# cl_dram_rd_arb_flat

==> cl_dram_rd_arb_flat/placement.png <==
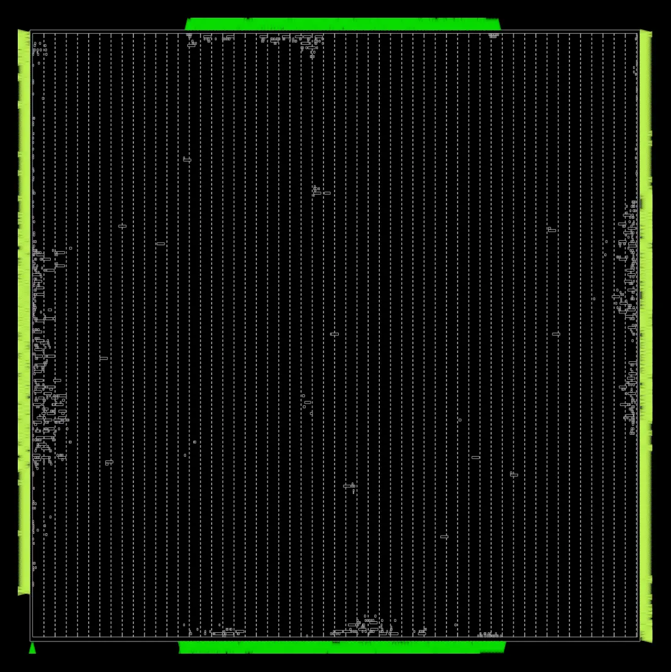
==> cl_dram_rd_arb_flat/flops_by_reg.png <==
The bar under the picture is 200 um long.
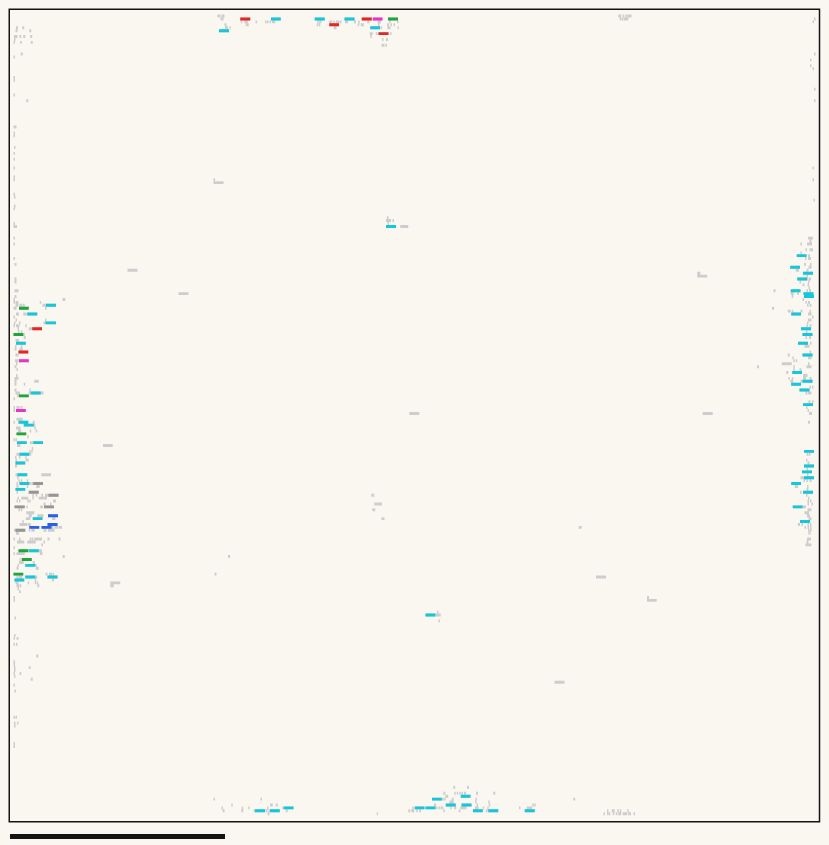
==> config.mk <==
export PLATFORM = sky130hd
export DESIGN_NAME = cl_dram_rd_arb_flat
export DESIGN_NICKNAME = d
export VERILOG_FILES = /design/src/rtl/cl_dram_rd_arb_if.sv /design/src/rtl/cl_dram_rd_arb.sv /design/src/flat_wrapper.sv
export SDC_FILE = /design/constraint.sdc
export NUM_CORES = 1
export LEC_CHECK = 0
export ABC_AREA = 1
export CAP_MARGIN = 20
export CORE_AREA = 3 3 750 752
export CTS_CLUSTER_SIZE = 30
export DETAILED_ROUTE_END_ITERATION = 10
export DIE_AREA = 0 0 753 755
export DONT_BUFFER_PORTS = 1
export PLACE_DENSITY = 0.3
export SLEW_MARGIN = 20
export SYNTH_ARGS = -nofsm -noshare
export SYNTH_HDL_FRONTEND = slang
export SYNTH_SLANG_ARGS = --single-unit
==> constraint.sdc <==
create_clock -name aclk -period 4.8 [get_ports aclk]
set_input_delay 0.96 -clock aclk [delete_from_list [all_inputs] [get_ports aclk]]
set_output_delay 0.96 -clock aclk [all_outputs]
set_load 0.05 [all_outputs]
==> src/rtl/cl_dram_rd_arb_if.sv <==
// cl_dram_rd_arb_if: AXI read-channel (AR + R) bundle shared by requesters and the downstream port
// Signals: arvalid/arready, araddr, arid, arlen, arsize, rvalid/rready, rdata, rresp, rlast, rid.
// Modports: master drives AR and rready; slave drives arready and the R payload.
interface cl_dram_rd_arb_if #(
  parameter int ID_W   = 6,
  parameter int ADDR_W = 64,
  parameter int DATA_W = 512
);
  logic              arvalid;
  logic              arready;
  logic [ADDR_W-1:0] araddr;
  logic [ID_W-1:0]   arid;
  logic [7:0]        arlen;
  logic [2:0]        arsize;
  logic              rvalid;
  logic              rready;
  logic [DATA_W-1:0] rdata;
  logic [1:0]        rresp;
  logic              rlast;
  logic [ID_W-1:0]   rid;
  modport master (output arvalid, araddr, arid, arlen, arsize, rready,
                  input  arready, rvalid, rdata, rresp, rlast, rid);
  modport slave  (input  arvalid, araddr, arid, arlen, arsize, rready,
                  output arready, rvalid, rdata, rresp, rlast, rid);
endinterface

==> src/rtl/cl_dram_rd_arb.sv <==
// cl_dram_rd_arb: two-port round-robin AXI read arbiter with per-port outstanding-burst limit
// Ports: aclk, areset (async, active high); s0/s1 requester AR/R (slave modport, ID_W ids);
//   m downstream AR/R (master modport, ID_W+1 ids, MSB tags the owning port);
//   err_underflow sticky R-last-without-outstanding flag; stat_clr, stat_grant0/1, stat_block counters.
// Optional: define CL_DRAM_RD_ARB_STATS_EN to build the saturating statistics counters;
//   otherwise stat_* read 0 and stat_clr is ignored.
module cl_dram_rd_arb #(
  parameter int ID_W      = 6,
  parameter int MAX_OUTST = 8
) (
  input  logic                     aclk,
  input  logic                     areset,
  cl_dram_rd_arb_if.slave          s0,
  cl_dram_rd_arb_if.slave          s1,
  cl_dram_rd_arb_if.master         m,
  output logic                     err_underflow,
  input  logic                     stat_clr,
  output logic [31:0]              stat_grant0,
  output logic [31:0]              stat_grant1,
  output logic [31:0]              stat_block
);
  localparam int CW = $clog2(MAX_OUTST + 1);
  localparam logic [CW-1:0] MAX_C = CW'(MAX_OUTST);
  typedef enum logic {IDLE, ISSUE} state_t;
  state_t        state;
  logic          rr_last, idle, elig0, elig1, gnt0, gnt1, sel, rdone, dec0, dec1;
  logic [CW-1:0] outst0, outst1;
  assign idle  = state == IDLE && !areset;
  assign elig0 = s0.arvalid && outst0 < MAX_C;
  assign elig1 = s1.arvalid && outst1 < MAX_C;
  // rr_last names the last winner, so a tie goes to the other port
  assign gnt0  = idle && elig0 && (!elig1 || rr_last);
  assign gnt1  = idle && elig1 && (!elig0 || !rr_last);
  assign s0.arready = gnt0;
  assign s1.arready = gnt1;
  assign sel       = m.rid[ID_W];
  assign s0.rvalid = m.rvalid && !sel;
  assign s1.rvalid = m.rvalid && sel;
  assign s0.rid    = m.rid[ID_W-1:0];
  assign s1.rid    = m.rid[ID_W-1:0];
  assign s0.rdata  = m.rdata;
  assign s1.rdata  = m.rdata;
  assign s0.rresp  = m.rresp;
  assign s1.rresp  = m.rresp;
  assign s0.rlast  = m.rlast;
  assign s1.rlast  = m.rlast;
  assign m.rready  = sel ? s1.rready : s0.rready;
  assign rdone = m.rvalid && m.rready && m.rlast;
  assign dec0  = rdone && !sel;
  assign dec1  = rdone && sel;
  // simultaneous grant and burst completion cancel; a completion at zero is held at zero
  function automatic logic [CW-1:0] next_cnt(logic [CW-1:0] c, logic inc, logic dec);
    return inc == dec ? c : inc ? c + 1'b1 : c == '0 ? c : c - 1'b1;
  endfunction
  always_ff @(posedge aclk or posedge areset) begin
    if (areset) begin
      state         <= IDLE;
      rr_last       <= 1'b1;
      outst0        <= '0;
      outst1        <= '0;
      err_underflow <= 1'b0;
      m.arvalid     <= 1'b0;
      m.araddr      <= '0;
      m.arid        <= '0;
      m.arlen       <= '0;
      m.arsize      <= '0;
    end else begin
      outst0        <= next_cnt(outst0, gnt0, dec0);
      outst1        <= next_cnt(outst1, gnt1, dec1);
      err_underflow <= err_underflow || (dec0 && outst0 == '0) || (dec1 && outst1 == '0);
      if (gnt0 || gnt1) begin
        state     <= ISSUE;
        m.arvalid <= 1'b1;
        rr_last   <= gnt1;
        m.araddr  <= gnt1 ? s1.araddr : s0.araddr;
        m.arid    <= gnt1 ? {1'b1, s1.arid} : {1'b0, s0.arid};
        m.arlen   <= gnt1 ? s1.arlen : s0.arlen;
        m.arsize  <= gnt1 ? s1.arsize : s0.arsize;
      end else if (state == ISSUE && m.arready) begin
        state     <= IDLE;
        m.arvalid <= 1'b0;
      end
    end
  end
`ifdef CL_DRAM_RD_ARB_STATS_EN
  logic blk;
  assign blk = (s0.arvalid && outst0 == MAX_C) || (s1.arvalid && outst1 == MAX_C);
  always_ff @(posedge aclk or posedge areset) begin
    if (areset || stat_clr) begin
      stat_grant0 <= '0;
      stat_grant1 <= '0;
      stat_block  <= '0;
    end else begin
      if (gnt0 && stat_grant0 != '1) stat_grant0 <= stat_grant0 + 1'b1;
      if (gnt1 && stat_grant1 != '1) stat_grant1 <= stat_grant1 + 1'b1;
      if (blk && stat_block != '1) stat_block <= stat_block + 1'b1;
    end
  end
`else
  logic unused_stat_clr;
  assign unused_stat_clr = stat_clr;
  assign stat_grant0 = '0;
  assign stat_grant1 = '0;
  assign stat_block  = '0;
`endif
endmodule
==> src/flat_wrapper.sv <==
// flat-port wrapper written by rule: the top's interface ports become plain ports
module cl_dram_rd_arb_flat 
#(
  parameter int ID_W      = 6,
  parameter int MAX_OUTST = 8
)
  (aclk, areset, err_underflow, stat_clr, stat_grant0, stat_grant1, stat_block, s0_arvalid, s0_araddr, s0_arid, s0_arlen, s0_arsize, s0_rready, s0_arready, s0_rvalid, s0_rdata, s0_rresp, s0_rlast, s0_rid, s1_arvalid, s1_araddr, s1_arid, s1_arlen, s1_arsize, s1_rready, s1_arready, s1_rvalid, s1_rdata, s1_rresp, s1_rlast, s1_rid, m_arvalid, m_araddr, m_arid, m_arlen, m_arsize, m_rready, m_arready, m_rvalid, m_rdata, m_rresp, m_rlast, m_rid);
  cl_dram_rd_arb_if #(.ID_W(ID_W)) s0_i ();
  cl_dram_rd_arb_if #(.ID_W(ID_W)) s1_i ();
  cl_dram_rd_arb_if #(.ID_W(ID_W)) m_i ();
  input  logic aclk;
  input  logic areset;
  output logic err_underflow;
  input  logic stat_clr;
  output logic [31:0] stat_grant0;
  output logic [31:0] stat_grant1;
  output logic [31:0] stat_block;
  input wire logic [$bits(s0_i.arvalid)-1:0] s0_arvalid;
  input wire logic [$bits(s0_i.araddr)-1:0] s0_araddr;
  input wire logic [$bits(s0_i.arid)-1:0] s0_arid;
  input wire logic [$bits(s0_i.arlen)-1:0] s0_arlen;
  input wire logic [$bits(s0_i.arsize)-1:0] s0_arsize;
  input wire logic [$bits(s0_i.rready)-1:0] s0_rready;
  output wire logic [$bits(s0_i.arready)-1:0] s0_arready;
  output wire logic [$bits(s0_i.rvalid)-1:0] s0_rvalid;
  output wire logic [$bits(s0_i.rdata)-1:0] s0_rdata;
  output wire logic [$bits(s0_i.rresp)-1:0] s0_rresp;
  output wire logic [$bits(s0_i.rlast)-1:0] s0_rlast;
  output wire logic [$bits(s0_i.rid)-1:0] s0_rid;
  input wire logic [$bits(s1_i.arvalid)-1:0] s1_arvalid;
  input wire logic [$bits(s1_i.araddr)-1:0] s1_araddr;
  input wire logic [$bits(s1_i.arid)-1:0] s1_arid;
  input wire logic [$bits(s1_i.arlen)-1:0] s1_arlen;
  input wire logic [$bits(s1_i.arsize)-1:0] s1_arsize;
  input wire logic [$bits(s1_i.rready)-1:0] s1_rready;
  output wire logic [$bits(s1_i.arready)-1:0] s1_arready;
  output wire logic [$bits(s1_i.rvalid)-1:0] s1_rvalid;
  output wire logic [$bits(s1_i.rdata)-1:0] s1_rdata;
  output wire logic [$bits(s1_i.rresp)-1:0] s1_rresp;
  output wire logic [$bits(s1_i.rlast)-1:0] s1_rlast;
  output wire logic [$bits(s1_i.rid)-1:0] s1_rid;
  output wire logic [$bits(m_i.arvalid)-1:0] m_arvalid;
  output wire logic [$bits(m_i.araddr)-1:0] m_araddr;
  output wire logic [$bits(m_i.arid)-1:0] m_arid;
  output wire logic [$bits(m_i.arlen)-1:0] m_arlen;
  output wire logic [$bits(m_i.arsize)-1:0] m_arsize;
  output wire logic [$bits(m_i.rready)-1:0] m_rready;
  input wire logic [$bits(m_i.arready)-1:0] m_arready;
  input wire logic [$bits(m_i.rvalid)-1:0] m_rvalid;
  input wire logic [$bits(m_i.rdata)-1:0] m_rdata;
  input wire logic [$bits(m_i.rresp)-1:0] m_rresp;
  input wire logic [$bits(m_i.rlast)-1:0] m_rlast;
  input wire logic [$bits(m_i.rid)-1:0] m_rid;
  assign s0_i.arvalid = s0_arvalid;
  assign s0_i.araddr = s0_araddr;
  assign s0_i.arid = s0_arid;
  assign s0_i.arlen = s0_arlen;
  assign s0_i.arsize = s0_arsize;
  assign s0_i.rready = s0_rready;
  assign s0_arready = s0_i.arready;
  assign s0_rvalid = s0_i.rvalid;
  assign s0_rdata = s0_i.rdata;
  assign s0_rresp = s0_i.rresp;
  assign s0_rlast = s0_i.rlast;
  assign s0_rid = s0_i.rid;
  assign s1_i.arvalid = s1_arvalid;
  assign s1_i.araddr = s1_araddr;
  assign s1_i.arid = s1_arid;
  assign s1_i.arlen = s1_arlen;
  assign s1_i.arsize = s1_arsize;
  assign s1_i.rready = s1_rready;
  assign s1_arready = s1_i.arready;
  assign s1_rvalid = s1_i.rvalid;
  assign s1_rdata = s1_i.rdata;
  assign s1_rresp = s1_i.rresp;
  assign s1_rlast = s1_i.rlast;
  assign s1_rid = s1_i.rid;
  assign m_arvalid = m_i.arvalid;
  assign m_araddr = m_i.araddr;
  assign m_arid = m_i.arid;
  assign m_arlen = m_i.arlen;
  assign m_arsize = m_i.arsize;
  assign m_rready = m_i.rready;
  assign m_i.arready = m_arready;
  assign m_i.rvalid = m_rvalid;
  assign m_i.rdata = m_rdata;
  assign m_i.rresp = m_rresp;
  assign m_i.rlast = m_rlast;
  assign m_i.rid = m_rid;
  cl_dram_rd_arb #(.ID_W(ID_W), .MAX_OUTST(MAX_OUTST)) u_core (.aclk(aclk), .areset(areset), .s0(s0_i), .s1(s1_i), .m(m_i), .err_underflow(err_underflow), .stat_clr(stat_clr), .stat_grant0(stat_grant0), .stat_grant1(stat_grant1), .stat_block(stat_block));
endmodule
==> run notes <==
- **final setup TNS** 0 ns
- **routed length on met1** 36,000 um
- **Clock Power Share** 53.5%
- **power dissipated by switching net loads** 0.875 mW
- **Fmax** 288 MHz
- **post-synthesis instance area** 0.0134 sq mm
- **routed wire length** 323,000 um
- **Top Metal Used** met5
- **CTS Hold Buffers Added** 0
- **Worst-Skew Late Latency** 0.62 ns
- **Met3 Routed Length** 144,000 um
- **per-instance average area after synthesis** 7.38 sq um
- **sum of met2 wire segment lengths after detailed routing** 124,000 um
- **global routing met1 resource utilization** 3.39%
- **CP Data Arrival Time** 2.51 ns
- **Starting Density** 2.41%
- **top cells by count** sky130_fd_sc_hd__buf_4 (1,143), sky130_fd_sc_hd__nand2_1 (337), sky130_fd_sc_hd__nand3_1 (164), sky130_fd_sc_hd__dfrtp_1 (90), sky130_fd_sc_hd__buf_2 (39)
- **quantity of I/O buffers inserted on ports** 0
- **Chip Area, Yosys** 0.0134 sq mm
- **max reg flops** 64
- **total setup violations reported at the end of the flow** 0
- **status** finished clean
- **largest registers** u_core.m.araddr (64), u_core.m.arlen (8), u_core.m.arid (6)
- **global routing met2 resource utilization** 15.0%
- **cell count after synthesis** 1,814
About cl_dram_rd_arb_flat/placement.png:
FILL cells: 66,600
Flops: 91
Cell Rows: 274

About cl_dram_rd_arb_flat/flops_by_reg.png:
- `u_core.m.arlen`: green (placed flops 8; where left middle)
- `u_core.outst1`: blue (placed flops 4)
- `u_core.m.araddr`: cyan (placed flops 64; where all over the die)
- `u_core.m.arid`: red (placed flops 6)
- `u_core.m.arsize`: magenta (placed flops 3)
- not coloured: 6
power drawn by the sequential cells: 0.769 mW
Flop area: 0.00228 sq mm

==> stage by stage <==
stage	instances	cell area, sq um	power [mW]	hold WS (ns)
after floorplan	1912	13800	3.40	0.450
after global placement	8184	14400	1.02	0.483
after detailed placement	8186	14400	1.02	0.488
after CTS	8203	14800	2.30	0.0455
after global routing	8214	14800	2.30	0.0722
final	8228	14800	2.16	0.122
==> kinds of logic after synthesis <==
family | synth area share [%]
adders and majority gates | 0.187
and+or+nand+nor | 15.9
AOI/OAI and AO/OA | 0.243
DFF | 17.0
other | 0.0280
buffers and inverters | 66.3
xor gates and xnor gates | 0.262

# groove_sweep_sequencer

**config.mk**
```make
export PLATFORM = sky130hd
export DESIGN_NAME = groove_sweep_sequencer
export DESIGN_NICKNAME = d
export VERILOG_FILES = /design/src/rtl/groove_sweep_sequencer.sv
export SDC_FILE = /design/constraint.sdc
export NUM_CORES = 1
export LEC_CHECK = 0
export CORE_ASPECT_RATIO = 2
export CORE_MARGIN = 2
export CORE_UTILIZATION = 40
export CTS_CLUSTER_SIZE = 10
export DETAILED_ROUTE_END_ITERATION = 12
export PLACE_DENSITY_LB_ADDON = 0.3
export SYNTH_ARGS = -nofsm -noshare
export SYNTH_HDL_FRONTEND = slang
export SYNTH_SLANG_ARGS = --single-unit
```
**constraint.sdc**
```tcl
create_clock -name clk -period 5.6 [get_ports clk]
set_input_delay 1.12 -clock clk [delete_from_list [all_inputs] [get_ports clk]]
set_output_delay 1.12 -clock clk [all_outputs]
set_load 0.05 [all_outputs]
```
**src/rtl/groove_sweep_sequencer.sv**
```systemverilog
// rtl/groove_sweep_sequencer.sv - sweep-end sync qualifier, direction tracker and lock FSM for the groove sample selector
module groove_sweep_sequencer #(
    parameter int unsigned MIN_PERIOD     = 2000,
    parameter int unsigned MAX_PERIOD     = 200000,
    parameter int unsigned HOLDOFF_CYCLES = 64,
    parameter int unsigned TIMEOUT_CYCLES = 400000,
    parameter int unsigned LOCK_COUNT     = 4,
    parameter int unsigned MISS_LIMIT     = 3
) (
    input  logic        clk,
    input  logic        reset,
    input  logic        enable,
    input  logic [31:0] current_timestamp,
    input  logic        lsync_pulse,
    input  logic        rsync_pulse,
    input  logic        best_sample_valid,
    output logic        dir,
    output logic        sync_pulse,
    output logic [31:0] sweep_period,
    output logic        locked,
    output logic        sweep_timeout,
    output logic        dir_error
);

    typedef enum logic [1:0] {
        S_IDLE    = 2'd0,
        S_SEARCH  = 2'd1,
        S_ACQUIRE = 2'd2,
        S_LOCKED  = 2'd3
    } state_t;

    localparam logic [31:0] MIN_P        = 32'(MIN_PERIOD);
    localparam logic [31:0] MAX_P        = 32'(MAX_PERIOD);
    localparam logic [15:0] HOLDOFF_INIT = 16'(HOLDOFF_CYCLES);
    // The watchdog reads 0 in the cycle after an accept, and expiry is decided one
    // cycle ahead so the registered pulse lands exactly TIMEOUT_CYCLES after the sync.
    localparam logic [31:0] WD_FIRE      = 32'(TIMEOUT_CYCLES - 2);
    localparam logic [4:0]  LOCK_TGT     = 5'(LOCK_COUNT);
    localparam logic [4:0]  MISS_TGT     = 5'(MISS_LIMIT);

    state_t      state;
    state_t      state_next;

    logic [15:0] holdoff_cnt;
    logic [31:0] watchdog;
    logic [31:0] last_sync_time;
    logic [3:0]  good_cnt;
    logic [3:0]  miss_cnt;
    logic        flip_pending;
    logic        chk_stage1;
    logic        chk_stage2;
    logic        chk_bad1;
    logic        chk_bad2;

    logic        active;
    logic        timeout_hit;
    logic        sync_accept;
    logic        both_err;
    logic        src_dir;
    logic [31:0] period;
    logic        period_ok;
    logic        src_match;
    logic        good_sweep;
    logic        lock_reached;
    logic        miss_reached;
    logic        locked_eval;
    logic        miss_now;

    logic        dir_next;
    logic        sync_pulse_next;
    logic [31:0] sweep_period_next;
    logic        locked_next;
    logic        sweep_timeout_next;
    logic        dir_error_next;

    assign active       = enable && (state != S_IDLE);
    assign timeout_hit  = active && (watchdog >= WD_FIRE);
    assign src_dir      = rsync_pulse;
    assign sync_accept  = active && !timeout_hit && (lsync_pulse ^ rsync_pulse)
                          && (holdoff_cnt == 16'd0);
    assign both_err     = active && !timeout_hit && lsync_pulse && rsync_pulse
                          && (holdoff_cnt == 16'd0);
    assign period       = current_timestamp - last_sync_time;
    assign period_ok    = (period >= MIN_P) && (period <= MAX_P);
    assign src_match    = (src_dir == dir);
    assign good_sweep   = period_ok && src_match;
    assign lock_reached = ({1'b0, good_cnt} + 5'd1) >= LOCK_TGT;
    assign miss_reached = ({1'b0, miss_cnt} + 5'd1) >= MISS_TGT;
    // A LOCKED sweep is judged two cycles after its sync, when the selector result arrives.
    assign locked_eval  = chk_stage2 && (state == S_LOCKED);
    assign miss_now     = chk_bad2 || !best_sample_valid;

    // State register.
    always_ff @(posedge clk) begin
        if (reset) begin
            state <= S_IDLE;
        end else begin
            state <= state_next;
        end
    end

    // Next-state: enable and watchdog expiry override the per-state transitions.
    always_comb begin
        state_next = state;
        if (!enable) begin
            state_next = S_IDLE;
        end else if (timeout_hit) begin
            state_next = S_SEARCH;
        end else begin
            case (state)
                S_IDLE:    state_next = S_SEARCH;
                S_SEARCH:  if (sync_accept) state_next = S_ACQUIRE;
                S_ACQUIRE: if (sync_accept && good_sweep && lock_reached) state_next = S_LOCKED;
                S_LOCKED:  if (locked_eval && miss_now && miss_reached) state_next = S_SEARCH;
                default:   state_next = S_IDLE;
            endcase
        end
    end

    // Output next-values: everything leaving the block is registered.
    always_comb begin
        sync_pulse_next    = sync_accept;
        sweep_period_next  = sweep_period;
        if (sync_accept) begin
            sweep_period_next = period;
        end
        locked_next        = (state_next == S_LOCKED);
        sweep_timeout_next = timeout_hit;
        dir_error_next     = both_err
                             || (sync_accept && !src_match
                                 && ((state == S_ACQUIRE) || (state == S_LOCKED)));
        dir_next           = dir;
        if (sync_accept) begin
            dir_next = src_dir;
        end else if (flip_pending) begin
            dir_next = ~dir;
        end
    end

    // Output registers.
    always_ff @(posedge clk) begin
        if (reset) begin
            dir           <= 1'b0;
            sync_pulse    <= 1'b0;
            sweep_period  <= 32'd0;
            locked        <= 1'b0;
            sweep_timeout <= 1'b0;
            dir_error     <= 1'b0;
        end else begin
            dir           <= dir_next;
            sync_pulse    <= sync_pulse_next;
            sweep_period  <= sweep_period_next;
            locked        <= locked_next;
            sweep_timeout <= sweep_timeout_next;
            dir_error     <= dir_error_next;
        end
    end

    // Sync timing: last accepted timestamp, holdoff window, watchdog and direction flip.
    always_ff @(posedge clk) begin
        if (reset) begin
            last_sync_time <= 32'd0;
            holdoff_cnt    <= 16'd0;
            watchdog       <= 32'd0;
            flip_pending   <= 1'b0;
        end else begin
            flip_pending <= sync_accept;
            if (sync_accept) begin
                last_sync_time <= current_timestamp;
            end
            if (sync_accept) begin
                holdoff_cnt <= HOLDOFF_INIT;
            end else if (holdoff_cnt != 16'd0) begin
                holdoff_cnt <= holdoff_cnt - 16'd1;
            end
            if (!active || sync_accept || timeout_hit) begin
                watchdog <= 32'd0;
            end else if (watchdog != 32'hFFFF_FFFF) begin
                watchdog <= watchdog + 32'd1;
            end
        end
    end

    // Lock bookkeeping: good-sweep count in ACQUIRE, miss pipeline and count in LOCKED.
    always_ff @(posedge clk) begin
        if (reset) begin
            good_cnt   <= 4'd0;
            miss_cnt   <= 4'd0;
            chk_stage1 <= 1'b0;
            chk_stage2 <= 1'b0;
            chk_bad1   <= 1'b0;
            chk_bad2   <= 1'b0;
        end else begin
            chk_stage1 <= sync_accept && (state == S_LOCKED) && (state_next == S_LOCKED);
            chk_bad1   <= !good_sweep;
            chk_stage2 <= chk_stage1;
            chk_bad2   <= chk_bad1;

            if (state_next != S_ACQUIRE) begin
                good_cnt <= 4'd0;
            end else if (sync_accept) begin
                if ((state == S_ACQUIRE) && good_sweep) begin
                    good_cnt <= good_cnt + 4'd1;
                end else begin
                    good_cnt <= 4'd0;
                end
            end

            if (state_next != S_LOCKED) begin
                miss_cnt <= 4'd0;
            end else if (locked_eval) begin
                if (miss_now) begin
                    miss_cnt <= miss_cnt + 4'd1;
                end else begin
                    miss_cnt <= 4'd0;
                end
            end
        end
    end

endmodule
```
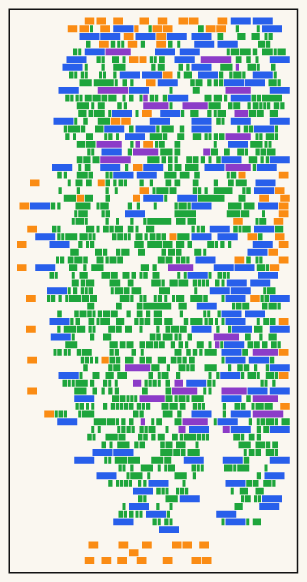
(groove_sweep_sequencer/placement_by_type.png)
- remaining buffers and delay cells: orange (cells 81; share of their area 8.9%)
- clock drivers and dummy loads: purple (cells 32; share of their area 7.1%)
- combinational and other logic: green (cells 797; share of their area 54%)
- sequential cells: blue (cells 131; share of their area 30%)
Cell Rows: 71
Core Area: 0.0187 sq mm
Post-Route Utilization: 48.8%
fraction of area in registers: 28.8%
final std cell area, no fill: 0.00910 sq mm

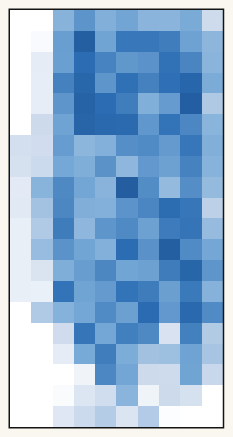
(groove_sweep_sequencer/cell_density.png)
The die is cut into 10 by 20 equal tiles; white is low, dark blue is high, 0 to 100% covered.
- tiles over 75% full: 8.5%
- densest ninth of the die: top middle
- fullest tile: 81%
- emptiest ninth of the die: bottom left
Starting Density: 40.5%

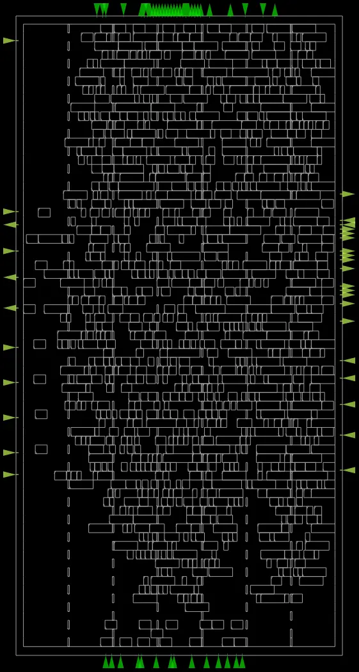
(groove_sweep_sequencer/placement.png)
Tap Cells: 219
number of non-filler instances in the completed layout: 1,260
Flops: 131
FILL cells: 1,827

==> run notes <==
- **number of setup buffers added after CTS** 0
- **vias in the first global route** 6,882
- **Worst Slack Setup Final** 0.665 ns
- **Setup WS pre-CTS** 0.364 ns
- **largest registers** last_sync_time (32), sweep_period (32), watchdog (32)
- **TritonCTS clock tree** built
- **Seq share, synth** 34.7%
- **Critical Path Sink Type** flip-flop
- **Final Hold Slack** 0.439 ns
- **most instantiated flip-flop cell in the synthesis netlist** sky130_fd_sc_hd__dfxtp_1
- **element type at the critical path start** input port
- **Largest cells by area** sky130_fd_sc_hd__dfxtp_1 (35%), sky130_fd_sc_hd__nand2_1 (8.2%), sky130_fd_sc_hd__a21oi_1 (7.0%)
- **time the worst path needs with I/O delays and setup** 4.94 ns
- **worst path cell trace** clkdlybuf4s50_1, inv_1, ha_1, inv_1, fa_1, a21o_1, a221oi_2, o2bb2ai_1, o21ai_0, a21oi_1, nor3_1, o22ai_1, a2111oi_0, nand4b_1, a221oi_1
- **ys cells** 961
- **global routing met2 resource utilization** 40.3%
- **CP Max Fanout** 6
- **number of CTS-inserted buffers** 17
- **cell count after synthesis** 961
- **total stage count of the critical path** 15
- **Netlist cell types** 85
- **level count of the clock H-tree** 4
- **timing endpoint of the critical path** miss_cnt[2]
- **slowest cell delay on critical path** 0.61 ns
- **Worst Reg2Reg Path Length in Cells** 13
- **Diodes inserted** 0
- **Pins Over Slew Limit** 0
- **CP Data Arrival Time** 5.26 ns
- **dominant logic cell type in the layout** sky130_fd_sc_hd__nand2_1
- **Worst-Skew Late Latency** 0.42 ns
- **number of cells after detailed placement** 1,228
- **number of antenna-violating nets in the routed design** 0
- **Post-Route Skew** 0.0125 ns
- **Synth top area share** 34.7%
- **status** finished clean
- **fraction of synthesized cell area in xor and xnor cells** 5.79%
- **die span in x** 101 um
- **Met3 Routed Length** 477 um
## layout make-up
type                    instances  area, sq um  area share, %
flip-flops and latches        131         2620           28.8
repair buffers                 81          788           8.66
multi-input cells             750         4610           50.7
well taps                     219          274           3.01
clock buffers                  19          443           4.87
clock inverters                13          180           1.98
inverters                      47          176           1.94
## power breakdown
part	internal [mW]	total, mW	leakage (nW)	switching (mW)
Clock	0.756	1.18	0.300	0.422
Combinational	0.221	0.499	1.85	0.278
Sequential	0.979	1.01	1.06	0.0360
Total	1.96	2.69	3.21	0.736

# stream_mux_arb

==> stream_mux_arb/cell_density.png <==
The die is cut into 6 by 6 equal tiles; white is low, dark blue is high, 0 to 100% covered.
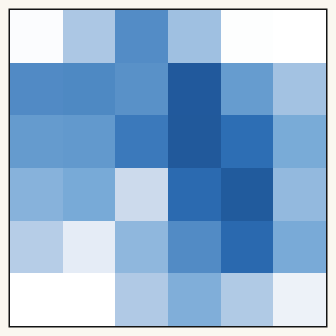
==> stream_mux_arb/placement_by_type.png <==
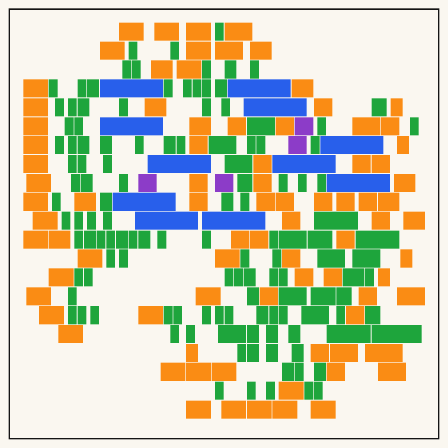
===== src/rtl/stream_mux_arb.sv =====
// stream_mux_arb: N-channel valid/ready stream mux with arbitration and one registered output stage.
// Define STREAM_MUX_ARB_RR_EN for round-robin arbitration; fixed lowest-index priority otherwise.
module stream_mux_arb #(
    parameter int NUM_CH = 4,
    parameter int WIDTH = 8,
    localparam int SEL_W = $clog2(NUM_CH)
) (
    input  logic                    clk,
    input  logic                    rst_n,
    input  logic [NUM_CH-1:0]       in_valid,
    input  logic [NUM_CH*WIDTH-1:0] in_data,
    output logic [NUM_CH-1:0]       in_ready,
    output logic                    out_valid,
    output logic [WIDTH-1:0]        out_data,
    output logic [SEL_W-1:0]        out_sel,
    input  logic                    out_ready
);
    logic [SEL_W-1:0] g;
    logic [SEL_W-1:0] last;
    logic take;
    // rst_n gating keeps producers from seeing a grant that the reset will discard
    assign take = rst_n && (!out_valid || out_ready) && |in_valid;
`ifdef STREAM_MUX_ARB_RR_EN
    always_comb begin
        g = '0;
        for (int k = NUM_CH; k >= 1; k--)
            if (in_valid[(int'(last) + k) % NUM_CH]) g = SEL_W'((int'(last) + k) % NUM_CH);
    end
`else
    logic unused_last;
    assign unused_last = ^last;
    always_comb begin
        g = '0;
        for (int i = NUM_CH - 1; i >= 0; i--)
            if (in_valid[i]) g = SEL_W'(i);
    end
`endif
    always_comb begin
        in_ready = '0;
        in_ready[g] = take;
    end
    always_ff @(posedge clk or negedge rst_n) begin
        if (!rst_n) begin
            out_valid <= 1'b0;
            out_data <= '0;
            out_sel <= '0;
            last <= SEL_W'(NUM_CH - 1);
        end else if (take) begin
            out_valid <= 1'b1;
            out_data <= in_data[int'(g) * WIDTH +: WIDTH];
            out_sel <= g;
            last <= g;
        end else if (out_ready) begin
            out_valid <= 1'b0;
        end
    end
endmodule


===== config.mk =====
export PLATFORM = sky130hd
export DESIGN_NAME = stream_mux_arb
export DESIGN_NICKNAME = d
export VERILOG_FILES = /design/src/rtl/stream_mux_arb.sv
export SDC_FILE = /design/constraint.sdc
export NUM_CORES = 1
export LEC_CHECK = 0
export ABC_AREA = 1
export CAP_MARGIN = 5
export CORE_UTILIZATION = 25
export CTS_BUF_LIST = sky130_fd_sc_hd__clkbuf_4 sky130_fd_sc_hd__clkbuf_8
export DETAILED_ROUTE_END_ITERATION = 8
export PLACE_DENSITY = 0.67
export SLEW_MARGIN = 5
export SYNTH_ARGS = -nofsm -noshare
export SYNTH_HDL_FRONTEND = slang
export SYNTH_SLANG_ARGS = --single-unit

===== constraint.sdc =====
create_clock -name clk -period 1.6 [get_ports clk]
set_clock_uncertainty 0.05 [all_clocks]
set_input_delay 0.48 -clock clk [delete_from_list [all_inputs] [get_ports clk]]
set_output_delay 0.48 -clock clk [all_outputs]
set_load 0.01 [all_outputs]

==> run notes <==
- **status** finished, violations left
- **violations in the final reports** negative setup slack
- **simple-gate share of the synthesized area** 52.1%
- **# Max-Cap Violations** 0
- **Setup WS pre-CTS** -1.12 ns
- **CP max-delay cell** sky130_fd_sc_hd__buf_2
- **ys cells** 140
- **Final Hold Slack** 0.350 ns
- **Seq share, synth** 31.0%
- **post-synthesis instance area** 888 sq um
- **time the worst path needs with I/O delays and setup** 1.78 ns
- **Netlist cell types** 15
- **cell internal pwr** 0.692 mW
- **level count of the clock H-tree** 1
- **number of placed I/O pins** 54
- **total stage count of the critical path** 9
- **Worst Slack Setup Final** -0.185 ns
- **GRT Resource Usage Total** 15.9%
- **transition time at the pin with the least slew margin** 0.199 ns
- **number of antenna-violating nets in the routed design** 0
- **TritonCTS clock tree** built
- **count of library flops with an enable pin** 0
- **Clock Power Share** 20.0%
- **Post-synth ARST share** 100%
- **average wire per standard cell** 9.68 um
- **total overflow reported by the global router** 0
- **OpenROAD warning count** 29
- **power drawn by the combinational cells** 0.457 mW
- **leading area contributor after synthesis** sky130_fd_sc_hd__dfrtp_1
- **total setup violations reported at the end of the flow** 4
- **Chip Area, Yosys** 888 sq um
- **DR DRC count** 0
- **fraction of synthesized cell area in xor and xnor cells** 0%
- **wire length of the first global-routing pass** 4490 um
- **worst hold-check path type** in2async
- **routed wire length** 2610 um
- **Critical Path Sink Type** primary output
- **leakage power figure** 0.961 nW
About stream_mux_arb/cell_density.png:
- fullest tile: 83%
- nearly empty tiles: 14%
- tiles over 75% full: 17%
- emptiest ninth of the die: bottom left
Starting Density: 26.4%
Core Area: 0.00336 sq mm
Post-Route Utilization: 52.1%

About stream_mux_arb/placement_by_type.png:
- combinational and other logic: green (cells 126; share of their area 39%)
- clock drivers and dummy loads: purple (cells 4; share of their area 1.8%)
- remaining buffers and delay cells: orange (cells 83; share of their area 43%)
- sequential cells: blue (cells 11; share of their area 16%)
Cell Rows: 21
fraction of area in registers: 15.7%

[layout make-up]
class / count / area [sq um] / area share [%]
multi-input combinational: 97 / 520 / 29.7
tap: 46 / 57.6 / 3.29
clock buffer: 4 / 30.0 / 1.71
timing repair buffer: 83 / 733 / 41.9
sequential: 11 / 275 / 15.7
inverter: 29 / 135 / 7.71
[metal layers]
metal	wire (um)	part of all wire, %	GRT usage [%]
met1	1090	42	18.4
met2	1390	53	29.0
met3	120	4.6	4.20
met4	12	0.46	4.13
met5	0	0	0
[flip-flops by register name, summed over array words and instances (netlist names)]
name,cells
out_valid,1
out_data,8
out_sel,2

# tone_mixer

### src/rtl/tone_mixer.sv
// Multi-channel phase-accumulator tone generator, time-multiplexed mixer to one 8-bit sample.
// Optional sine ROM for mode 3 enabled by defining TONE_MIXER_SINE_EN (otherwise mode 3 = triangle).
`timescale 1ns/1ps
module tone_mixer #(
  parameter int CHANNELS   = 4,
  parameter int PHASE_BITS = 24
) (
  input  logic                  inputClock,
  input  logic                  reset,
  input  logic                  sampleStrobe,
  input  logic                  cfgWrite,
  input  logic [3:0]            cfgChannel,
  input  logic [PHASE_BITS-1:0] cfgFreq,
  input  logic [7:0]            cfgVolume,
  input  logic [1:0]            cfgMode,
  input  logic                  cfgEnable,
  input  logic                  cfgPhaseReset,
  output logic [7:0]            outputSample,
  output logic                  outputValid,
  output logic                  busy,
  output logic [7:0]            overrunCount
);
  localparam int LOG2_CH = $clog2(CHANNELS);
  localparam int KW      = (CHANNELS > 1) ? LOG2_CH : 1;
  localparam int SUM_W   = 8 + LOG2_CH;

  typedef enum logic [1:0] {IDLE, ACCUM, DONE} state_t;

  state_t                state;
  logic [KW-1:0]         k;
  logic [SUM_W-1:0]      sum;

  logic [PHASE_BITS-1:0] sh_freq  [CHANNELS];
  logic [7:0]            sh_vol   [CHANNELS];
  logic [1:0]            sh_mode  [CHANNELS];
  logic                  sh_en    [CHANNELS];
  logic                  sh_prst  [CHANNELS];
  logic [PHASE_BITS-1:0] act_freq [CHANNELS];
  logic [7:0]            act_vol  [CHANNELS];
  logic [1:0]            act_mode [CHANNELS];
  logic                  act_en   [CHANNELS];
  logic [PHASE_BITS-1:0] phase    [CHANNELS];
  logic                  wr_hit   [CHANNELS];

  logic [7:0]  p, tri_w, wave, scaled;
  logic [15:0] prod;
  logic [16:0] num;

`ifdef TONE_MIXER_SINE_EN
  // Quarter-wave magnitude round(127*sin(2*pi*i/256)), i = 0..63; i = 64 handled as 127.
  localparam logic [6:0] QSIN [64] = '{
    7'd0,   7'd3,   7'd6,   7'd9,   7'd12,  7'd16,  7'd19,  7'd22,
    7'd25,  7'd28,  7'd31,  7'd34,  7'd37,  7'd40,  7'd43,  7'd46,
    7'd49,  7'd51,  7'd54,  7'd57,  7'd60,  7'd63,  7'd65,  7'd68,
    7'd71,  7'd73,  7'd76,  7'd78,  7'd81,  7'd83,  7'd85,  7'd88,
    7'd90,  7'd92,  7'd94,  7'd96,  7'd98,  7'd100, 7'd102, 7'd104,
    7'd106, 7'd107, 7'd109, 7'd111, 7'd112, 7'd113, 7'd115, 7'd116,
    7'd117, 7'd118, 7'd120, 7'd121, 7'd122, 7'd122, 7'd123, 7'd124,
    7'd125, 7'd125, 7'd126, 7'd126, 7'd126, 7'd127, 7'd127, 7'd127
  };

  function automatic logic [7:0] sine_lookup(input logic [7:0] ph);
    logic [6:0] mag;
    if (ph[6] && (ph[5:0] == 6'd0))
      mag = 7'd127;
    else if (ph[6])
      mag = QSIN[6'(7'd64 - {1'b0, ph[5:0]})];
    else
      mag = QSIN[ph[5:0]];
    return ph[7] ? (8'd128 - {1'b0, mag}) : (8'd128 + {1'b0, mag});
  endfunction
`endif

  always_comb begin
    for (int unsigned i = 0; i < CHANNELS; i++)
      wr_hit[i] = cfgWrite && (32'(cfgChannel) == i);
  end

  always_comb begin
    p     = phase[k][PHASE_BITS-1 -: 8];
    tri_w = p[7] ? {~p[6:0], 1'b0} : {p[6:0], 1'b0};
    unique case (act_mode[k])
      2'd0:    wave = p;
      2'd1:    wave = p[7] ? 8'hFF : 8'h00;
      2'd2:    wave = tri_w;
`ifdef TONE_MIXER_SINE_EN
      default: wave = sine_lookup(p);
`else
      default: wave = tri_w;
`endif
    endcase
    prod   = wave * act_vol[k];
    num    = {1'b0, prod} + 17'd127;
    scaled = 8'(num / 17'd255);
  end

  always_ff @(posedge inputClock or posedge reset) begin
    if (reset) begin
      state        <= IDLE;
      k            <= '0;
      sum          <= '0;
      outputSample <= '0;
      outputValid  <= 1'b0;
      busy         <= 1'b0;
      overrunCount <= '0;
      for (int unsigned i = 0; i < CHANNELS; i++) begin
        sh_freq[i]  <= '0;
        sh_vol[i]   <= '0;
        sh_mode[i]  <= '0;
        sh_en[i]    <= 1'b0;
        sh_prst[i]  <= 1'b0;
        act_freq[i] <= '0;
        act_vol[i]  <= '0;
        act_mode[i] <= '0;
        act_en[i]   <= 1'b0;
        phase[i]    <= '0;
      end
    end else begin
      outputValid <= 1'b0;
      for (int unsigned i = 0; i < CHANNELS; i++) begin
        if (wr_hit[i]) begin
          sh_freq[i] <= cfgFreq;
          sh_vol[i]  <= cfgVolume;
          sh_mode[i] <= cfgMode;
          sh_en[i]   <= cfgEnable;
          sh_prst[i] <= cfgPhaseReset;
        end
      end
      if (sampleStrobe && (state != IDLE) && (overrunCount != 8'hFF))
        overrunCount <= overrunCount + 8'd1;
      unique case (state)
        IDLE: begin
          if (sampleStrobe) begin
            // Same-edge writes bypass the shadow straight into the active set; pending flag is consumed here.
            for (int unsigned i = 0; i < CHANNELS; i++) begin
              act_freq[i] <= wr_hit[i] ? cfgFreq   : sh_freq[i];
              act_vol[i]  <= wr_hit[i] ? cfgVolume : sh_vol[i];
              act_mode[i] <= wr_hit[i] ? cfgMode   : sh_mode[i];
              act_en[i]   <= wr_hit[i] ? cfgEnable : sh_en[i];
              if (wr_hit[i] ? cfgPhaseReset : sh_prst[i])
                phase[i] <= '0;
              sh_prst[i] <= 1'b0;
            end
            k     <= '0;
            busy  <= 1'b1;
            state <= ACCUM;
          end
        end
        ACCUM: begin
          if (act_en[k]) begin
            sum      <= sum + SUM_W'(scaled);
            phase[k] <= phase[k] + act_freq[k];
          end
          if (k == KW'(CHANNELS - 1))
            state <= DONE;
          else
            k <= k + 1'b1;
        end
        DONE: begin
          outputSample <= 8'(sum >> LOG2_CH);
          outputValid  <= 1'b1;
          sum          <= '0;
          busy         <= 1'b0;
          state        <= IDLE;
        end
        default: begin
          busy  <= 1'b0;
          state <= IDLE;
        end
      endcase
    end
  end
endmodule
### config.mk
export PLATFORM = sky130hd
export DESIGN_NAME = tone_mixer
export DESIGN_NICKNAME = d
export VERILOG_FILES = /design/src/rtl/tone_mixer.sv
export SDC_FILE = /design/constraint.sdc
export NUM_CORES = 1
export LEC_CHECK = 0
export ABC_CLOCK_PERIOD_IN_PS = 19450
export CAP_MARGIN = 40
export CORE_ASPECT_RATIO = 0.7
export CORE_MARGIN = 2
export CORE_UTILIZATION = 25
export CTS_CLUSTER_DIAMETER = 30
export DETAILED_ROUTE_END_ITERATION = 10
export DONT_BUFFER_PORTS = 1
export PLACE_DENSITY = 0.42
export SETUP_SLACK_MARGIN = 0.15
export SYNTH_ARGS = -nofsm -noshare
export SYNTH_HDL_FRONTEND = slang
export SYNTH_SLANG_ARGS = --single-unit
### constraint.sdc
create_clock -name inputClock -period 19.45 [get_ports inputClock]
set_input_delay 3.89 -clock inputClock [delete_from_list [all_inputs] [get_ports inputClock]]
set_output_delay 3.89 -clock inputClock [all_outputs]
set_load 0.02 [all_outputs]
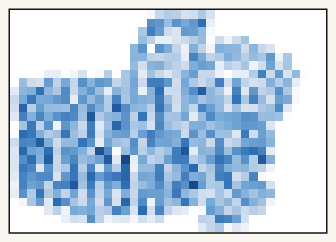
(tone_mixer/cell_density.png)
The die is cut into 37 by 26 equal tiles; white is low, dark blue is high, 0 to 100% covered.
- emptiest ninth of the die: top left
- nearly empty tiles: 34%
- mean over tiles: 28%
Core Area: 0.0924 sq mm
Post-Route Utilization: 30.5%

==> run notes <==
- **multi-input combinational gate total** 1,589
- **per-instance average area after synthesis** 10.6 sq um
- **# Max-Cap Violations** 0
- **Iteration-0 DRC Markers** 1,134
- **Area Overhead vs Synth** 20.6%
- **number of setup buffers added after CTS** 0
- **global routing met2 resource utilization** 19.3%
- **number of endpoints with negative hold slack in the final report** 0
- **Largest cells by area** sky130_fd_sc_hd__dfrtp_1 (44%), sky130_fd_sc_hd__nand2_1 (8.2%), sky130_fd_sc_hd__mux2_2 (7.3%)
- **# resized after CTS** 0
- **routed length on met1** 31,900 um
- **most used cells in the layout excluding fill and tap cells** sky130_fd_sc_hd__nand2_1 (508), sky130_fd_sc_hd__dfrtp_1 (410), sky130_fd_sc_hd__mux2_2 (152)
- **die span in x** 370 um
- **main logic family after synthesis** simple AND/OR/NAND/NOR gates
- **Setup WS pre-CTS** 3.78 ns
- **global routing met1 resource utilization** 19.4%
- **antenna violations before repair** 2
- **TritonCTS clock tree** built
- **status** finished clean
- **top cells by count** sky130_fd_sc_hd__nand2_1 (509), sky130_fd_sc_hd__dfrtp_1 (412), sky130_fd_sc_hd__mux2_2 (152), sky130_fd_sc_hd__inv_1 (101), sky130_fd_sc_hd__a22o_1 (93)
- **worst hold-check path type** reg2reg
- **TritonRoute pass-1 iters** 5
- **Starting Density** 25.3%
- **level count of the clock H-tree** 3
- **vias after detailed routing** 16,900
- **register-to-register path setup slack** 3.73 ns
- **end of the worst register-to-register path** sum[8]
- **most instantiated flip-flop cell in the synthesis netlist** sky130_fd_sc_hd__dfrtp_1
- **Slew Limit Headroom** 34.0%
- **CP Max Fanout** 22
- **sum of met2 wire segment lengths after detailed routing** 26,700 um
- **HPWL reported at the end of detailed placement** 42,800 um
- **cell count after synthesis** 2,210
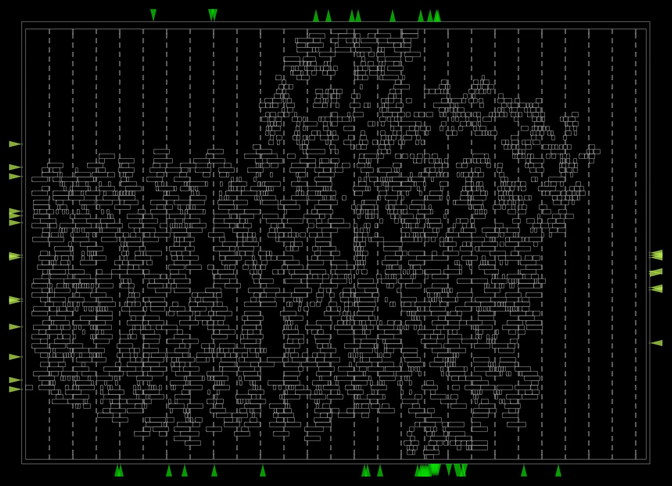
(tone_mixer/placement.png)
Cell Rows: 93
number of non-filler instances in the completed layout: 3,541

-- sequential cells by signal (all words and copies together) (netlist names), 4 cells and up --
signal	count
act_freq	96
sh_prst	4
act_en	4
sum	10
sh_vol	32
sh_freq	96
phase	96
sh_en	4
sh_mode	8
overrunCount	8
act_vol	32
act_mode	8
outputSample	8

# dcache_resp

File: src/rtl/dcache_resp.sv
// Direct-mapped, write-through / no-write-allocate data cache front end.
// Loads hit in one cycle; misses refill a full line word by word from backing memory.
package dcache_resp_pkg;
  typedef enum logic [2:0] {
    L_S_BYTE   = 3'd0,
    L_S_HALF   = 3'd1,
    L_S_WORD   = 3'd2,
    L_S_BYTE_U = 3'd3,
    L_S_HALF_U = 3'd4
  } l_s_sel_t;
endpackage

module dcache_resp
  import dcache_resp_pkg::*;
#(
  parameter int LINES = 16,
  parameter int WORDS = 4
) (
  input  logic        i_clk,
  input  logic        i_rst,
  input  logic        i_rd_en,
  input  logic        i_wr_en,
  input  logic [31:0] i_addr,
  input  logic [31:0] i_wr_val,
  input  l_s_sel_t    i_l_s_sel,
  output logic [31:0] o_rd_val,
  output logic        o_rd_valid,
  output logic        o_stall,
  output logic        o_misalign,
  output logic        o_mem_req,
  output logic        o_mem_we,
  output logic [31:0] o_mem_addr,
  output logic [31:0] o_mem_wdata,
  output logic [3:0]  o_mem_wstrb,
  input  logic        i_mem_ack,
  input  logic [31:0] i_mem_rdata
);
  localparam int WI_W    = $clog2(WORDS);
  localparam int LI_W    = $clog2(LINES);
  localparam int TAG_LSB = 2 + WI_W + LI_W;
  localparam int TAG_W   = 32 - TAG_LSB;
  localparam int IDX_W   = LI_W + WI_W;

  typedef enum logic [1:0] {IDLE, REFILL, WRITE, RESP} state_t;

  function automatic logic misalign_f(input l_s_sel_t sel, input logic [1:0] off);
    case (sel)
      L_S_HALF, L_S_HALF_U: misalign_f = off[0];
      L_S_WORD:             misalign_f = (off != 2'b00);
      default:              misalign_f = 1'b0;
    endcase
  endfunction

  function automatic logic [3:0] wstrb_f(input l_s_sel_t sel, input logic [1:0] off);
    case (sel)
      L_S_BYTE, L_S_BYTE_U: wstrb_f = 4'b0001 << off;
      L_S_HALF, L_S_HALF_U: wstrb_f = 4'b0011 << off;
      default:              wstrb_f = 4'b1111;
    endcase
  endfunction

  function automatic logic [31:0] wdata_f(input l_s_sel_t sel, input logic [31:0] val,
                                          input logic [1:0] off);
    case (sel)
      L_S_BYTE, L_S_BYTE_U: wdata_f = {24'b0, val[7:0]} << {off, 3'b000};
      L_S_HALF, L_S_HALF_U: wdata_f = {16'b0, val[15:0]} << {off, 3'b000};
      default:              wdata_f = val;
    endcase
  endfunction

  state_t            state_q;
  logic [31:0]       req_addr_q;
  logic [WI_W-1:0]   cnt_q;
  logic [LINES-1:0]  valid_q;
  logic [TAG_W-1:0]  tag_mem [LINES];
  logic [31:0]       data_mem [LINES*WORDS];

  logic [31:0]       rd_val_q;
  logic              rd_valid_q;
  logic              misalign_q;
  logic              mem_req_q;
  logic              mem_we_q;
  logic [31:0]       mem_addr_q;
  logic [31:0]       mem_wdata_q;
  logic [3:0]        mem_wstrb_q;

  logic [1:0]        in_off;
  logic [WI_W-1:0]   in_word;
  logic [LI_W-1:0]   in_line;
  logic [TAG_W-1:0]  in_tag;
  logic [1:0]        req_off;
  logic [WI_W-1:0]   req_word;
  logic [LI_W-1:0]   req_line;
  logic [TAG_W-1:0]  req_tag;

  assign in_off   = i_addr[1:0];
  assign in_word  = i_addr[2 +: WI_W];
  assign in_line  = i_addr[2+WI_W +: LI_W];
  assign in_tag   = i_addr[31:TAG_LSB];
  assign req_off  = req_addr_q[1:0];
  assign req_word = req_addr_q[2 +: WI_W];
  assign req_line = req_addr_q[2+WI_W +: LI_W];
  assign req_tag  = req_addr_q[31:TAG_LSB];

  logic        hit;
  logic [31:0] hit_word;
  logic        req_mis;
  logic        idle_mis;
  logic        idle_st;
  logic        idle_ld;
  logic        ack_v;

  assign hit      = valid_q[in_line] && (tag_mem[in_line] == in_tag);
  assign hit_word = data_mem[{in_line, in_word}];
  assign req_mis  = misalign_f(i_l_s_sel, in_off);
  // A simultaneous load and store is treated as the store alone.
  assign idle_mis = (state_q == IDLE) && (i_rd_en || i_wr_en) && req_mis;
  assign idle_st  = (state_q == IDLE) && i_wr_en && !req_mis;
  assign idle_ld  = (state_q == IDLE) && i_rd_en && !i_wr_en && !req_mis;
  assign ack_v    = mem_req_q && i_mem_ack;

  always_comb begin
    o_stall = 1'b0;
    case (state_q)
      IDLE:    o_stall = idle_st || (idle_ld && !hit);
      WRITE:   o_stall = !ack_v;
      default: o_stall = 1'b1;
    endcase
  end

  logic             arr_we_d;
  logic [IDX_W-1:0] arr_idx_d;
  logic [31:0]      arr_wdata_d;
  logic [3:0]       arr_be_d;
  logic             tag_we_d;

  always_comb begin
    arr_we_d    = 1'b0;
    arr_idx_d   = {in_line, in_word};
    arr_wdata_d = wdata_f(i_l_s_sel, i_wr_val, in_off);
    arr_be_d    = wstrb_f(i_l_s_sel, in_off);
    tag_we_d    = 1'b0;
    if (idle_st && hit) begin
      arr_we_d = 1'b1;
    end else if (state_q == REFILL && ack_v) begin
      arr_we_d    = 1'b1;
      arr_idx_d   = {req_line, cnt_q};
      arr_wdata_d = i_mem_rdata;
      arr_be_d    = 4'b1111;
      tag_we_d    = (cnt_q == WI_W'(WORDS - 1));
    end
  end

  always_ff @(posedge i_clk) begin
    if (arr_we_d) begin
      for (int b = 0; b < 4; b++) begin
        if (arr_be_d[b]) data_mem[arr_idx_d][8*b +: 8] <= arr_wdata_d[8*b +: 8];
      end
    end
    if (tag_we_d) tag_mem[req_line] <= req_tag;
  end

  always_ff @(posedge i_clk) begin
    if (i_rst) begin
      state_q     <= IDLE;
      valid_q     <= '0;
      cnt_q       <= '0;
      rd_val_q    <= '0;
      rd_valid_q  <= 1'b0;
      misalign_q  <= 1'b0;
      mem_req_q   <= 1'b0;
      mem_we_q    <= 1'b0;
      mem_wstrb_q <= 4'b0000;
    end else begin
      rd_valid_q <= 1'b0;
      misalign_q <= 1'b0;
      case (state_q)
        IDLE: begin
          if (idle_mis) begin
            misalign_q <= 1'b1;
          end else if (idle_st) begin
            state_q     <= WRITE;
            req_addr_q  <= i_addr;
            mem_req_q   <= 1'b1;
            mem_we_q    <= 1'b1;
            mem_addr_q  <= {i_addr[31:2], 2'b00};
            mem_wdata_q <= wdata_f(i_l_s_sel, i_wr_val, in_off);
            mem_wstrb_q <= wstrb_f(i_l_s_sel, in_off);
          end else if (idle_ld && hit) begin
            rd_valid_q <= 1'b1;
            rd_val_q   <= hit_word >> {in_off, 3'b000};
          end else if (idle_ld) begin
            state_q     <= REFILL;
            req_addr_q  <= i_addr;
            cnt_q       <= '0;
            mem_req_q   <= 1'b1;
            mem_we_q    <= 1'b0;
            mem_wstrb_q <= 4'b0000;
            mem_addr_q  <= {i_addr[31:2+WI_W], {WI_W{1'b0}}, 2'b00};
          end
        end
        REFILL: begin
          // One word in flight at a time; request drops for a cycle between words.
          if (ack_v) begin
            mem_req_q <= 1'b0;
            if (cnt_q == WI_W'(WORDS - 1)) begin
              cnt_q             <= '0;
              valid_q[req_line] <= 1'b1;
              state_q           <= RESP;
            end else begin
              cnt_q <= cnt_q + 1'b1;
            end
          end else if (!mem_req_q) begin
            mem_req_q  <= 1'b1;
            mem_addr_q <= {req_addr_q[31:2+WI_W], cnt_q, 2'b00};
          end
        end
        WRITE: begin
          if (ack_v) begin
            mem_req_q   <= 1'b0;
            mem_we_q    <= 1'b0;
            mem_wstrb_q <= 4'b0000;
            state_q     <= IDLE;
          end
        end
        RESP: begin
          rd_valid_q <= 1'b1;
          rd_val_q   <= data_mem[{req_line, req_word}] >> {req_off, 3'b000};
          state_q    <= IDLE;
        end
        default: state_q <= IDLE;
      endcase
    end
  end

  assign o_rd_val    = rd_val_q;
  assign o_rd_valid  = rd_valid_q;
  assign o_misalign  = misalign_q;
  assign o_mem_req   = mem_req_q;
  assign o_mem_we    = mem_we_q;
  assign o_mem_addr  = mem_addr_q;
  assign o_mem_wdata = mem_wdata_q;
  assign o_mem_wstrb = mem_wstrb_q;
endmodule
File: config.mk
export PLATFORM = sky130hd
export DESIGN_NAME = dcache_resp
export DESIGN_NICKNAME = d
export VERILOG_FILES = /design/src/rtl/dcache_resp.sv
export SDC_FILE = /design/constraint.sdc
export NUM_CORES = 2
export LEC_CHECK = 0
export CORE_MARGIN = 2
export CORE_UTILIZATION = 25
export DETAILED_ROUTE_END_ITERATION = 10
export PLACE_DENSITY_LB_ADDON = 0.08
export SLEW_MARGIN = 15
export SYNTH_ARGS = -nofsm -noshare
export SYNTH_HDL_FRONTEND = slang
export SYNTH_SLANG_ARGS = --single-unit
File: constraint.sdc
create_clock -name i_clk -period 7.9 [get_ports i_clk]
set_input_delay 1.58 -clock i_clk [delete_from_list [all_inputs] [get_ports i_clk]]
set_output_delay 1.58 -clock i_clk [all_outputs]
set_load 0.005 [all_outputs]
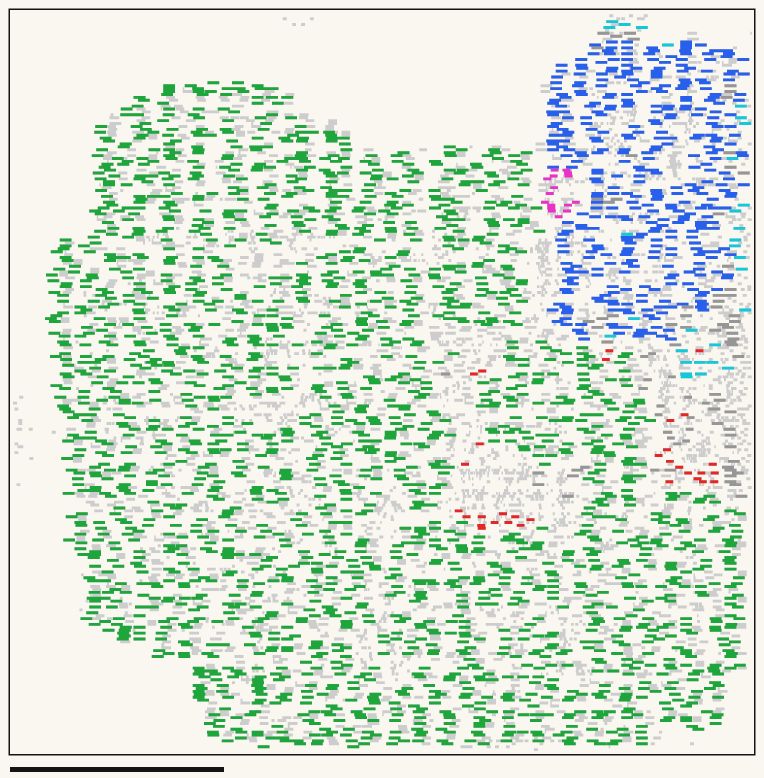
(dcache_resp/flops_by_reg.png)
The bar under the picture is 200 um long.
- `o_mem_addr`: cyan (placed flops 30)
- `data_mem`: green (placed flops 2,048; where all over the die)
- `o_rd_val`: red (placed flops 32)
- `valid_q`: magenta (placed flops 16; where top right)
- `tag_mem`: blue (placed flops 384; where top right)
- not coloured: 82
Post-Route Utilization: 30.1%
fraction of area in registers: 54.0%
power drawn by the sequential cells: 16.0 mW
Flop area: 0.0772 sq mm

==> run notes <==
- **share of cell area taken by multi-input logic gates** 28.1%
- **Cell Rows** 253
- **routed length on met1** 229,000 um
- **number of antenna-violating nets in the routed design** 0
- **worst hold-check path type** reg2reg
- **sequential share of power** 41.5%
- **FILL cells** 46,000
- **Worst VDD drop** 0.169 mV
- **Clock Buffer Count** 383
- **unrepaired setup endpoints after global routing** no
- **Starting Density** 25.1%
- **number of non-filler instances in the completed layout** 13,100
- **Routability Congestion** 0.841
- **critical register-to-register path startpoint** tag_mem[11][12]
- **total stage count of the critical path** 14
- **required time of the critical path** 6.32 ns
- **routed wire length** 515,000 um
- **Tap Cells** 6,375
- **number of CTS-inserted buffers** 320
- **DR DRC count** 0
- **cell at the root of the clock tree** sky130_fd_sc_hd__clkbuf_16
- **Switching Fraction** 29.3%
- **Seq share, synth** 64.7%
- **OpenROAD warning count** 30
- **multiplexer fraction of the synthesized cell area** 27.3%
- **area of the die** 0.483 sq mm
- **# resized after CTS** 0
- **cell family contributing the most delay on the critical path** AND-OR/OR-AND gates
- **status** finished clean
- **Netlist cell types** 80
- **Largest cells by area** sky130_fd_sc_hd__edfxtp_1 (64%), sky130_fd_sc_hd__mux4_2 (25%), sky130_fd_sc_hd__mux2i_1 (1.8%)
- **Worst path most repeated cell** sky130_fd_sc_hd__buf_4
- **Non-clock inverters** 31
- **simple-gate share of the synthesized area** 1.75%
- **Min-Delay Endpoint** valid_q[2]
- **Pins Over Slew Limit** 0
- **number of cells after detailed placement** 12,500
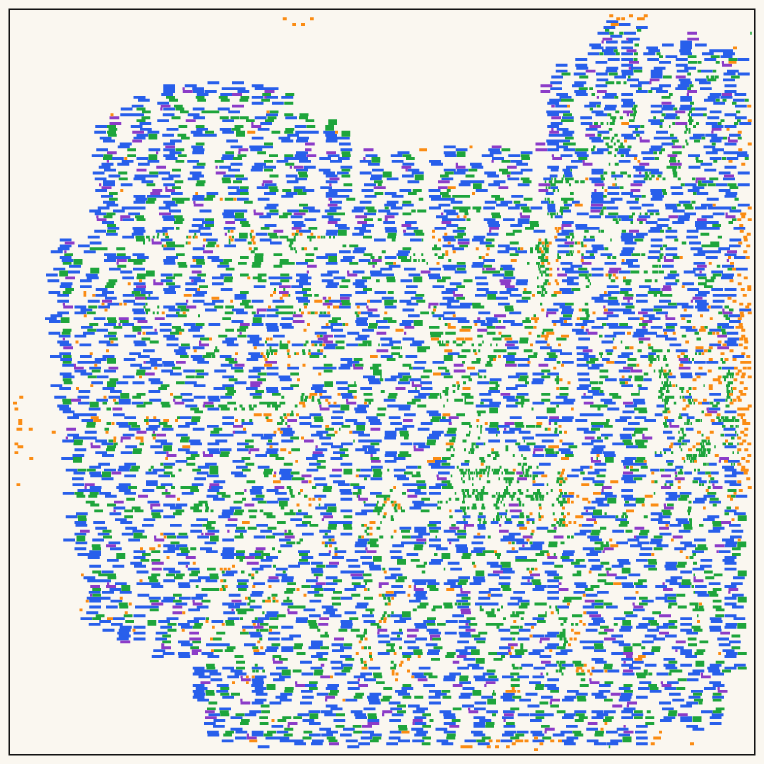
(dcache_resp/placement_by_type.png)
- remaining buffers and delay cells: orange (cells 771; share of their area 5.2%)
- clock drivers and dummy loads: purple (cells 577; share of their area 7.7%)
- combinational and other logic: green (cells 2,801; share of their area 30%)
- sequential cells: blue (cells 2,592; share of their area 57%)

per-layer routing:
layer | track usage, % | vias up
met1 | 29.6 | 38900
met4 | 4.97 | 14
met3 | 3.91 | 576
li1 | - | 27000
met5 | 0 | -
met2 | 33.2 | 2717
registers in the layout, indices dropped and copies added, names as in the netlist, 2 cells and up, named ones only:
| name | count |
|---|---|
| state_q | 2 |
| o_mem_wdata | 32 |
| cnt_q | 2 |
| o_rd_val | 32 |
| o_mem_wstrb | 4 |
| req_addr_q | 32 |
| o_mem_addr | 30 |
| data_mem | 2048 |
| valid_q | 16 |
| tag_mem | 384 |

# uc_tx_frame

## config.mk

```make
export PLATFORM = sky130hd
export DESIGN_NAME = uc_tx_frame
export DESIGN_NICKNAME = d
export VERILOG_FILES = /design/src/rtl/uc_tx_frame.sv
export SDC_FILE = /design/constraint.sdc
export NUM_CORES = 1
export LEC_CHECK = 0
export ABC_AREA = 1
export CAP_MARGIN = 0
export CORE_UTILIZATION = 25
export CTS_BUF_LIST = sky130_fd_sc_hd__clkbuf_8 sky130_fd_sc_hd__clkbuf_16
export DETAILED_ROUTE_END_ITERATION = 6
export GPL_ROUTABILITY_DRIVEN = 0
export PLACE_DENSITY = 0.45
export SYNTH_ARGS = -nofsm -noshare
export SYNTH_HDL_FRONTEND = slang
export SYNTH_SLANG_ARGS = --single-unit
export TNS_END_PERCENT = 5
```

## constraint.sdc

```tcl
create_clock -name clk -period 1.8 [get_ports clk]
set_clock_uncertainty 0.05 [all_clocks]
set_input_delay 0.54 -clock clk [delete_from_list [all_inputs] [get_ports clk]]
set_output_delay 0.54 -clock clk [all_outputs]
set_load 0.05 [all_outputs]
```

## src/rtl/uc_tx_frame.sv

```systemverilog
// uc_tx_frame: UART transmit framer.
// Sends one byte per frame: a start bit, 5-8 data bits LSB first, an optional
// parity bit, then 1 or 2 stop bits. It advances one bit per bd_tick from the
// baud generator and keeps bd_en high for the whole frame.
//
// Ports:
//   clk, rst            system clock, synchronous active-high reset
//   tx_data, tx_valid   byte to send plus valid; accepted when tx_ready is high
//   tx_ready            high only while idle
//   cfg_*               frame format; captured together with the byte
//   bd_en, bd_tick      enable out to the baud generator, bit pulse back from it
//   tx                  registered serial line
//   busy, frame_done    frame in progress; one-cycle pulse once a frame ends
//
// state  | meaning
// IDLE   | line idle, waiting for a byte
// ARM    | baud generator enabled, line still idle until the first tick
// START  | start bit on the line
// DATA   | data bits on the line
// PARITY | parity bit on the line
// STOP1  | first stop bit on the line
// STOP2  | second stop bit on the line
module uc_tx_frame #(
  parameter logic IDLE_LEVEL = 1'b1,
  parameter int   DATA_W     = 8
) (
  input  logic              clk,
  input  logic              rst,
  input  logic [DATA_W-1:0] tx_data,
  input  logic              tx_valid,
  output logic              tx_ready,
  input  logic [1:0]        cfg_data_bits,
  input  logic              cfg_parity_en,
  input  logic              cfg_parity_odd,
  input  logic              cfg_stop2,
  output logic              bd_en,
  input  logic              bd_tick,
  output logic              tx,
  output logic              busy,
  output logic              frame_done
);

  typedef enum logic [2:0] {
    ST_IDLE, ST_ARM, ST_START, ST_DATA, ST_PARITY, ST_STOP1, ST_STOP2
  } state_t;

  state_t            state_q, state_d;
  logic [DATA_W-1:0] data_q, data_d;
  logic [2:0]        last_q, last_d;     // index of the final data bit (N-1)
  logic [2:0]        idx_q, idx_d;       // index of the data bit now on the line
  logic              par_en_q, par_en_d;
  logic              par_odd_q, par_odd_d;
  logic              stop2_q, stop2_d;
  logic              tx_q, tx_d;
  logic              done_q, done_d;

  logic [DATA_W-1:0] data_mask;
  logic              parity_bit;

  // Only the configured number of data bits feed the parity.
  assign data_mask  = {DATA_W{1'b1}} >> (3'd7 - last_q);
  assign parity_bit = (^(data_q & data_mask)) ^ par_odd_q;

  always_ff @(posedge clk) begin
    if (rst) begin
      state_q   <= ST_IDLE;
      data_q    <= '0;
      last_q    <= '0;
      idx_q     <= '0;
      par_en_q  <= 1'b0;
      par_odd_q <= 1'b0;
      stop2_q   <= 1'b0;
      tx_q      <= IDLE_LEVEL;
      done_q    <= 1'b0;
    end else begin
      state_q   <= state_d;
      data_q    <= data_d;
      last_q    <= last_d;
      idx_q     <= idx_d;
      par_en_q  <= par_en_d;
      par_odd_q <= par_odd_d;
      stop2_q   <= stop2_d;
      tx_q      <= tx_d;
      done_q    <= done_d;
    end
  end

  always_comb begin
    state_d   = state_q;
    data_d    = data_q;
    last_d    = last_q;
    idx_d     = idx_q;
    par_en_d  = par_en_q;
    par_odd_d = par_odd_q;
    stop2_d   = stop2_q;
    tx_d      = tx_q;
    done_d    = 1'b0;

    case (state_q)
      ST_IDLE: begin
        tx_d  = IDLE_LEVEL;
        idx_d = '0;
        if (tx_valid) begin
          data_d    = tx_data;
          last_d    = {1'b0, cfg_data_bits} + 3'd4;
          par_en_d  = cfg_parity_en;
          par_odd_d = cfg_parity_odd;
          stop2_d   = cfg_stop2;
          state_d   = ST_ARM;
        end
      end
      ST_ARM: begin
        if (bd_tick) begin
          tx_d    = ~IDLE_LEVEL;
          state_d = ST_START;
        end
      end
      ST_START: begin
        if (bd_tick) begin
          tx_d    = data_q[0];
          idx_d   = '0;
          state_d = ST_DATA;
        end
      end
      ST_DATA: begin
        // Tracking the index of the bit on the line (not the next one) keeps
        // the counter within 0..7 even for 8-bit frames.
        if (bd_tick) begin
          if (idx_q != last_q) begin
            tx_d  = data_q[idx_q + 3'd1];
            idx_d = idx_q + 3'd1;
          end else if (par_en_q) begin
            tx_d    = parity_bit;
            state_d = ST_PARITY;
          end else begin
            tx_d    = IDLE_LEVEL;
            state_d = ST_STOP1;
          end
        end
      end
      ST_PARITY: begin
        if (bd_tick) begin
          tx_d    = IDLE_LEVEL;
          state_d = ST_STOP1;
        end
      end
      ST_STOP1: begin
        if (bd_tick) begin
          if (stop2_q) begin
            state_d = ST_STOP2;
          end else begin
            state_d = ST_IDLE;
            done_d  = 1'b1;
          end
        end
      end
      ST_STOP2: begin
        if (bd_tick) begin
          state_d = ST_IDLE;
          done_d  = 1'b1;
        end
      end
      default: begin
        state_d = ST_IDLE;
        tx_d    = IDLE_LEVEL;
      end
    endcase
  end

  assign tx_ready   = (state_q == ST_IDLE);
  assign busy       = (state_q != ST_IDLE);
  assign bd_en      = busy;
  assign tx         = tx_q;
  assign frame_done = done_q;

endmodule

```

==> run notes <==
- **status** finished clean
- **path type of the worst setup path** reg2out
- **Worst path most repeated cell** sky130_fd_sc_hd__nor2_4
- **TritonRoute pass-1 iters** 5
- **crit path from** state_q[0]
- **quantity of I/O buffers inserted on ports** 21
- **Largest cells by area** sky130_fd_sc_hd__dfxtp_1 (32%), sky130_fd_sc_hd__nand2_1 (16%), sky130_fd_sc_hd__a21oi_1 (8.4%)
- **Post-Route Utilization** 34.9%
- **final setup TNS** 0 ns
- **total setup violations reported at the end of the flow** 0
- **per-instance average area after synthesis** 6.36 sq um
- **maximum clock insertion buffer count** 2
- **transition time at the pin with the least slew margin** 0.328 ns
- **top cells by count** sky130_fd_sc_hd__nand2_1 (59), sky130_fd_sc_hd__inv_1 (24), sky130_fd_sc_hd__a21oi_1 (23), sky130_fd_sc_hd__dfxtp_1 (22)
- **share of cells above drive strength 1** 16.7%
- **met3 track utilization from global routing** 2.99%
- **post-synthesis instance area** 0.00137 sq mm
- **number of endpoints with negative hold slack in the final report** 0
- **vias in the first global route** 1,199
- **element type at the critical path start** flip-flop
- **average wire per standard cell** 10.8 um
[cell families (layout without fill, tap and decap cells)]
group | count (synthesis) | count (layout) | synth area share, %
simple gates | 98 | 98 | 31.5
compound gates | 49 | 49 | 19.6
buf+inv | 42 | 66 | 13.4
flops | 22 | 22 | 32.1
xor+xnor | 4 | 4 | 2.55
fa+ha+maj | 1 | 1 | 0.911
[report_power, final]
part           internal [mW]  total, mW  switching [mW]
Sequential             0.631      0.777           0.146
Combinational          0.649       1.52           0.874
Clock                  0.150      0.318           0.168
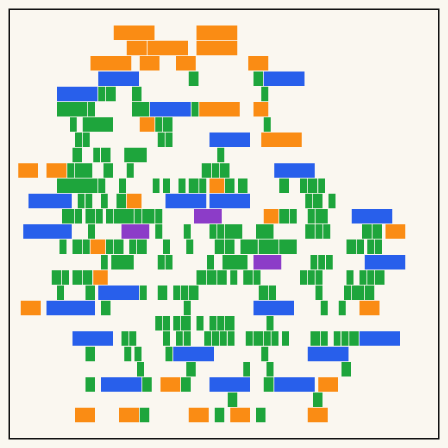
(uc_tx_frame/placement_by_type.png)
- remaining buffers and delay cells: orange (cells 30; share of their area 20%)
- clock drivers: purple (cells 3; share of their area 2.4%)
- combinational and other logic: green (cells 185; share of their area 51%)
- sequential cells: blue (cells 22; share of their area 26%)


# iomem_bridge_master

==> iomem_bridge_master/placement_by_type.png <==
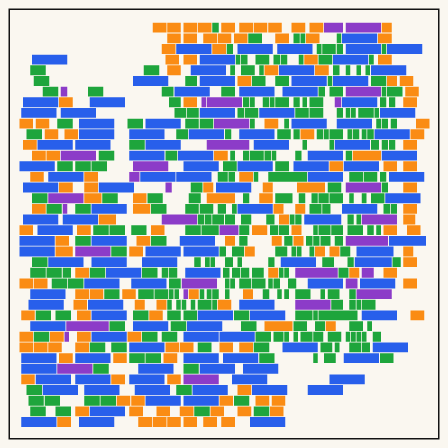
==> iomem_bridge_master/placement.png <==
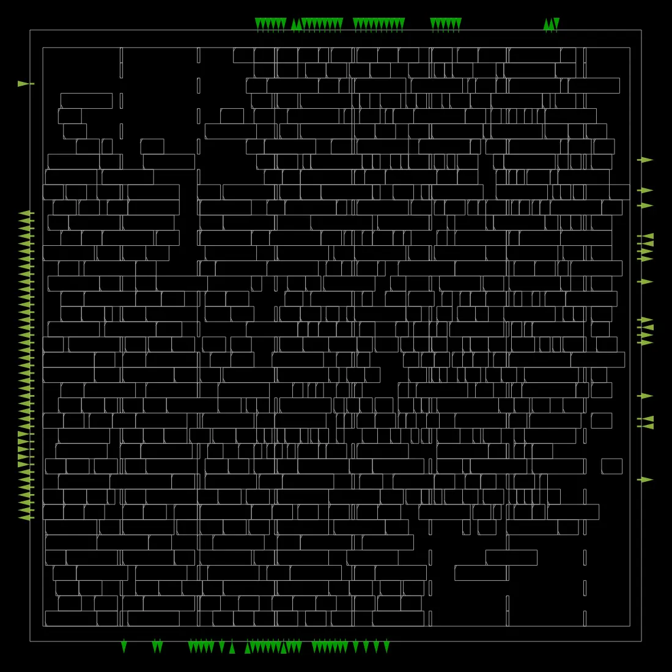
==> iomem_bridge_master/layer_met3.png <==
The bar under the picture is 20 um long.
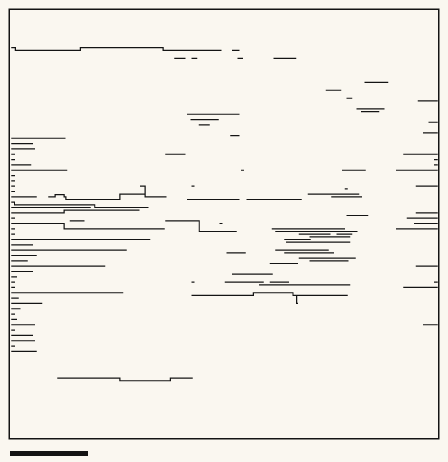
==> config.mk <==
export PLATFORM = sky130hd
export DESIGN_NAME = iomem_bridge_master
export DESIGN_NICKNAME = d
export VERILOG_FILES = /design/src/rtl/iomem_bridge_master_pkg.sv /design/src/rtl/iomem_bridge_master.sv
export SDC_FILE = /design/constraint.sdc
export NUM_CORES = 1
export LEC_CHECK = 0
export ABC_AREA = 0
export ABC_CLOCK_PERIOD_IN_PS = 2100
export CAP_MARGIN = 20
export CORE_MARGIN = 2
export CORE_UTILIZATION = 50
export CTS_CLUSTER_DIAMETER = 50
export CTS_CLUSTER_SIZE = 10
export DETAILED_ROUTE_END_ITERATION = 10
export MAX_ROUTING_LAYER = met4
export PLACE_DENSITY = 0.83
export SETUP_SLACK_MARGIN = 0.15
export SYNTH_ARGS = -nofsm -noshare
export SYNTH_HDL_FRONTEND = slang
export SYNTH_SLANG_ARGS = --single-unit
==> constraint.sdc <==
create_clock -name clk -period 2.1 [get_ports clk]
set_input_delay 0.42 -clock clk [delete_from_list [all_inputs] [get_ports clk]]
set_output_delay 0.42 -clock clk [all_outputs]
set_load 0.01 [all_outputs]
==> src/rtl/iomem_bridge_master_pkg.sv <==
// rtl/iomem_bridge_master_pkg.sv - opcode/response byte constants and FSM states for the iomem bridge
package iomem_bridge_master_pkg;

  localparam logic [7:0] OP_WR   = 8'h57;
  localparam logic [7:0] OP_RD   = 8'h52;
  localparam logic [7:0] RSP_OK  = 8'h4B;
  localparam logic [7:0] RSP_TO  = 8'h54;
  localparam logic [7:0] RSP_ERR = 8'h3F;

  typedef enum logic [2:0] {
    ST_IDLE,
    ST_ADDR,
    ST_STRB,
    ST_DATA,
    ST_BUS,
    ST_RESP,
    ST_RDAT
  } state_t;

  function automatic logic is_opcode(input logic [7:0] b);
    return (b == OP_WR) || (b == OP_RD);
  endfunction

endpackage

==> src/rtl/iomem_bridge_master.sv <==
// rtl/iomem_bridge_master.sv - byte-stream driven iomem initiator (W/R packets, status + read data back)
// Optional inter-byte receive abort is built only with IOMEM_BRIDGE_RXTO_EN defined.
module iomem_bridge_master
  import iomem_bridge_master_pkg::*;
#(
  parameter int TIMEOUT_CYCLES = 255,
  parameter int RX_IDLE_CYCLES = 1023
) (
  input  logic        clk,
  input  logic        resetn,
  input  logic [7:0]  rx_data,
  input  logic        rx_valid,
  output logic        rx_ready,
  output logic [7:0]  tx_data,
  output logic        tx_valid,
  input  logic        tx_ready,
  output logic        iomem_valid,
  input  logic        iomem_ready,
  output logic [3:0]  iomem_wstrb,
  output logic [31:0] iomem_addr,
  output logic [31:0] iomem_wdata,
  input  logic [31:0] iomem_rdata,
  output logic        busy
);

  localparam int TW = $clog2(TIMEOUT_CYCLES + 1);

  state_t        state, state_next;
  logic [1:0]    bcnt;
  logic [TW-1:0] tcnt;
  logic          is_rd;
  logic [7:0]    rsp;
  logic [31:0]   rdata_q;
  logic          rx_fire, tx_fire, last_byte, bus_to, rx_abort;

  assign rx_ready  = resetn && (state inside {ST_IDLE, ST_ADDR, ST_STRB, ST_DATA});
  assign busy      = (state != ST_IDLE);
  assign rx_fire   = rx_valid & rx_ready;
  assign tx_fire   = tx_valid & tx_ready;
  assign last_byte = (bcnt == 2'd3);
  assign bus_to    = (tcnt == TW'(TIMEOUT_CYCLES));

`ifdef IOMEM_BRIDGE_RXTO_EN
  localparam int IW = $clog2(RX_IDLE_CYCLES + 1);
  logic [IW-1:0] icnt;
  logic          rx_wait;

  assign rx_wait  = state inside {ST_ADDR, ST_STRB, ST_DATA};
  assign rx_abort = rx_wait && !rx_fire && (icnt == IW'(RX_IDLE_CYCLES - 1));

  always_ff @(posedge clk or negedge resetn) begin
    if (!resetn)
      icnt <= '0;
    else if (!rx_wait || rx_fire || (state_next != state))
      icnt <= '0;
    else
      icnt <= icnt + IW'(1);
  end
`else
  localparam int rx_idle_unused = RX_IDLE_CYCLES;
  assign rx_abort = 1'b0;
`endif

  always_ff @(posedge clk or negedge resetn) begin
    if (!resetn) state <= ST_IDLE;
    else         state <= state_next;
  end

  always_comb begin
    state_next = state;
    unique case (state)
      ST_IDLE: if (rx_fire) state_next = is_opcode(rx_data) ? ST_ADDR : ST_RESP;
      ST_ADDR: if (rx_fire && last_byte) state_next = is_rd ? ST_BUS : ST_STRB;
      ST_STRB: if (rx_fire) state_next = ST_DATA;
      ST_DATA: if (rx_fire && last_byte) state_next = ST_BUS;
      ST_BUS:  if (iomem_ready || bus_to) state_next = ST_RESP;
      ST_RESP: if (tx_fire) state_next = (is_rd && rsp == RSP_OK) ? ST_RDAT : ST_IDLE;
      ST_RDAT: if (tx_fire && last_byte) state_next = ST_IDLE;
      default: state_next = ST_IDLE;
    endcase
    if (rx_abort) state_next = ST_RESP;
  end

  always_ff @(posedge clk or negedge resetn) begin
    if (!resetn) begin
      bcnt        <= '0;
      tcnt        <= '0;
      is_rd       <= 1'b0;
      rsp         <= RSP_OK;
      rdata_q     <= '0;
      iomem_valid <= 1'b0;
      iomem_wstrb <= '0;
      iomem_addr  <= '0;
      iomem_wdata <= '0;
      tx_valid    <= 1'b0;
      tx_data     <= '0;
    end else begin
      // One byte counter shared by ADDR/DATA/RDAT, restarted on every state change
      if (state_next != state)
        bcnt <= '0;
      else if ((rx_fire && (state == ST_ADDR || state == ST_DATA)) || (tx_fire && state == ST_RDAT))
        bcnt <= bcnt + 2'd1;

      case (state)
        ST_IDLE: if (rx_fire) begin
          is_rd <= (rx_data == OP_RD);
          rsp   <= is_opcode(rx_data) ? RSP_OK : RSP_ERR;
          if (rx_data == OP_RD) iomem_wstrb <= '0;
        end
        ST_ADDR: if (rx_fire) iomem_addr  <= {iomem_addr[23:0], rx_data};
        ST_STRB: if (rx_fire) iomem_wstrb <= rx_data[3:0];
        ST_DATA: if (rx_fire) iomem_wdata <= {iomem_wdata[23:0], rx_data};
        ST_BUS: begin
          // Ready on the expiry cycle still counts as a completed transfer
          if (iomem_ready) begin
            iomem_valid <= 1'b0;
            rdata_q     <= iomem_rdata;
            rsp         <= RSP_OK;
          end else if (bus_to) begin
            iomem_valid <= 1'b0;
            rsp         <= RSP_TO;
          end else begin
            tcnt <= tcnt + TW'(1);
          end
        end
        ST_RESP, ST_RDAT: begin
          if (!tx_valid) begin
            tx_valid <= 1'b1;
            if (state == ST_RESP) begin
              tx_data <= rsp;
            end else begin
              tx_data <= rdata_q[31:24];
              rdata_q <= {rdata_q[23:0], 8'h00};
            end
          end else if (tx_ready) begin
            tx_valid <= 1'b0;
          end
        end
        default: ;
      endcase

      if (state != ST_BUS && state_next == ST_BUS) begin
        iomem_valid <= 1'b1;
        tcnt        <= TW'(1);
      end
      if (rx_abort) rsp <= RSP_ERR;
    end
  end

endmodule

==> run notes <==
- **Worst Reg2Reg Path Length in Cells** 5
- **CP max-delay cell** sky130_fd_sc_hd__dfrtp_1
- **global routing met2 resource utilization** 41.2%
- **Worst Slack Setup Final** 0.157 ns
- **Post-Route Utilization** 71.4%
- **Starting Density** 51.1%
- **Fmax** 515 MHz
- **Clock Buffer Count** 22
- **Critical Path Sink Type** primary output
- **worst hold-check path type** in2async
- **path type of the worst setup path** reg2out
- **Post-Route Skew** 0.00792 ns
- **CP Data Arrival Time** 1.52 ns
- **CP Max Fanout** 7
- **total number of clock tree sinks** 128
- **average wire per standard cell** 18.8 um
- **multi-input combinational gate total** 288
- **required time of the critical path** 1.68 ns
- **top cells by count** sky130_fd_sc_hd__dfrtp_1 (126), sky130_fd_sc_hd__mux2_2 (68), sky130_fd_sc_hd__nor2_1 (39), sky130_fd_sc_hd__mux2i_1 (36), sky130_fd_sc_hd__a21oi_1 (32)
- **cell internal pwr** 7.43 mW
- **DR DRC count** 0
- **unrepaired setup endpoints after global routing** yes
- **top cell class by occupied area** registers
- **portion of the clock cycle consumed by the worst path in the final layout** 92.5%
- **Synthesized Nets** 495
- **status** finished clean
## Picture notes: iomem_bridge_master/placement_by_type.png
- combinational and other logic: green (cells 296; share of their area 30%)
- clock drivers and dummy loads: purple (cells 32; share of their area 8.0%)
- sequential cells: blue (cells 128; share of their area 42%)
- remaining buffers and delay cells: orange (cells 152; share of their area 20%)

## Picture notes: iomem_bridge_master/placement.png
FILL cells: 759
Cell Rows: 38
number of non-filler instances in the completed layout: 748

## Picture notes: iomem_bridge_master/layer_met3.png
- wire length on this layer: 955 um
- nets with wire on the layer: 88
- main direction: horizontal
vias after detailed routing: 4,139
routed wire length: 14,000 um
met3 track utilization from global routing: 7.17%

## state kept, by name, summed over array words and instances, names as in the netlist, 2 cells and up
register / cells
bcnt: 2
iomem_addr: 32
iomem_wdata: 32
iomem_wstrb: 4
rdata_q: 32
rsp: 4
state: 3
tcnt: 8
tx_data: 8
## logic make-up after synthesis
logic type	after synthesis	synth area share, %
compound gates	75	8.68
xor+xnor	7	1.11
fa+ha+maj	2	0.452
buf+inv	32	2.64
flops	128	57.9
mux	104	20.3
simple gates	100	8.88

# cluster_resp_merge

**src/rtl/cluster_resp_merge_pkg.sv**
```systemverilog
// cluster_resp_merge_pkg: shared constants for the cluster response merger
package cluster_resp_merge_pkg;
   localparam int unsigned MaxNrClusters   = 8;
   localparam int unsigned DefTransIdWidth = 5;
   localparam int unsigned FifoDepth       = 2;
endpackage

```
**src/rtl/cluster_resp_merge_fifo.sv**
```systemverilog
// cluster_resp_merge_fifo: two-entry registered (non fall-through) response buffer
module cluster_resp_merge_fifo
   import cluster_resp_merge_pkg::*;
#(
   parameter int unsigned DataWidth = 8
) (
   input  logic                 clk_i,
   input  logic                 rst_ni,
   input  logic                 push_i,
   input  logic [DataWidth-1:0] data_i,
   input  logic                 pop_i,
   output logic [DataWidth-1:0] data_o,
   output logic                 full_o,
   output logic                 empty_o
);
   logic [FifoDepth-1:0][DataWidth-1:0] mem_q, mem_d;
   logic                                wr_ptr_q, wr_ptr_d, rd_ptr_q, rd_ptr_d;
   logic [1:0]                          cnt_q, cnt_d;
   logic                                push, pop;

   assign full_o  = cnt_q == 2'd2;
   assign empty_o = cnt_q == 2'd0;
   assign push    = push_i && !full_o;
   assign pop     = pop_i && !empty_o;
   assign data_o  = mem_q[rd_ptr_q];

   // Write slot, pointer and occupancy next-state
   always_comb begin
      mem_d = mem_q;
      if (push) mem_d[wr_ptr_q] = data_i;
      wr_ptr_d = wr_ptr_q ^ push;
      rd_ptr_d = rd_ptr_q ^ pop;
      cnt_d    = cnt_q + {1'b0, push} - {1'b0, pop};
   end

   // Storage and pointer registers, emptied by reset
   always_ff @(posedge clk_i or negedge rst_ni) begin
      if (!rst_ni) begin
         mem_q    <= '0;
         wr_ptr_q <= 1'b0;
         rd_ptr_q <= 1'b0;
         cnt_q    <= 2'd0;
      end else begin
         mem_q    <= mem_d;
         wr_ptr_q <= wr_ptr_d;
         rd_ptr_q <= rd_ptr_d;
         cnt_q    <= cnt_d;
      end
   end
endmodule

```
**src/rtl/cluster_resp_merge.sv**
```systemverilog
// cluster_resp_merge: joins per-cluster scalar responses and completion status into one stream
module cluster_resp_merge
   import cluster_resp_merge_pkg::*;
#(
   parameter int unsigned NrClusters   = 4,
   parameter int unsigned ResultWidth  = 64,
   parameter int unsigned TransIdWidth = DefTransIdWidth,
   parameter int unsigned CplCntWidth  = 4
) (
   input  logic                                    clk_i,
   input  logic                                    rst_ni,
   input  logic [NrClusters-1:0]                   cl_resp_valid_i,
   output logic [NrClusters-1:0]                   cl_resp_ready_o,
   input  logic [NrClusters-1:0][ResultWidth-1:0]  cl_resp_result_i,
   input  logic [NrClusters-1:0][TransIdWidth-1:0] cl_resp_trans_id_i,
   input  logic [NrClusters-1:0]                   cl_resp_exception_i,
   input  logic [NrClusters-1:0]                   cl_store_pending_i,
   input  logic [NrClusters-1:0]                   cl_load_complete_i,
   input  logic [NrClusters-1:0]                   cl_store_complete_i,
   output logic                                    resp_valid_o,
   input  logic                                    resp_ready_i,
   output logic [ResultWidth-1:0]                  resp_result_o,
   output logic [TransIdWidth-1:0]                 resp_trans_id_o,
   output logic                                    resp_exception_o,
   output logic                                    store_pending_o,
   output logic                                    load_complete_o,
   output logic                                    store_complete_o,
   output logic                                    id_mismatch_o
);
   localparam int unsigned             EntryWidth = ResultWidth + TransIdWidth + 1;
   localparam logic [CplCntWidth-1:0] CntMax     = '1;
   localparam logic [CplCntWidth-1:0] CntOne     = CplCntWidth'(1);

   logic [NrClusters-1:0][EntryWidth-1:0]             fifo_wdata, fifo_rdata;
   logic [NrClusters-1:0]                             fifo_full, fifo_empty;
   logic                                              merge, mismatch, exc_any, unused_res;
   logic                                              resp_valid_q, resp_valid_d;
   logic [ResultWidth-1:0]                            resp_result_q, resp_result_d;
   logic [TransIdWidth-1:0]                           resp_trans_id_q, resp_trans_id_d;
   logic                                              resp_exception_q, resp_exception_d;
   logic                                              id_mismatch_q, id_mismatch_d;
   logic                                              store_pending_q, store_pending_d;
   logic [1:0][NrClusters-1:0]                        cpl;
   logic [1:0][NrClusters-1:0][CplCntWidth-1:0]       cnt_q, cnt_d;
   logic [1:0]                                        cpl_all, cpl_pulse_q, cpl_pulse_d;

   for (genvar c = 0; c < NrClusters; c++) begin : g_fifo
      assign fifo_wdata[c] = {cl_resp_exception_i[c], cl_resp_trans_id_i[c], cl_resp_result_i[c]};
      cluster_resp_merge_fifo #(.DataWidth(EntryWidth)) i_fifo (
         .clk_i   (clk_i),
         .rst_ni  (rst_ni),
         .push_i  (cl_resp_valid_i[c]),
         .data_i  (fifo_wdata[c]),
         .pop_i   (merge),
         .data_o  (fifo_rdata[c]),
         .full_o  (fifo_full[c]),
         .empty_o (fifo_empty[c])
      );
   end

   assign cl_resp_ready_o  = ~fifo_full;
   assign cpl              = {cl_store_complete_i, cl_load_complete_i};
   assign resp_valid_o     = resp_valid_q;
   assign resp_result_o    = resp_result_q;
   assign resp_trans_id_o  = resp_trans_id_q;
   assign resp_exception_o = resp_exception_q;
   assign id_mismatch_o    = id_mismatch_q;
   assign store_pending_o  = store_pending_q;
   assign load_complete_o  = cpl_pulse_q[0];
   assign store_complete_o = cpl_pulse_q[1];

   // Merge when every cluster has a head entry and the output slot frees up; load the output register
   always_comb begin
      merge      = ~|fifo_empty && (!resp_valid_q || resp_ready_i);
      mismatch   = 1'b0;
      exc_any    = 1'b0;
      unused_res = 1'b0;
      for (int c = 0; c < NrClusters; c++) begin
         mismatch = mismatch | (fifo_rdata[c][ResultWidth +: TransIdWidth] != fifo_rdata[0][ResultWidth +: TransIdWidth]);
         exc_any  = exc_any | fifo_rdata[c][EntryWidth-1];
         if (c > 0) unused_res = unused_res ^ (^fifo_rdata[c][ResultWidth-1:0]);
      end
      resp_valid_d     = merge | (resp_valid_q & ~resp_ready_i);
      resp_result_d    = merge ? fifo_rdata[0][ResultWidth-1:0] : resp_result_q;
      resp_trans_id_d  = merge ? fifo_rdata[0][ResultWidth +: TransIdWidth] : resp_trans_id_q;
      resp_exception_d = merge ? exc_any : resp_exception_q;
      id_mismatch_d    = id_mismatch_q | (merge & mismatch);
      store_pending_d  = |cl_store_pending_i;
   end

   // Completion counters: index 0 tracks loads, 1 stores; all non-zero releases one merged pulse
   always_comb begin
      cpl_all = '1;
      for (int k = 0; k < 2; k++)
         for (int c = 0; c < NrClusters; c++)
            if (cnt_q[k][c] == '0) cpl_all[k] = 1'b0;
      for (int k = 0; k < 2; k++)
         for (int c = 0; c < NrClusters; c++)
            cnt_d[k][c] = (cpl[k][c] && !cpl_all[k]) ? ((cnt_q[k][c] == CntMax) ? cnt_q[k][c] : cnt_q[k][c] + CntOne)
                        : (!cpl[k][c] && cpl_all[k]) ? cnt_q[k][c] - CntOne
                        : cnt_q[k][c];
      cpl_pulse_d = cpl_all;
   end

   // Output register, sticky error, status and counter state
   always_ff @(posedge clk_i or negedge rst_ni) begin
      if (!rst_ni) begin
         resp_valid_q     <= 1'b0;
         resp_result_q    <= '0;
         resp_trans_id_q  <= '0;
         resp_exception_q <= 1'b0;
         id_mismatch_q    <= 1'b0;
         store_pending_q  <= 1'b0;
         cnt_q            <= '0;
         cpl_pulse_q      <= '0;
      end else begin
         resp_valid_q     <= resp_valid_d;
         resp_result_q    <= resp_result_d;
         resp_trans_id_q  <= resp_trans_id_d;
         resp_exception_q <= resp_exception_d;
         id_mismatch_q    <= id_mismatch_d;
         store_pending_q  <= store_pending_d;
         cnt_q            <= cnt_d;
         cpl_pulse_q      <= cpl_pulse_d;
      end
   end

   for (genvar k = 0; k < 2; k++) begin : g_sat_k
      for (genvar c = 0; c < NrClusters; c++) begin : g_sat_c
         a_no_overflow: assert property (@(posedge clk_i) disable iff (!rst_ni)
            !(cpl[k][c] && !cpl_all[k] && cnt_q[k][c] == CntMax));
      end
   end
endmodule
```
**config.mk**
```make
export PLATFORM = sky130hd
export DESIGN_NAME = cluster_resp_merge
export DESIGN_NICKNAME = d
export VERILOG_FILES = /design/src/rtl/cluster_resp_merge_pkg.sv /design/src/rtl/cluster_resp_merge_fifo.sv /design/src/rtl/cluster_resp_merge.sv
export SDC_FILE = /design/constraint.sdc
export NUM_CORES = 1
export LEC_CHECK = 0
export ABC_AREA = 1
export ABC_CLOCK_PERIOD_IN_PS = 3000
export CORE_AREA = 2 2 178 180
export CTS_CLUSTER_DIAMETER = 200
export DETAILED_ROUTE_END_ITERATION = 6
export DIE_AREA = 0 0 180 182
export MAX_ROUTING_LAYER = met4
export PLACE_DENSITY = 0.75
export SLEW_MARGIN = 5
export SYNTH_ARGS = -nofsm -noshare
export SYNTH_HDL_FRONTEND = slang
export SYNTH_SLANG_ARGS = --single-unit
```
**constraint.sdc**
```tcl
create_clock -name clk_i -period 3 [get_ports clk_i]
set_clock_uncertainty 0.2 [all_clocks]
set_input_delay 0.45 -clock clk_i [delete_from_list [all_inputs] [get_ports clk_i]]
set_output_delay 0.45 -clock clk_i [all_outputs]
set_load 0.03 [all_outputs]
```
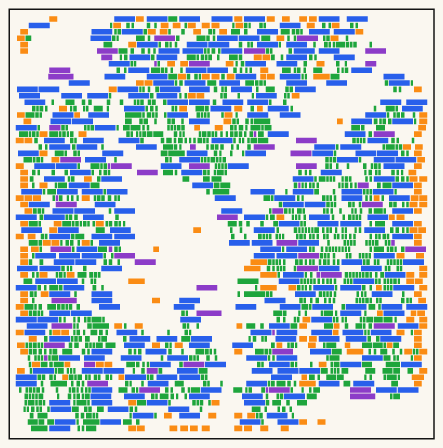
(cluster_resp_merge/placement_by_type.png)
- sequential cells: blue (cells 299; share of their area 44%)
- remaining buffers and delay cells: orange (cells 215; share of their area 13%)
- clock drivers and dummy loads: purple (cells 60; share of their area 7.1%)
- combinational and other logic: green (cells 1,163; share of their area 36%)
Cell Rows: 65
Post-Route Utilization: 56.0%
fraction of area in registers: 43.1%
final std cell area, no fill: 0.0174 sq mm

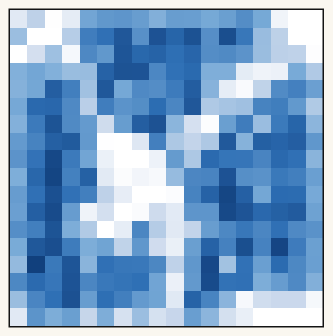
(cluster_resp_merge/cell_density.png)
The die is cut into 18 by 18 equal tiles; white is low, dark blue is high, 0 to 100% covered.
- emptiest ninth of the die: middle
- fullest tile: 94%
- tiles over 75% full: 20%

==> run notes <==
- **multi-input combinational gate total** 987
- **quantity of I/O buffers inserted on ports** 185
- **FILL cells** 2,614
- **wire length of the first global-routing pass** 54,100 um
- **layer with the highest usage** met2
- **status** finished clean
- **simple-gate share of the synthesized area** 16.5%
- **number of synthesized register bits** 299
- **Flops** 299
- **largest register by flop count** g_fifo.i_fifo.mem_q
- **total power** 21.8 mW
- **Synth top cell by count** sky130_fd_sc_hd__nand2_1
- **sum of met2 wire segment lengths after detailed routing** 14,700 um
- **CP max-delay cell** sky130_fd_sc_hd__dfrtp_1
- **Synth top area share** 54.3%
- **global routing met1 resource utilization** 27.3%
- **yosys aoi share** 10.3%
## power by group
group / switching [mW] / internal, mW / total, mW
Combinational: 5.97 / 4.02 / 9.99
Sequential: 1.27 / 6.13 / 7.40
Clock: 1.63 / 2.76 / 4.39
Total: 8.88 / 12.9 / 21.8
## metrics by stage
step	area (sq um)	setup slack (ns)
2_1_floorplan	13800	0.740
3_3_place_gp	16200	0.444
3_5_place_dp	16200	0.379
4_1_cts	17400	0.365
5_1_grt	17400	0.0655
6_report	17400	0.349

# seq_or_stim

==> seq_or_stim/placement.png <==
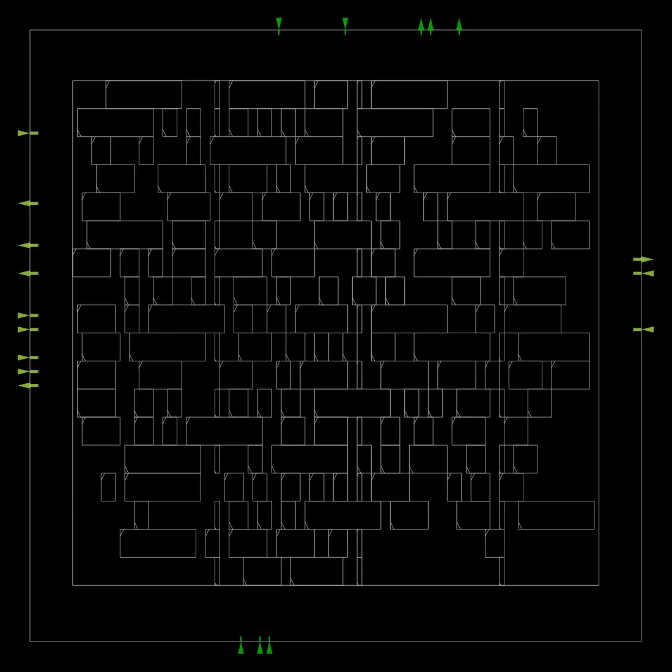
==> seq_or_stim/cell_density.png <==
The die is cut into 12 by 12 equal tiles; white is low, dark blue is high, 0 to 100% covered.
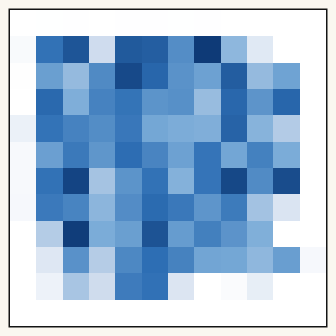
==> seq_or_stim/flops_by_reg.png <==
The bar under the picture is 20 um long.
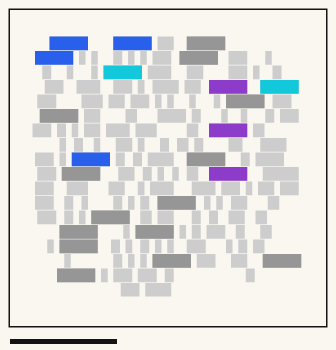
### src/rtl/seq_or_stim.sv
// seq_or_stim: programmable burst-train stimulus generator driving a/c trigger threads
module seq_or_stim #(
  parameter int GAP_W = 3,
  parameter int RPT_W = 4
) (
  input  logic             clk,
  input  logic             reset,
  input  logic             start,
  input  logic [1:0]       mode,
  input  logic [GAP_W-1:0] gap,
  input  logic [RPT_W-1:0] rpt,
  output logic             a,
  output logic             c,
  output logic             busy,
  output logic             done,
  output logic [RPT_W-1:0] burst_cnt
);
  typedef enum logic [2:0] {IDLE, TRIG, GAP, TAIL, DONE} state_t;
  state_t state_q, state_d;
  logic [1:0] mode_q, mode_d;
  logic [GAP_W-1:0] gap_q, gap_d, gcnt_q, gcnt_d;
  logic [RPT_W-1:0] rpt_q, rpt_d, cnt_q, cnt_d;
  logic a_d, c_d, busy_d, done_d;
  always_comb begin
    state_d = state_q;
    mode_d = mode_q;
    gap_d = gap_q;
    rpt_d = rpt_q;
    gcnt_d = gcnt_q;
    cnt_d = cnt_q;
    case (state_q)
      IDLE: if (start) begin
        mode_d = mode;
        gap_d = gap;
        rpt_d = rpt;
        cnt_d = '0;
        state_d = rpt == '0 ? DONE : TRIG;
      end
      TRIG: begin
        state_d = gap_q != '0 ? GAP : TAIL;
        gcnt_d = gap_q - GAP_W'(1);
      end
      GAP: begin
        state_d = gcnt_q == '0 ? TAIL : GAP;
        gcnt_d = gcnt_q == '0 ? gcnt_q : gcnt_q - GAP_W'(1);
      end
      TAIL: state_d = cnt_q == rpt_q ? DONE : TRIG;
      DONE: state_d = IDLE;
      default: state_d = IDLE;
    endcase
    // the count is registered on entry to TAIL so it reads as completed during TAIL
    if (state_d == TAIL) cnt_d = cnt_q + RPT_W'(1);
    a_d = state_d == TRIG && (mode_d == 2'b00 || mode_d == 2'b10 || (mode_d == 2'b11 && !cnt_d[0]));
    c_d = state_d == TAIL || (state_d == TRIG && (mode_d == 2'b01 || mode_d == 2'b10 || (mode_d == 2'b11 && cnt_d[0])));
    busy_d = state_d != IDLE;
    done_d = state_d == DONE;
  end
  always_ff @(posedge clk) begin
    if (reset) begin
      state_q <= IDLE;
      mode_q <= '0;
      gap_q <= '0;
      rpt_q <= '0;
      gcnt_q <= '0;
      cnt_q <= '0;
      a <= 1'b0;
      c <= 1'b0;
      busy <= 1'b0;
      done <= 1'b0;
    end else begin
      state_q <= state_d;
      mode_q <= mode_d;
      gap_q <= gap_d;
      rpt_q <= rpt_d;
      gcnt_q <= gcnt_d;
      cnt_q <= cnt_d;
      a <= a_d;
      c <= c_d;
      busy <= busy_d;
      done <= done_d;
    end
  end
  assign burst_cnt = cnt_q;
endmodule

### config.mk
export PLATFORM = sky130hd
export DESIGN_NAME = seq_or_stim
export DESIGN_NICKNAME = d
export VERILOG_FILES = /design/src/rtl/seq_or_stim.sv
export SDC_FILE = /design/constraint.sdc
export NUM_CORES = 1
export LEC_CHECK = 0
export CAP_MARGIN = 20
export CELL_PAD_IN_SITES_DETAIL_PLACEMENT = 1
export CELL_PAD_IN_SITES_GLOBAL_PLACEMENT = 1
export CORE_MARGIN = 4
export CORE_UTILIZATION = 43
export CTS_BUF_LIST = sky130_fd_sc_hd__clkbuf_8
export CTS_CLUSTER_SIZE = 28
export DETAILED_ROUTE_END_ITERATION = 12
export GPL_ROUTABILITY_DRIVEN = 0
export GPL_TIMING_DRIVEN = 0
export PLACE_DENSITY = 0.95
export SLEW_MARGIN = 5
export SYNTH_ARGS = -nofsm -noshare
export SYNTH_HDL_FRONTEND = slang
export SYNTH_SLANG_ARGS = --single-unit
### constraint.sdc
create_clock -name clk -period 5.4 [get_ports clk]
set_clock_uncertainty 0.05 [all_clocks]
set_input_delay 1.62 -clock clk [delete_from_list [all_inputs] [get_ports clk]]
set_output_delay 1.62 -clock clk [all_outputs]
set_load 0.1 [all_outputs]
==> run notes <==
- **Post-layout nets** 169
- **status** finished clean
- **Chip Area, Yosys** 0.00113 sq mm
- **unrepaired setup endpoints after global routing** no
- **power dissipated by switching net loads** 0.316 mW
- **vias in the first global route** 1,133
- **Met3 Routed Length** 100 um
- **vias after detailed routing** 1,042
- **sequential share of power** 35.3%
- **TritonRoute pass-1 iters** 4
- **worst hold-check path type** reg2reg
- **OpenROAD warning count** 26
- **most instantiated flip-flop cell in the synthesis netlist** sky130_fd_sc_hd__dfxtp_1
- **slowest cell delay on critical path** 0.47 ns
- **leakage power figure** 0.543 nW
- **global routing met1 resource utilization** 23.1%
- **Post-Route Utilization** 56.3%
- **quantity of I/O buffers inserted on ports** 19
- **clock-pin slew on the worst setup and hold paths** 0.09 ns
- **post-synthesis instance area** 0.00113 sq mm
- **power in the clock group** 0.111 mW
- **Worst path most repeated cell** sky130_fd_sc_hd__nand2_1
- **time the worst path needs with I/O delays and setup** 3.64 ns
- **yosys aoi share** 17.8%
- **average wire per standard cell** 17.4 um
- **met3 track utilization from global routing** 3.49%
Notes on seq_or_stim/placement.png above:
FILL cells: 301
number of non-filler instances in the completed layout: 183
Cell Rows: 18

Notes on seq_or_stim/cell_density.png above:
- nearly empty tiles: 29%
- tiles over 75% full: 13%
- densest ninth of the die: middle

Notes on seq_or_stim/flops_by_reg.png above:
- `burst_cnt`: blue (placed flops 4; where top left)
- `state_q`: purple (placed flops 3)
- `mode_q`: cyan (placed flops 2)

-- final cells by class --
class / instances / share of cell area (%)
Tap cell: 30 / 2.67
Buffer: 5 / 1.51
Clock inverter: 1 / 0.356
Sequential cell: 23 / 32.7
Multi-Input combinational cell: 98 / 45.2
Timing Repair Buffer: 19 / 13.5
Inverter: 4 / 1.07
Clock buffer: 3 / 2.94
-- worst max path at each step --
| stage | start | to | cells after the start |
|---|---|---|---|
| detailed placement | start | c | 10 |
| global placement | start | c | 10 |
| CTS | start | c | 10 |
| floorplan | start | c | 7 |
| finish | start | c | 10 |
| global route | start | c | 10 |

# corr_readout_seq_flat

==> corr_readout_seq_flat/placement_by_type.png <==
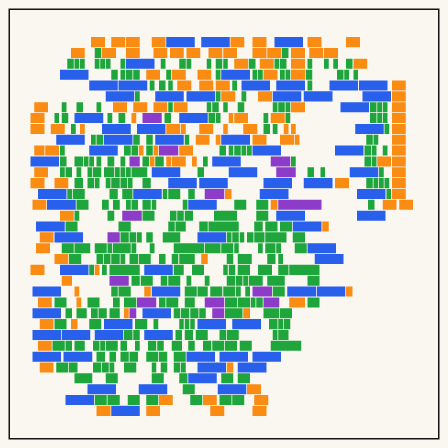
==> corr_readout_seq_flat/placement.png <==
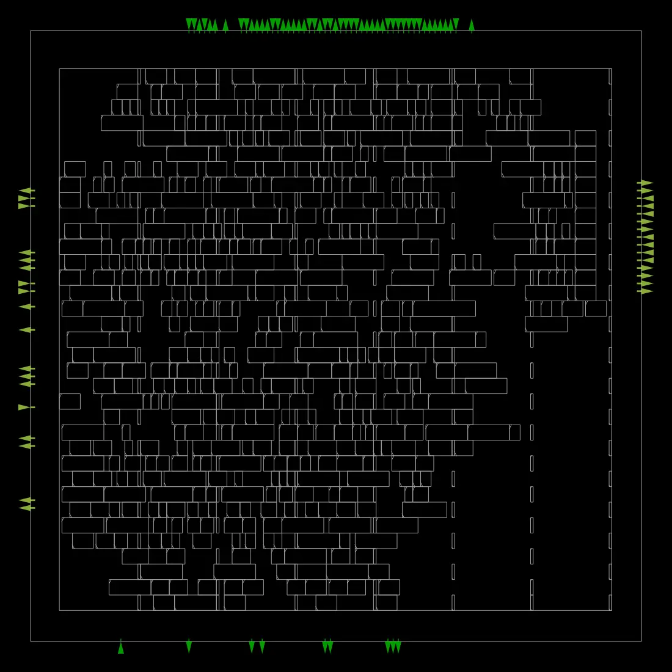
==> src/rtl/corr_readout_seq_if.sv <==
// corr_readout_seq_if
//   Bus bundle between the readout sequencer, the bank-select RAM mux and the
//   downstream stream sink.
//
//   Signals
//     ram_addr  [15:0] sequencer -> RAM mux; [15:12] bank, [11:0] word index
//     ram_data  [31:0] RAM mux -> sequencer; valid one clk after ram_addr changes
//     out_data  [31:0] stream word
//     out_valid        out_data is valid
//     out_ready        sink accepts out_data
//     out_last         final word of the readout
//
//   Stream handshake: a word moves on every rising clk edge where
//   out_valid && out_ready are both high. Once out_valid is raised, out_data,
//   out_valid and out_last stay unchanged until that transfer edge. out_valid
//   never waits on out_ready, and out_ready may change freely at any time.
//
//   Modports
//     master : the sequencer side
//     slave  : the RAM mux / sink side
interface corr_readout_seq_if;
  logic [15:0] ram_addr;
  logic [31:0] ram_data;
  logic [31:0] out_data;
  logic        out_valid;
  logic        out_ready;
  logic        out_last;

  modport master (
    output ram_addr,
    input  ram_data,
    output out_data,
    output out_valid,
    input  out_ready,
    output out_last
  );

  modport slave (
    input  ram_addr,
    output ram_data,
    input  out_data,
    input  out_valid,
    output out_ready,
    input  out_last
  );
endinterface

==> src/rtl/corr_readout_seq.sv <==
// corr_readout_seq
//   Reads every correlator bank out through the bank-select RAM mux and
//   streams the words to a valid/ready sink. Bank k is at 0xk000 and holds
//   BASE_LEN<<(k-1) words. The correlators are frozen for the whole readout.
//
//   Parameters
//     NUM_BANKS  number of banks (1..15)
//     BASE_LEN   word count of bank 1 (the largest bank must fit in 12 bits)
//
//   Ports
//     clk       rising-edge clock
//     rst       synchronous active-high reset
//     start     one-cycle readout request, honoured only when idle
//     busy      high from start acceptance until the done cycle
//     freeze    correlator hold, same timing as busy
//     done      one-cycle pulse when the readout completes
//     dbgState  current FSM state encoding
//     bus       RAM address/data and output stream (master side)
//
//   Build option
//     CORR_FRAME_HDR_EN  when defined, every bank is preceded by a header word
//                        {16'hC0DE, bank[3:0], length[11:0]}.
module corr_readout_seq #(
  parameter int NUM_BANKS = 5,
  parameter int BASE_LEN  = 32
) (
  input  logic       clk,
  input  logic       rst,
  input  logic       start,
  output logic       busy,
  output logic       freeze,
  output logic       done,
  output logic [2:0] dbgState,
  corr_readout_seq_if.master bus
);

  typedef enum logic [2:0] {
    IDLE = 3'd0,
`ifdef CORR_FRAME_HDR_EN
    HDR  = 3'd1,
`endif
    RD   = 3'd2,
    CAP  = 3'd3,
    OUT  = 3'd4,
    FIN  = 3'd5
  } state_t;

  localparam logic [3:0]  LAST_BANK = 4'(NUM_BANKS);
  localparam logic [15:0] FIRST_LEN = 16'(BASE_LEN);

  state_t      state;
  logic [3:0]  bank;
  logic [11:0] idx;
  logic [15:0] bankLen;   // word count of the current bank

  logic        lastInBank;
  logic [3:0]  nextBank;
  logic [15:0] nextLen;

  assign lastInBank = ({4'h0, idx} == bankLen - 16'd1);
  assign nextBank   = bank + 4'd1;
  assign nextLen    = bankLen << 1;
  assign dbgState   = state;

  always_ff @(posedge clk) begin
    if (rst) begin
      state         <= IDLE;
      busy          <= 1'b0;
      freeze        <= 1'b0;
      done          <= 1'b0;
      bank          <= 4'd0;
      idx           <= 12'd0;
      bankLen       <= 16'd0;
      bus.ram_addr  <= 16'h0000;
      bus.out_data  <= 32'd0;
      bus.out_valid <= 1'b0;
      bus.out_last  <= 1'b0;
    end else begin
      case (state)
        IDLE: begin
          if (start) begin
            busy         <= 1'b1;
            freeze       <= 1'b1;
            bank         <= 4'd1;
            idx          <= 12'd0;
            bankLen      <= FIRST_LEN;
            bus.ram_addr <= 16'h1000;
`ifdef CORR_FRAME_HDR_EN
            bus.out_data  <= {16'hC0DE, 4'd1, FIRST_LEN[11:0]};
            bus.out_valid <= 1'b1;
            state         <= HDR;
`else
            state         <= RD;
`endif
          end
        end

`ifdef CORR_FRAME_HDR_EN
        // The address was already set on bank entry, so the RAM read for
        // word 0 overlaps the header transfer.
        HDR: begin
          if (bus.out_ready) begin
            bus.out_valid <= 1'b0;
            state         <= RD;
          end
        end
`endif

        // One idle cycle covers the RAM read latency.
        RD: state <= CAP;

        CAP: begin
          bus.out_data  <= bus.ram_data;
          bus.out_valid <= 1'b1;
          bus.out_last  <= lastInBank && (bank == LAST_BANK);
          state         <= OUT;
        end

        OUT: begin
          if (bus.out_ready) begin
            bus.out_valid <= 1'b0;
            bus.out_last  <= 1'b0;
            if (!lastInBank) begin
              idx          <= idx + 12'd1;
              bus.ram_addr <= {bank, idx + 12'd1};
              state        <= RD;
            end else if (bank == LAST_BANK) begin
              // Address stays on the final word until FIN clears it.
              done  <= 1'b1;
              state <= FIN;
            end else begin
              bank         <= nextBank;
              idx          <= 12'd0;
              bankLen      <= nextLen;
              bus.ram_addr <= {nextBank, 12'h000};
`ifdef CORR_FRAME_HDR_EN
              bus.out_data  <= {16'hC0DE, nextBank, nextLen[11:0]};
              bus.out_valid <= 1'b1;
              state         <= HDR;
`else
              state         <= RD;
`endif
            end
          end
        end

        FIN: begin
          done         <= 1'b0;
          busy         <= 1'b0;
          freeze       <= 1'b0;
          bus.ram_addr <= 16'h0000;
          state        <= IDLE;
        end

        default: state <= IDLE;
      endcase
    end
  end

endmodule

==> src/flat_wrapper.sv <==
// flat-port wrapper written by rule: the top's interface ports become plain ports
module corr_readout_seq_flat 
#(
  parameter int NUM_BANKS = 5,
  parameter int BASE_LEN  = 32
)
  (clk, rst, start, busy, freeze, done, dbgState, bus_ram_addr, bus_ram_data, bus_out_data, bus_out_valid, bus_out_ready, bus_out_last);
  corr_readout_seq_if bus_i ();
  input  logic clk;
  input  logic rst;
  input  logic start;
  output logic busy;
  output logic freeze;
  output logic done;
  output logic [2:0] dbgState;
  output wire logic [$bits(bus_i.ram_addr)-1:0] bus_ram_addr;
  input wire logic [$bits(bus_i.ram_data)-1:0] bus_ram_data;
  output wire logic [$bits(bus_i.out_data)-1:0] bus_out_data;
  output wire logic [$bits(bus_i.out_valid)-1:0] bus_out_valid;
  input wire logic [$bits(bus_i.out_ready)-1:0] bus_out_ready;
  output wire logic [$bits(bus_i.out_last)-1:0] bus_out_last;
  assign bus_ram_addr = bus_i.ram_addr;
  assign bus_i.ram_data = bus_ram_data;
  assign bus_out_data = bus_i.out_data;
  assign bus_out_valid = bus_i.out_valid;
  assign bus_i.out_ready = bus_out_ready;
  assign bus_out_last = bus_i.out_last;
  corr_readout_seq #(.NUM_BANKS(NUM_BANKS), .BASE_LEN(BASE_LEN)) u_core (.clk(clk), .rst(rst), .start(start), .busy(busy), .freeze(freeze), .done(done), .dbgState(dbgState), .bus(bus_i));
endmodule
==> config.mk <==
export PLATFORM = sky130hd
export DESIGN_NAME = corr_readout_seq_flat
export DESIGN_NICKNAME = d
export VERILOG_FILES = /design/src/rtl/corr_readout_seq_if.sv /design/src/rtl/corr_readout_seq.sv /design/src/flat_wrapper.sv
export SDC_FILE = /design/constraint.sdc
export NUM_CORES = 1
export LEC_CHECK = 0
export CAP_MARGIN = 20
export CORE_MARGIN = 5
export CORE_UTILIZATION = 40
export DETAILED_ROUTE_END_ITERATION = 10
export GPL_TIMING_DRIVEN = 0
export PLACE_DENSITY = 0.77
export SLEW_MARGIN = 5
export SYNTH_ARGS = -nofsm -noshare
export SYNTH_HDL_FRONTEND = slang
export SYNTH_SLANG_ARGS = --single-unit
export TNS_END_PERCENT = 10
==> constraint.sdc <==
create_clock -name clk -period 5.03 [get_ports clk]
set_input_delay 1.006 -clock clk [delete_from_list [all_inputs] [get_ports clk]]
set_output_delay 1.006 -clock clk [all_outputs]
set_load 0.05 [all_outputs]
==> run notes <==
- **status** finished clean
- **most used cells in the layout excluding fill and tap cells** sky130_fd_sc_hd__clkdlybuf4s50_1 (91), sky130_fd_sc_hd__nand2_1 (82), sky130_fd_sc_hd__dfxtp_1 (82)
- **routed wire length** 10,200 um
- **share of cells above drive strength 1** 8.71%
- **# Max-Cap Violations** 0
- **quantity of I/O buffers inserted on ports** 91
- **simple-gate share of the synthesized area** 24.6%
- **Worst-Skew Late Latency** 0.35 ns
- **power dissipated by switching net loads** 0.365 mW
- **# resized after CTS** 0
- **crit path from** u_core.bankLen[5]
- **level count of the clock H-tree** 3
- **CP Data Arrival Time** 3.49 ns
- **Seq share, synth** 43.3%
- **die span in x** 107 um
- **Diodes inserted** 0
- **cell at the root of the clock tree** sky130_fd_sc_hd__clkbuf_8
- **total stage count of the critical path** 11
- **post-synthesis instance area** 0.00379 sq mm
## Picture notes: corr_readout_seq_flat/placement_by_type.png
- combinational and other logic: green (cells 332; share of their area 41%)
- clock drivers and dummy loads: purple (cells 16; share of their area 4.3%)
- sequential cells: blue (cells 82; share of their area 33%)
- remaining buffers and delay cells: orange (cells 121; share of their area 21%)

## Picture notes: corr_readout_seq_flat/placement.png
Post-Route Utilization: 54.9%
number of non-filler instances in the completed layout: 680
Tap Cells: 129
Core Area: 0.00924 sq mm

-- cell type report --
| class | instances | area share [%] |
|---|---|---|
| plain buffers | 30 | 2.74 |
| repair buffers | 91 | 18.0 |
| clock inverters | 6 | 1.41 |
| clock buffers | 10 | 2.71 |
| multi-input cells | 319 | 38.7 |
| inverters | 13 | 0.962 |
| flip-flops and latches | 82 | 32.4 |
| well taps | 129 | 3.18 |
-- per-layer routing --
layer  vias up  track usage (%)  wire (um)
met1      1704             21.8       4380
met4         0             6.13        184
met2       111             29.4       5030
li1       1791                -          -
met3        15             3.84        566
met5         -                0          0

# reflet_irq_ctrl

--- src/rtl/reflet_irq_ctrl.sv ---
// reflet_irq_ctrl
// ---------------
// Memory-mapped interrupt controller that sits in front of reflet_cpu. It
// collects four external interrupt lines, latches them as pending, masks
// them and drives the CPU's 4-bit interrupt_request input. The CPU
// configures and acknowledges it through its ordinary data bus. The read
// data is meant to be OR-ed onto the CPU's data_in next to ROM/RAM, so it is
// zero whenever the window is not addressed.
//
// Register window (index = (addr - base_addr) / (wordsize/8)):
//   0 STATUS (RO) bits[3:0] pending
//   1 ENABLE (RW) bits[3:0] request mask, resets to 0
//   2 MODE   (RW) bit=1 edge-triggered, bit=0 level, resets to 4'hF
//   3 CLEAR  (WO) writing 1 to bit n clears edge-pending bit n, reads 0
//
// Parameters:
//   wordsize  CPU word width in bits (8, 16, 32 or 64)
//   base_addr byte address of the window, aligned to 4 words
//
// Ports:
//   clk               system clock, all state on the rising edge
//   reset             asynchronous, active-low; 0 clears all state
//   enable            0 freezes every register, synchronizers included
//   irq_in[3:0]       external interrupt sources
//   addr              CPU byte address
//   data_in           CPU write data (the CPU's data_out)
//   write_en          CPU write strobe
//   data_out          registered read data, 0 when not addressed
//   interrupt_request pending & ENABLE, straight from flops
//
// Build option:
//   REFLET_IRQ_SYNC_EN  when defined, irq_in passes through a 2-flop
//                       synchronizer per line so asynchronous sources are
//                       safe (adds 2 cycles of latency). When undefined,
//                       irq_in is used directly and must be synchronous.

module reflet_irq_ctrl #(
  parameter int                  wordsize  = 16,
  parameter logic [wordsize-1:0] base_addr = 16'hFF00
) (
  input  logic                clk,
  input  logic                reset,
  input  logic                enable,
  input  logic [3:0]          irq_in,
  input  logic [wordsize-1:0] addr,
  input  logic [wordsize-1:0] data_in,
  input  logic                write_en,
  output logic [wordsize-1:0] data_out,
  output logic [3:0]          interrupt_request
);

  // Byte offset of a register inside the window is word-aligned, so the low
  // address bits that select a byte within a word carry no information.
  localparam int BYTES_PER_WORD = wordsize / 8;
  localparam int ADDR_SHIFT     = $clog2(BYTES_PER_WORD);

  localparam logic [1:0] IDX_STATUS = 2'd0;
  localparam logic [1:0] IDX_ENABLE = 2'd1;
  localparam logic [1:0] IDX_MODE   = 2'd2;
  localparam logic [1:0] IDX_CLEAR  = 2'd3;

  logic [3:0]          s;
  logic [3:0]          s_prev;
  logic [3:0]          pending;
  logic [3:0]          pending_next;
  logic [3:0]          irq_enable;
  logic [3:0]          irq_mode;
  logic [3:0]          clear_bits;
  logic [3:0]          rise;
  logic [wordsize-1:0] offset;
  logic [wordsize-1:0] read_value;
  logic [1:0]          reg_index;
  logic                in_window;
  logic                bus_write;
  logic                unused_bits;

  // Input conditioning: either a 2-flop synchronizer per line, or a direct
  // connection when the sources are already in the clk domain.
`ifdef REFLET_IRQ_SYNC_EN
  logic [3:0] sync_meta;
  logic [3:0] sync_out;

  always_ff @(posedge clk or negedge reset) begin
    if (!reset) begin
      sync_meta <= 4'h0;
      sync_out  <= 4'h0;
    end else if (enable) begin
      sync_meta <= irq_in;
      sync_out  <= sync_meta;
    end
  end

  assign s = sync_out;
`else
  assign s = irq_in;
`endif

  // Address decode. The subtraction wraps, so addresses below base_addr land
  // far outside the window and are rejected by the upper-bit test.
  assign offset    = addr - base_addr;
  assign in_window = (offset[wordsize-1:ADDR_SHIFT+2] == '0);
  assign reg_index = offset[ADDR_SHIFT+1:ADDR_SHIFT];
  assign bus_write = enable & write_en & in_window;

  assign clear_bits = (bus_write && (reg_index == IDX_CLEAR)) ? data_in[3:0] : 4'h0;

  // Upper data bits and byte-select address bits are intentionally ignored.
  assign unused_bits = ^{data_in[wordsize-1:4], offset};

  // Pending update. Edge-mode bits set on a rising edge of s and hold until
  // cleared; the set term is OR-ed last so an edge coinciding with a clear
  // wins. Level-mode bits simply track s. The mode used is the one currently
  // in the register, so a MODE write only changes the rule from the next edge.
  assign rise = s & ~s_prev;

  always_comb begin
    pending_next = (irq_mode & (rise | (pending & ~clear_bits)))
                 | (~irq_mode & s);
  end

  // Read mux: zero outside the window and for the write-only CLEAR register,
  // so the result can be OR-ed onto the shared CPU read bus.
  always_comb begin
    read_value = '0;
    if (in_window) begin
      case (reg_index)
        IDX_STATUS: read_value[3:0] = pending;
        IDX_ENABLE: read_value[3:0] = irq_enable;
        IDX_MODE:   read_value[3:0] = irq_mode;
        default:    read_value      = '0;
      endcase
    end
  end

  // All architectural state. Everything freezes while enable is low; data_out
  // samples the pre-update registers, so a STATUS read racing a pending
  // change returns the old value.
  always_ff @(posedge clk or negedge reset) begin
    if (!reset) begin
      s_prev     <= 4'h0;
      pending    <= 4'h0;
      irq_enable <= 4'h0;
      irq_mode   <= 4'hF;
      data_out   <= '0;
    end else if (enable) begin
      s_prev   <= s;
      pending  <= pending_next;
      data_out <= read_value;
      if (bus_write && (reg_index == IDX_ENABLE)) begin
        irq_enable <= data_in[3:0];
      end
      if (bus_write && (reg_index == IDX_MODE)) begin
        irq_mode <= data_in[3:0];
      end
    end
  end

  // Pure AND of two flop outputs, so the request line cannot glitch.
  assign interrupt_request = pending & irq_enable;

endmodule

--- config.mk ---
export PLATFORM = sky130hd
export DESIGN_NAME = reflet_irq_ctrl
export DESIGN_NICKNAME = d
export VERILOG_FILES = /design/src/rtl/reflet_irq_ctrl.sv
export SDC_FILE = /design/constraint.sdc
export NUM_CORES = 1
export LEC_CHECK = 0
export CORE_ASPECT_RATIO = 1.25
export CORE_MARGIN = 4
export CORE_UTILIZATION = 35
export DETAILED_ROUTE_END_ITERATION = 7
export PLACE_DENSITY = 0.78
export SETUP_SLACK_MARGIN = 0.02
export SYNTH_ARGS = -nofsm -noshare
export SYNTH_HDL_FRONTEND = slang
export SYNTH_SLANG_ARGS = --single-unit
--- constraint.sdc ---
create_clock -name clk -period 1.56 [get_ports clk]
set_input_delay 0.312 -clock clk [delete_from_list [all_inputs] [get_ports clk]]
set_output_delay 0.312 -clock clk [all_outputs]
set_load 0.01 [all_outputs]
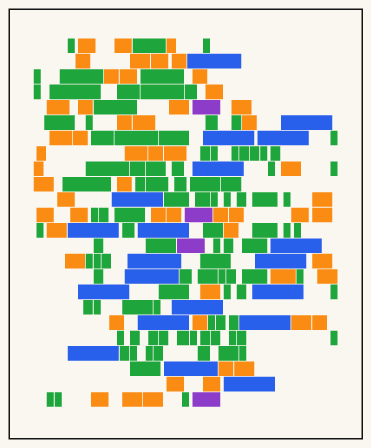
(reflet_irq_ctrl/placement_by_type.png)
- remaining buffers and delay cells: orange (cells 56; share of their area 26%)
- combinational and other logic: green (cells 104; share of their area 43%)
- clock drivers and dummy loads: purple (cells 4; share of their area 3.0%)
- sequential cells: blue (cells 20; share of their area 27%)

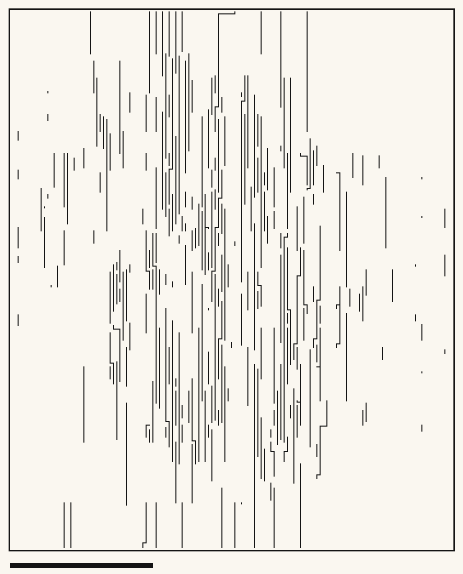
(reflet_irq_ctrl/layer_met2.png)
The bar under the picture is 20 um long.
- nets with wire on the layer: 182
- wire length on this layer: 1,700 um
routed wire length: 3220 um
global routing met2 resource utilization: 24.3%

==> run notes <==
- **most used cells in the layout excluding fill and tap cells** sky130_fd_sc_hd__buf_4 (19), sky130_fd_sc_hd__dfrtp_1 (16), sky130_fd_sc_hd__clkdlybuf4s50_1 (14)
- **CP max-delay cell** sky130_fd_sc_hd__mux2_4
- **# Max-Cap Violations** 0
- **yosys aoi share** 17.2%
- **Non-clock inverters** 12
- **violations in the final reports** negative setup slack
- **Post-layout nets** 226
- **status** finished, violations left
- **layer with the highest usage** met2
- **total setup violations reported at the end of the flow** 16
- **dominant logic cell type in the layout** sky130_fd_sc_hd__buf_4
- **Post-Route Skew** 0.00251 ns
- **Final Hold Slack** 0.383 ns
- **Worst Slack Setup Final** -0.116 ns
- **TritonRoute pass-1 iters** 4
## sequential cells by signal, summed over array words and instances (netlist names)
signal and cells:
data_out 4, irq_enable 4, irq_mode 4, pending 4, s_prev 4
## where the power goes
part           switching [mW]  total, mW  internal (mW)  leakage [nW]
combinational           0.121      0.239          0.118         0.557
sequential            0.00951      0.547          0.537         0.250
clock                   0.179      0.404          0.225        0.0288


==> notes/layouts.md <==
Pictures saved along the way, in no particular order.

The metal 3 layer.
image #1
The bar under the picture is 20 um long.
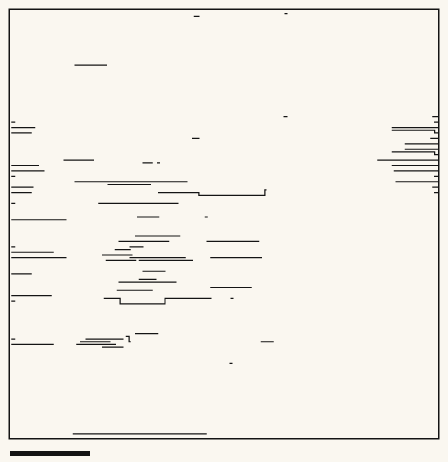
image #2
The bar under the picture is 50 um long.
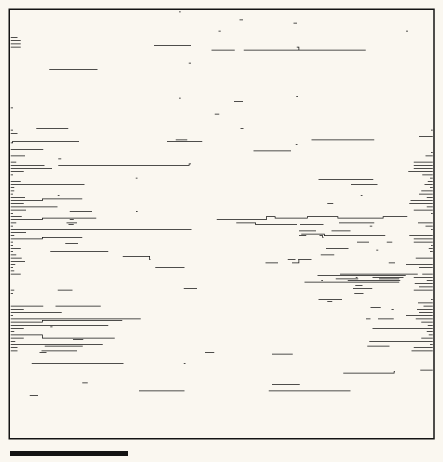
image #3
The bar under the picture is 20 um long.
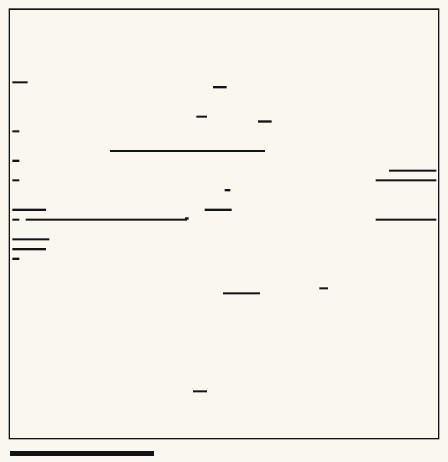
image #4
The bar under the picture is 20 um long.
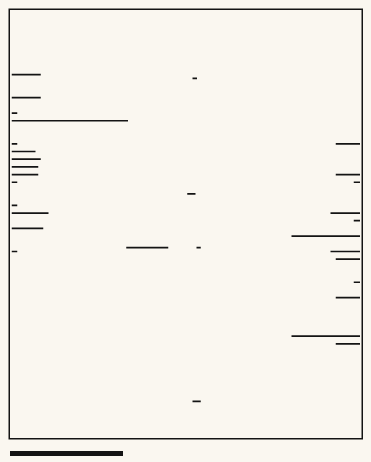
image #5
The bar under the picture is 200 um long.
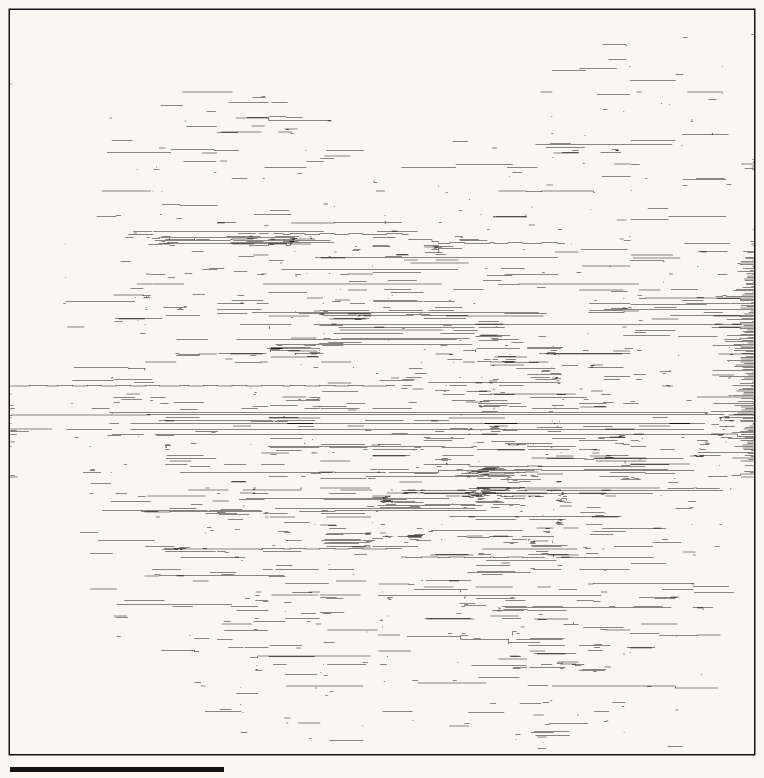
image #6
The bar under the picture is 20 um long.
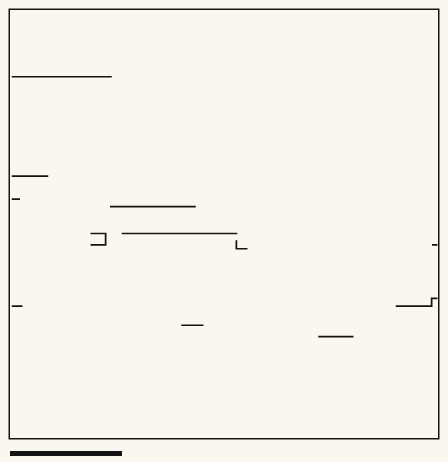
- image #5 = dcache_resp
- image #1 = corr_readout_seq_flat
- image #4 = reflet_irq_ctrl
- image #6 = uc_tx_frame
- image #2 = cluster_resp_merge
- image #3 = seq_or_stim
Of these, largest die: image #5


==> layout pictures side by side <==
Local utilization.
picture 1
The die is cut into 38 by 38 equal tiles; white is low, dark blue is high, 0 to 100% covered.
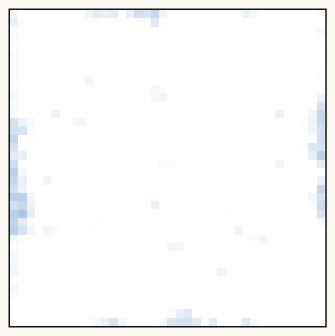
picture 2
The die is cut into 8 by 8 equal tiles; white is low, dark blue is high, 0 to 100% covered.
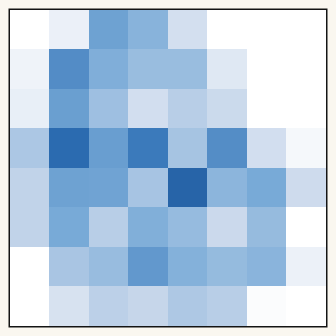
picture 3
The die is cut into 11 by 11 equal tiles; white is low, dark blue is high, 0 to 100% covered.
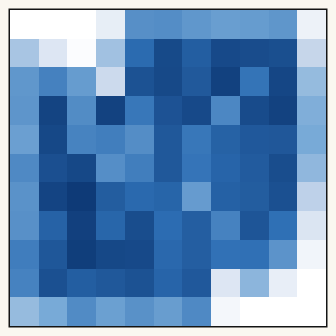
picture 4
The die is cut into 11 by 11 equal tiles; white is low, dark blue is high, 0 to 100% covered.
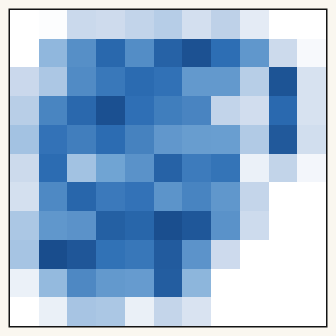
picture 5
The die is cut into 35 by 35 equal tiles; white is low, dark blue is high, 0 to 100% covered.
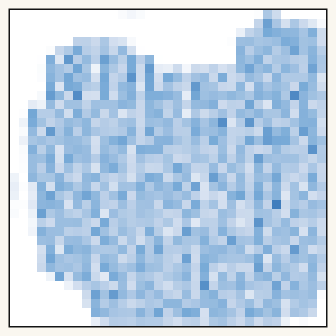
picture 6
The die is cut into 6 by 8 equal tiles; white is low, dark blue is high, 0 to 100% covered.
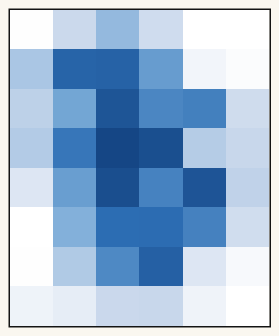
| picture | from |
|---|---|
| picture 5 | dcache_resp |
| picture 6 | reflet_irq_ctrl |
| picture 3 | iomem_bridge_master |
| picture 1 | cl_dram_rd_arb_flat |
| picture 4 | corr_readout_seq_flat |
| picture 2 | uc_tx_frame |

No activity file was given, so power comes from the tool's default toggle rates.
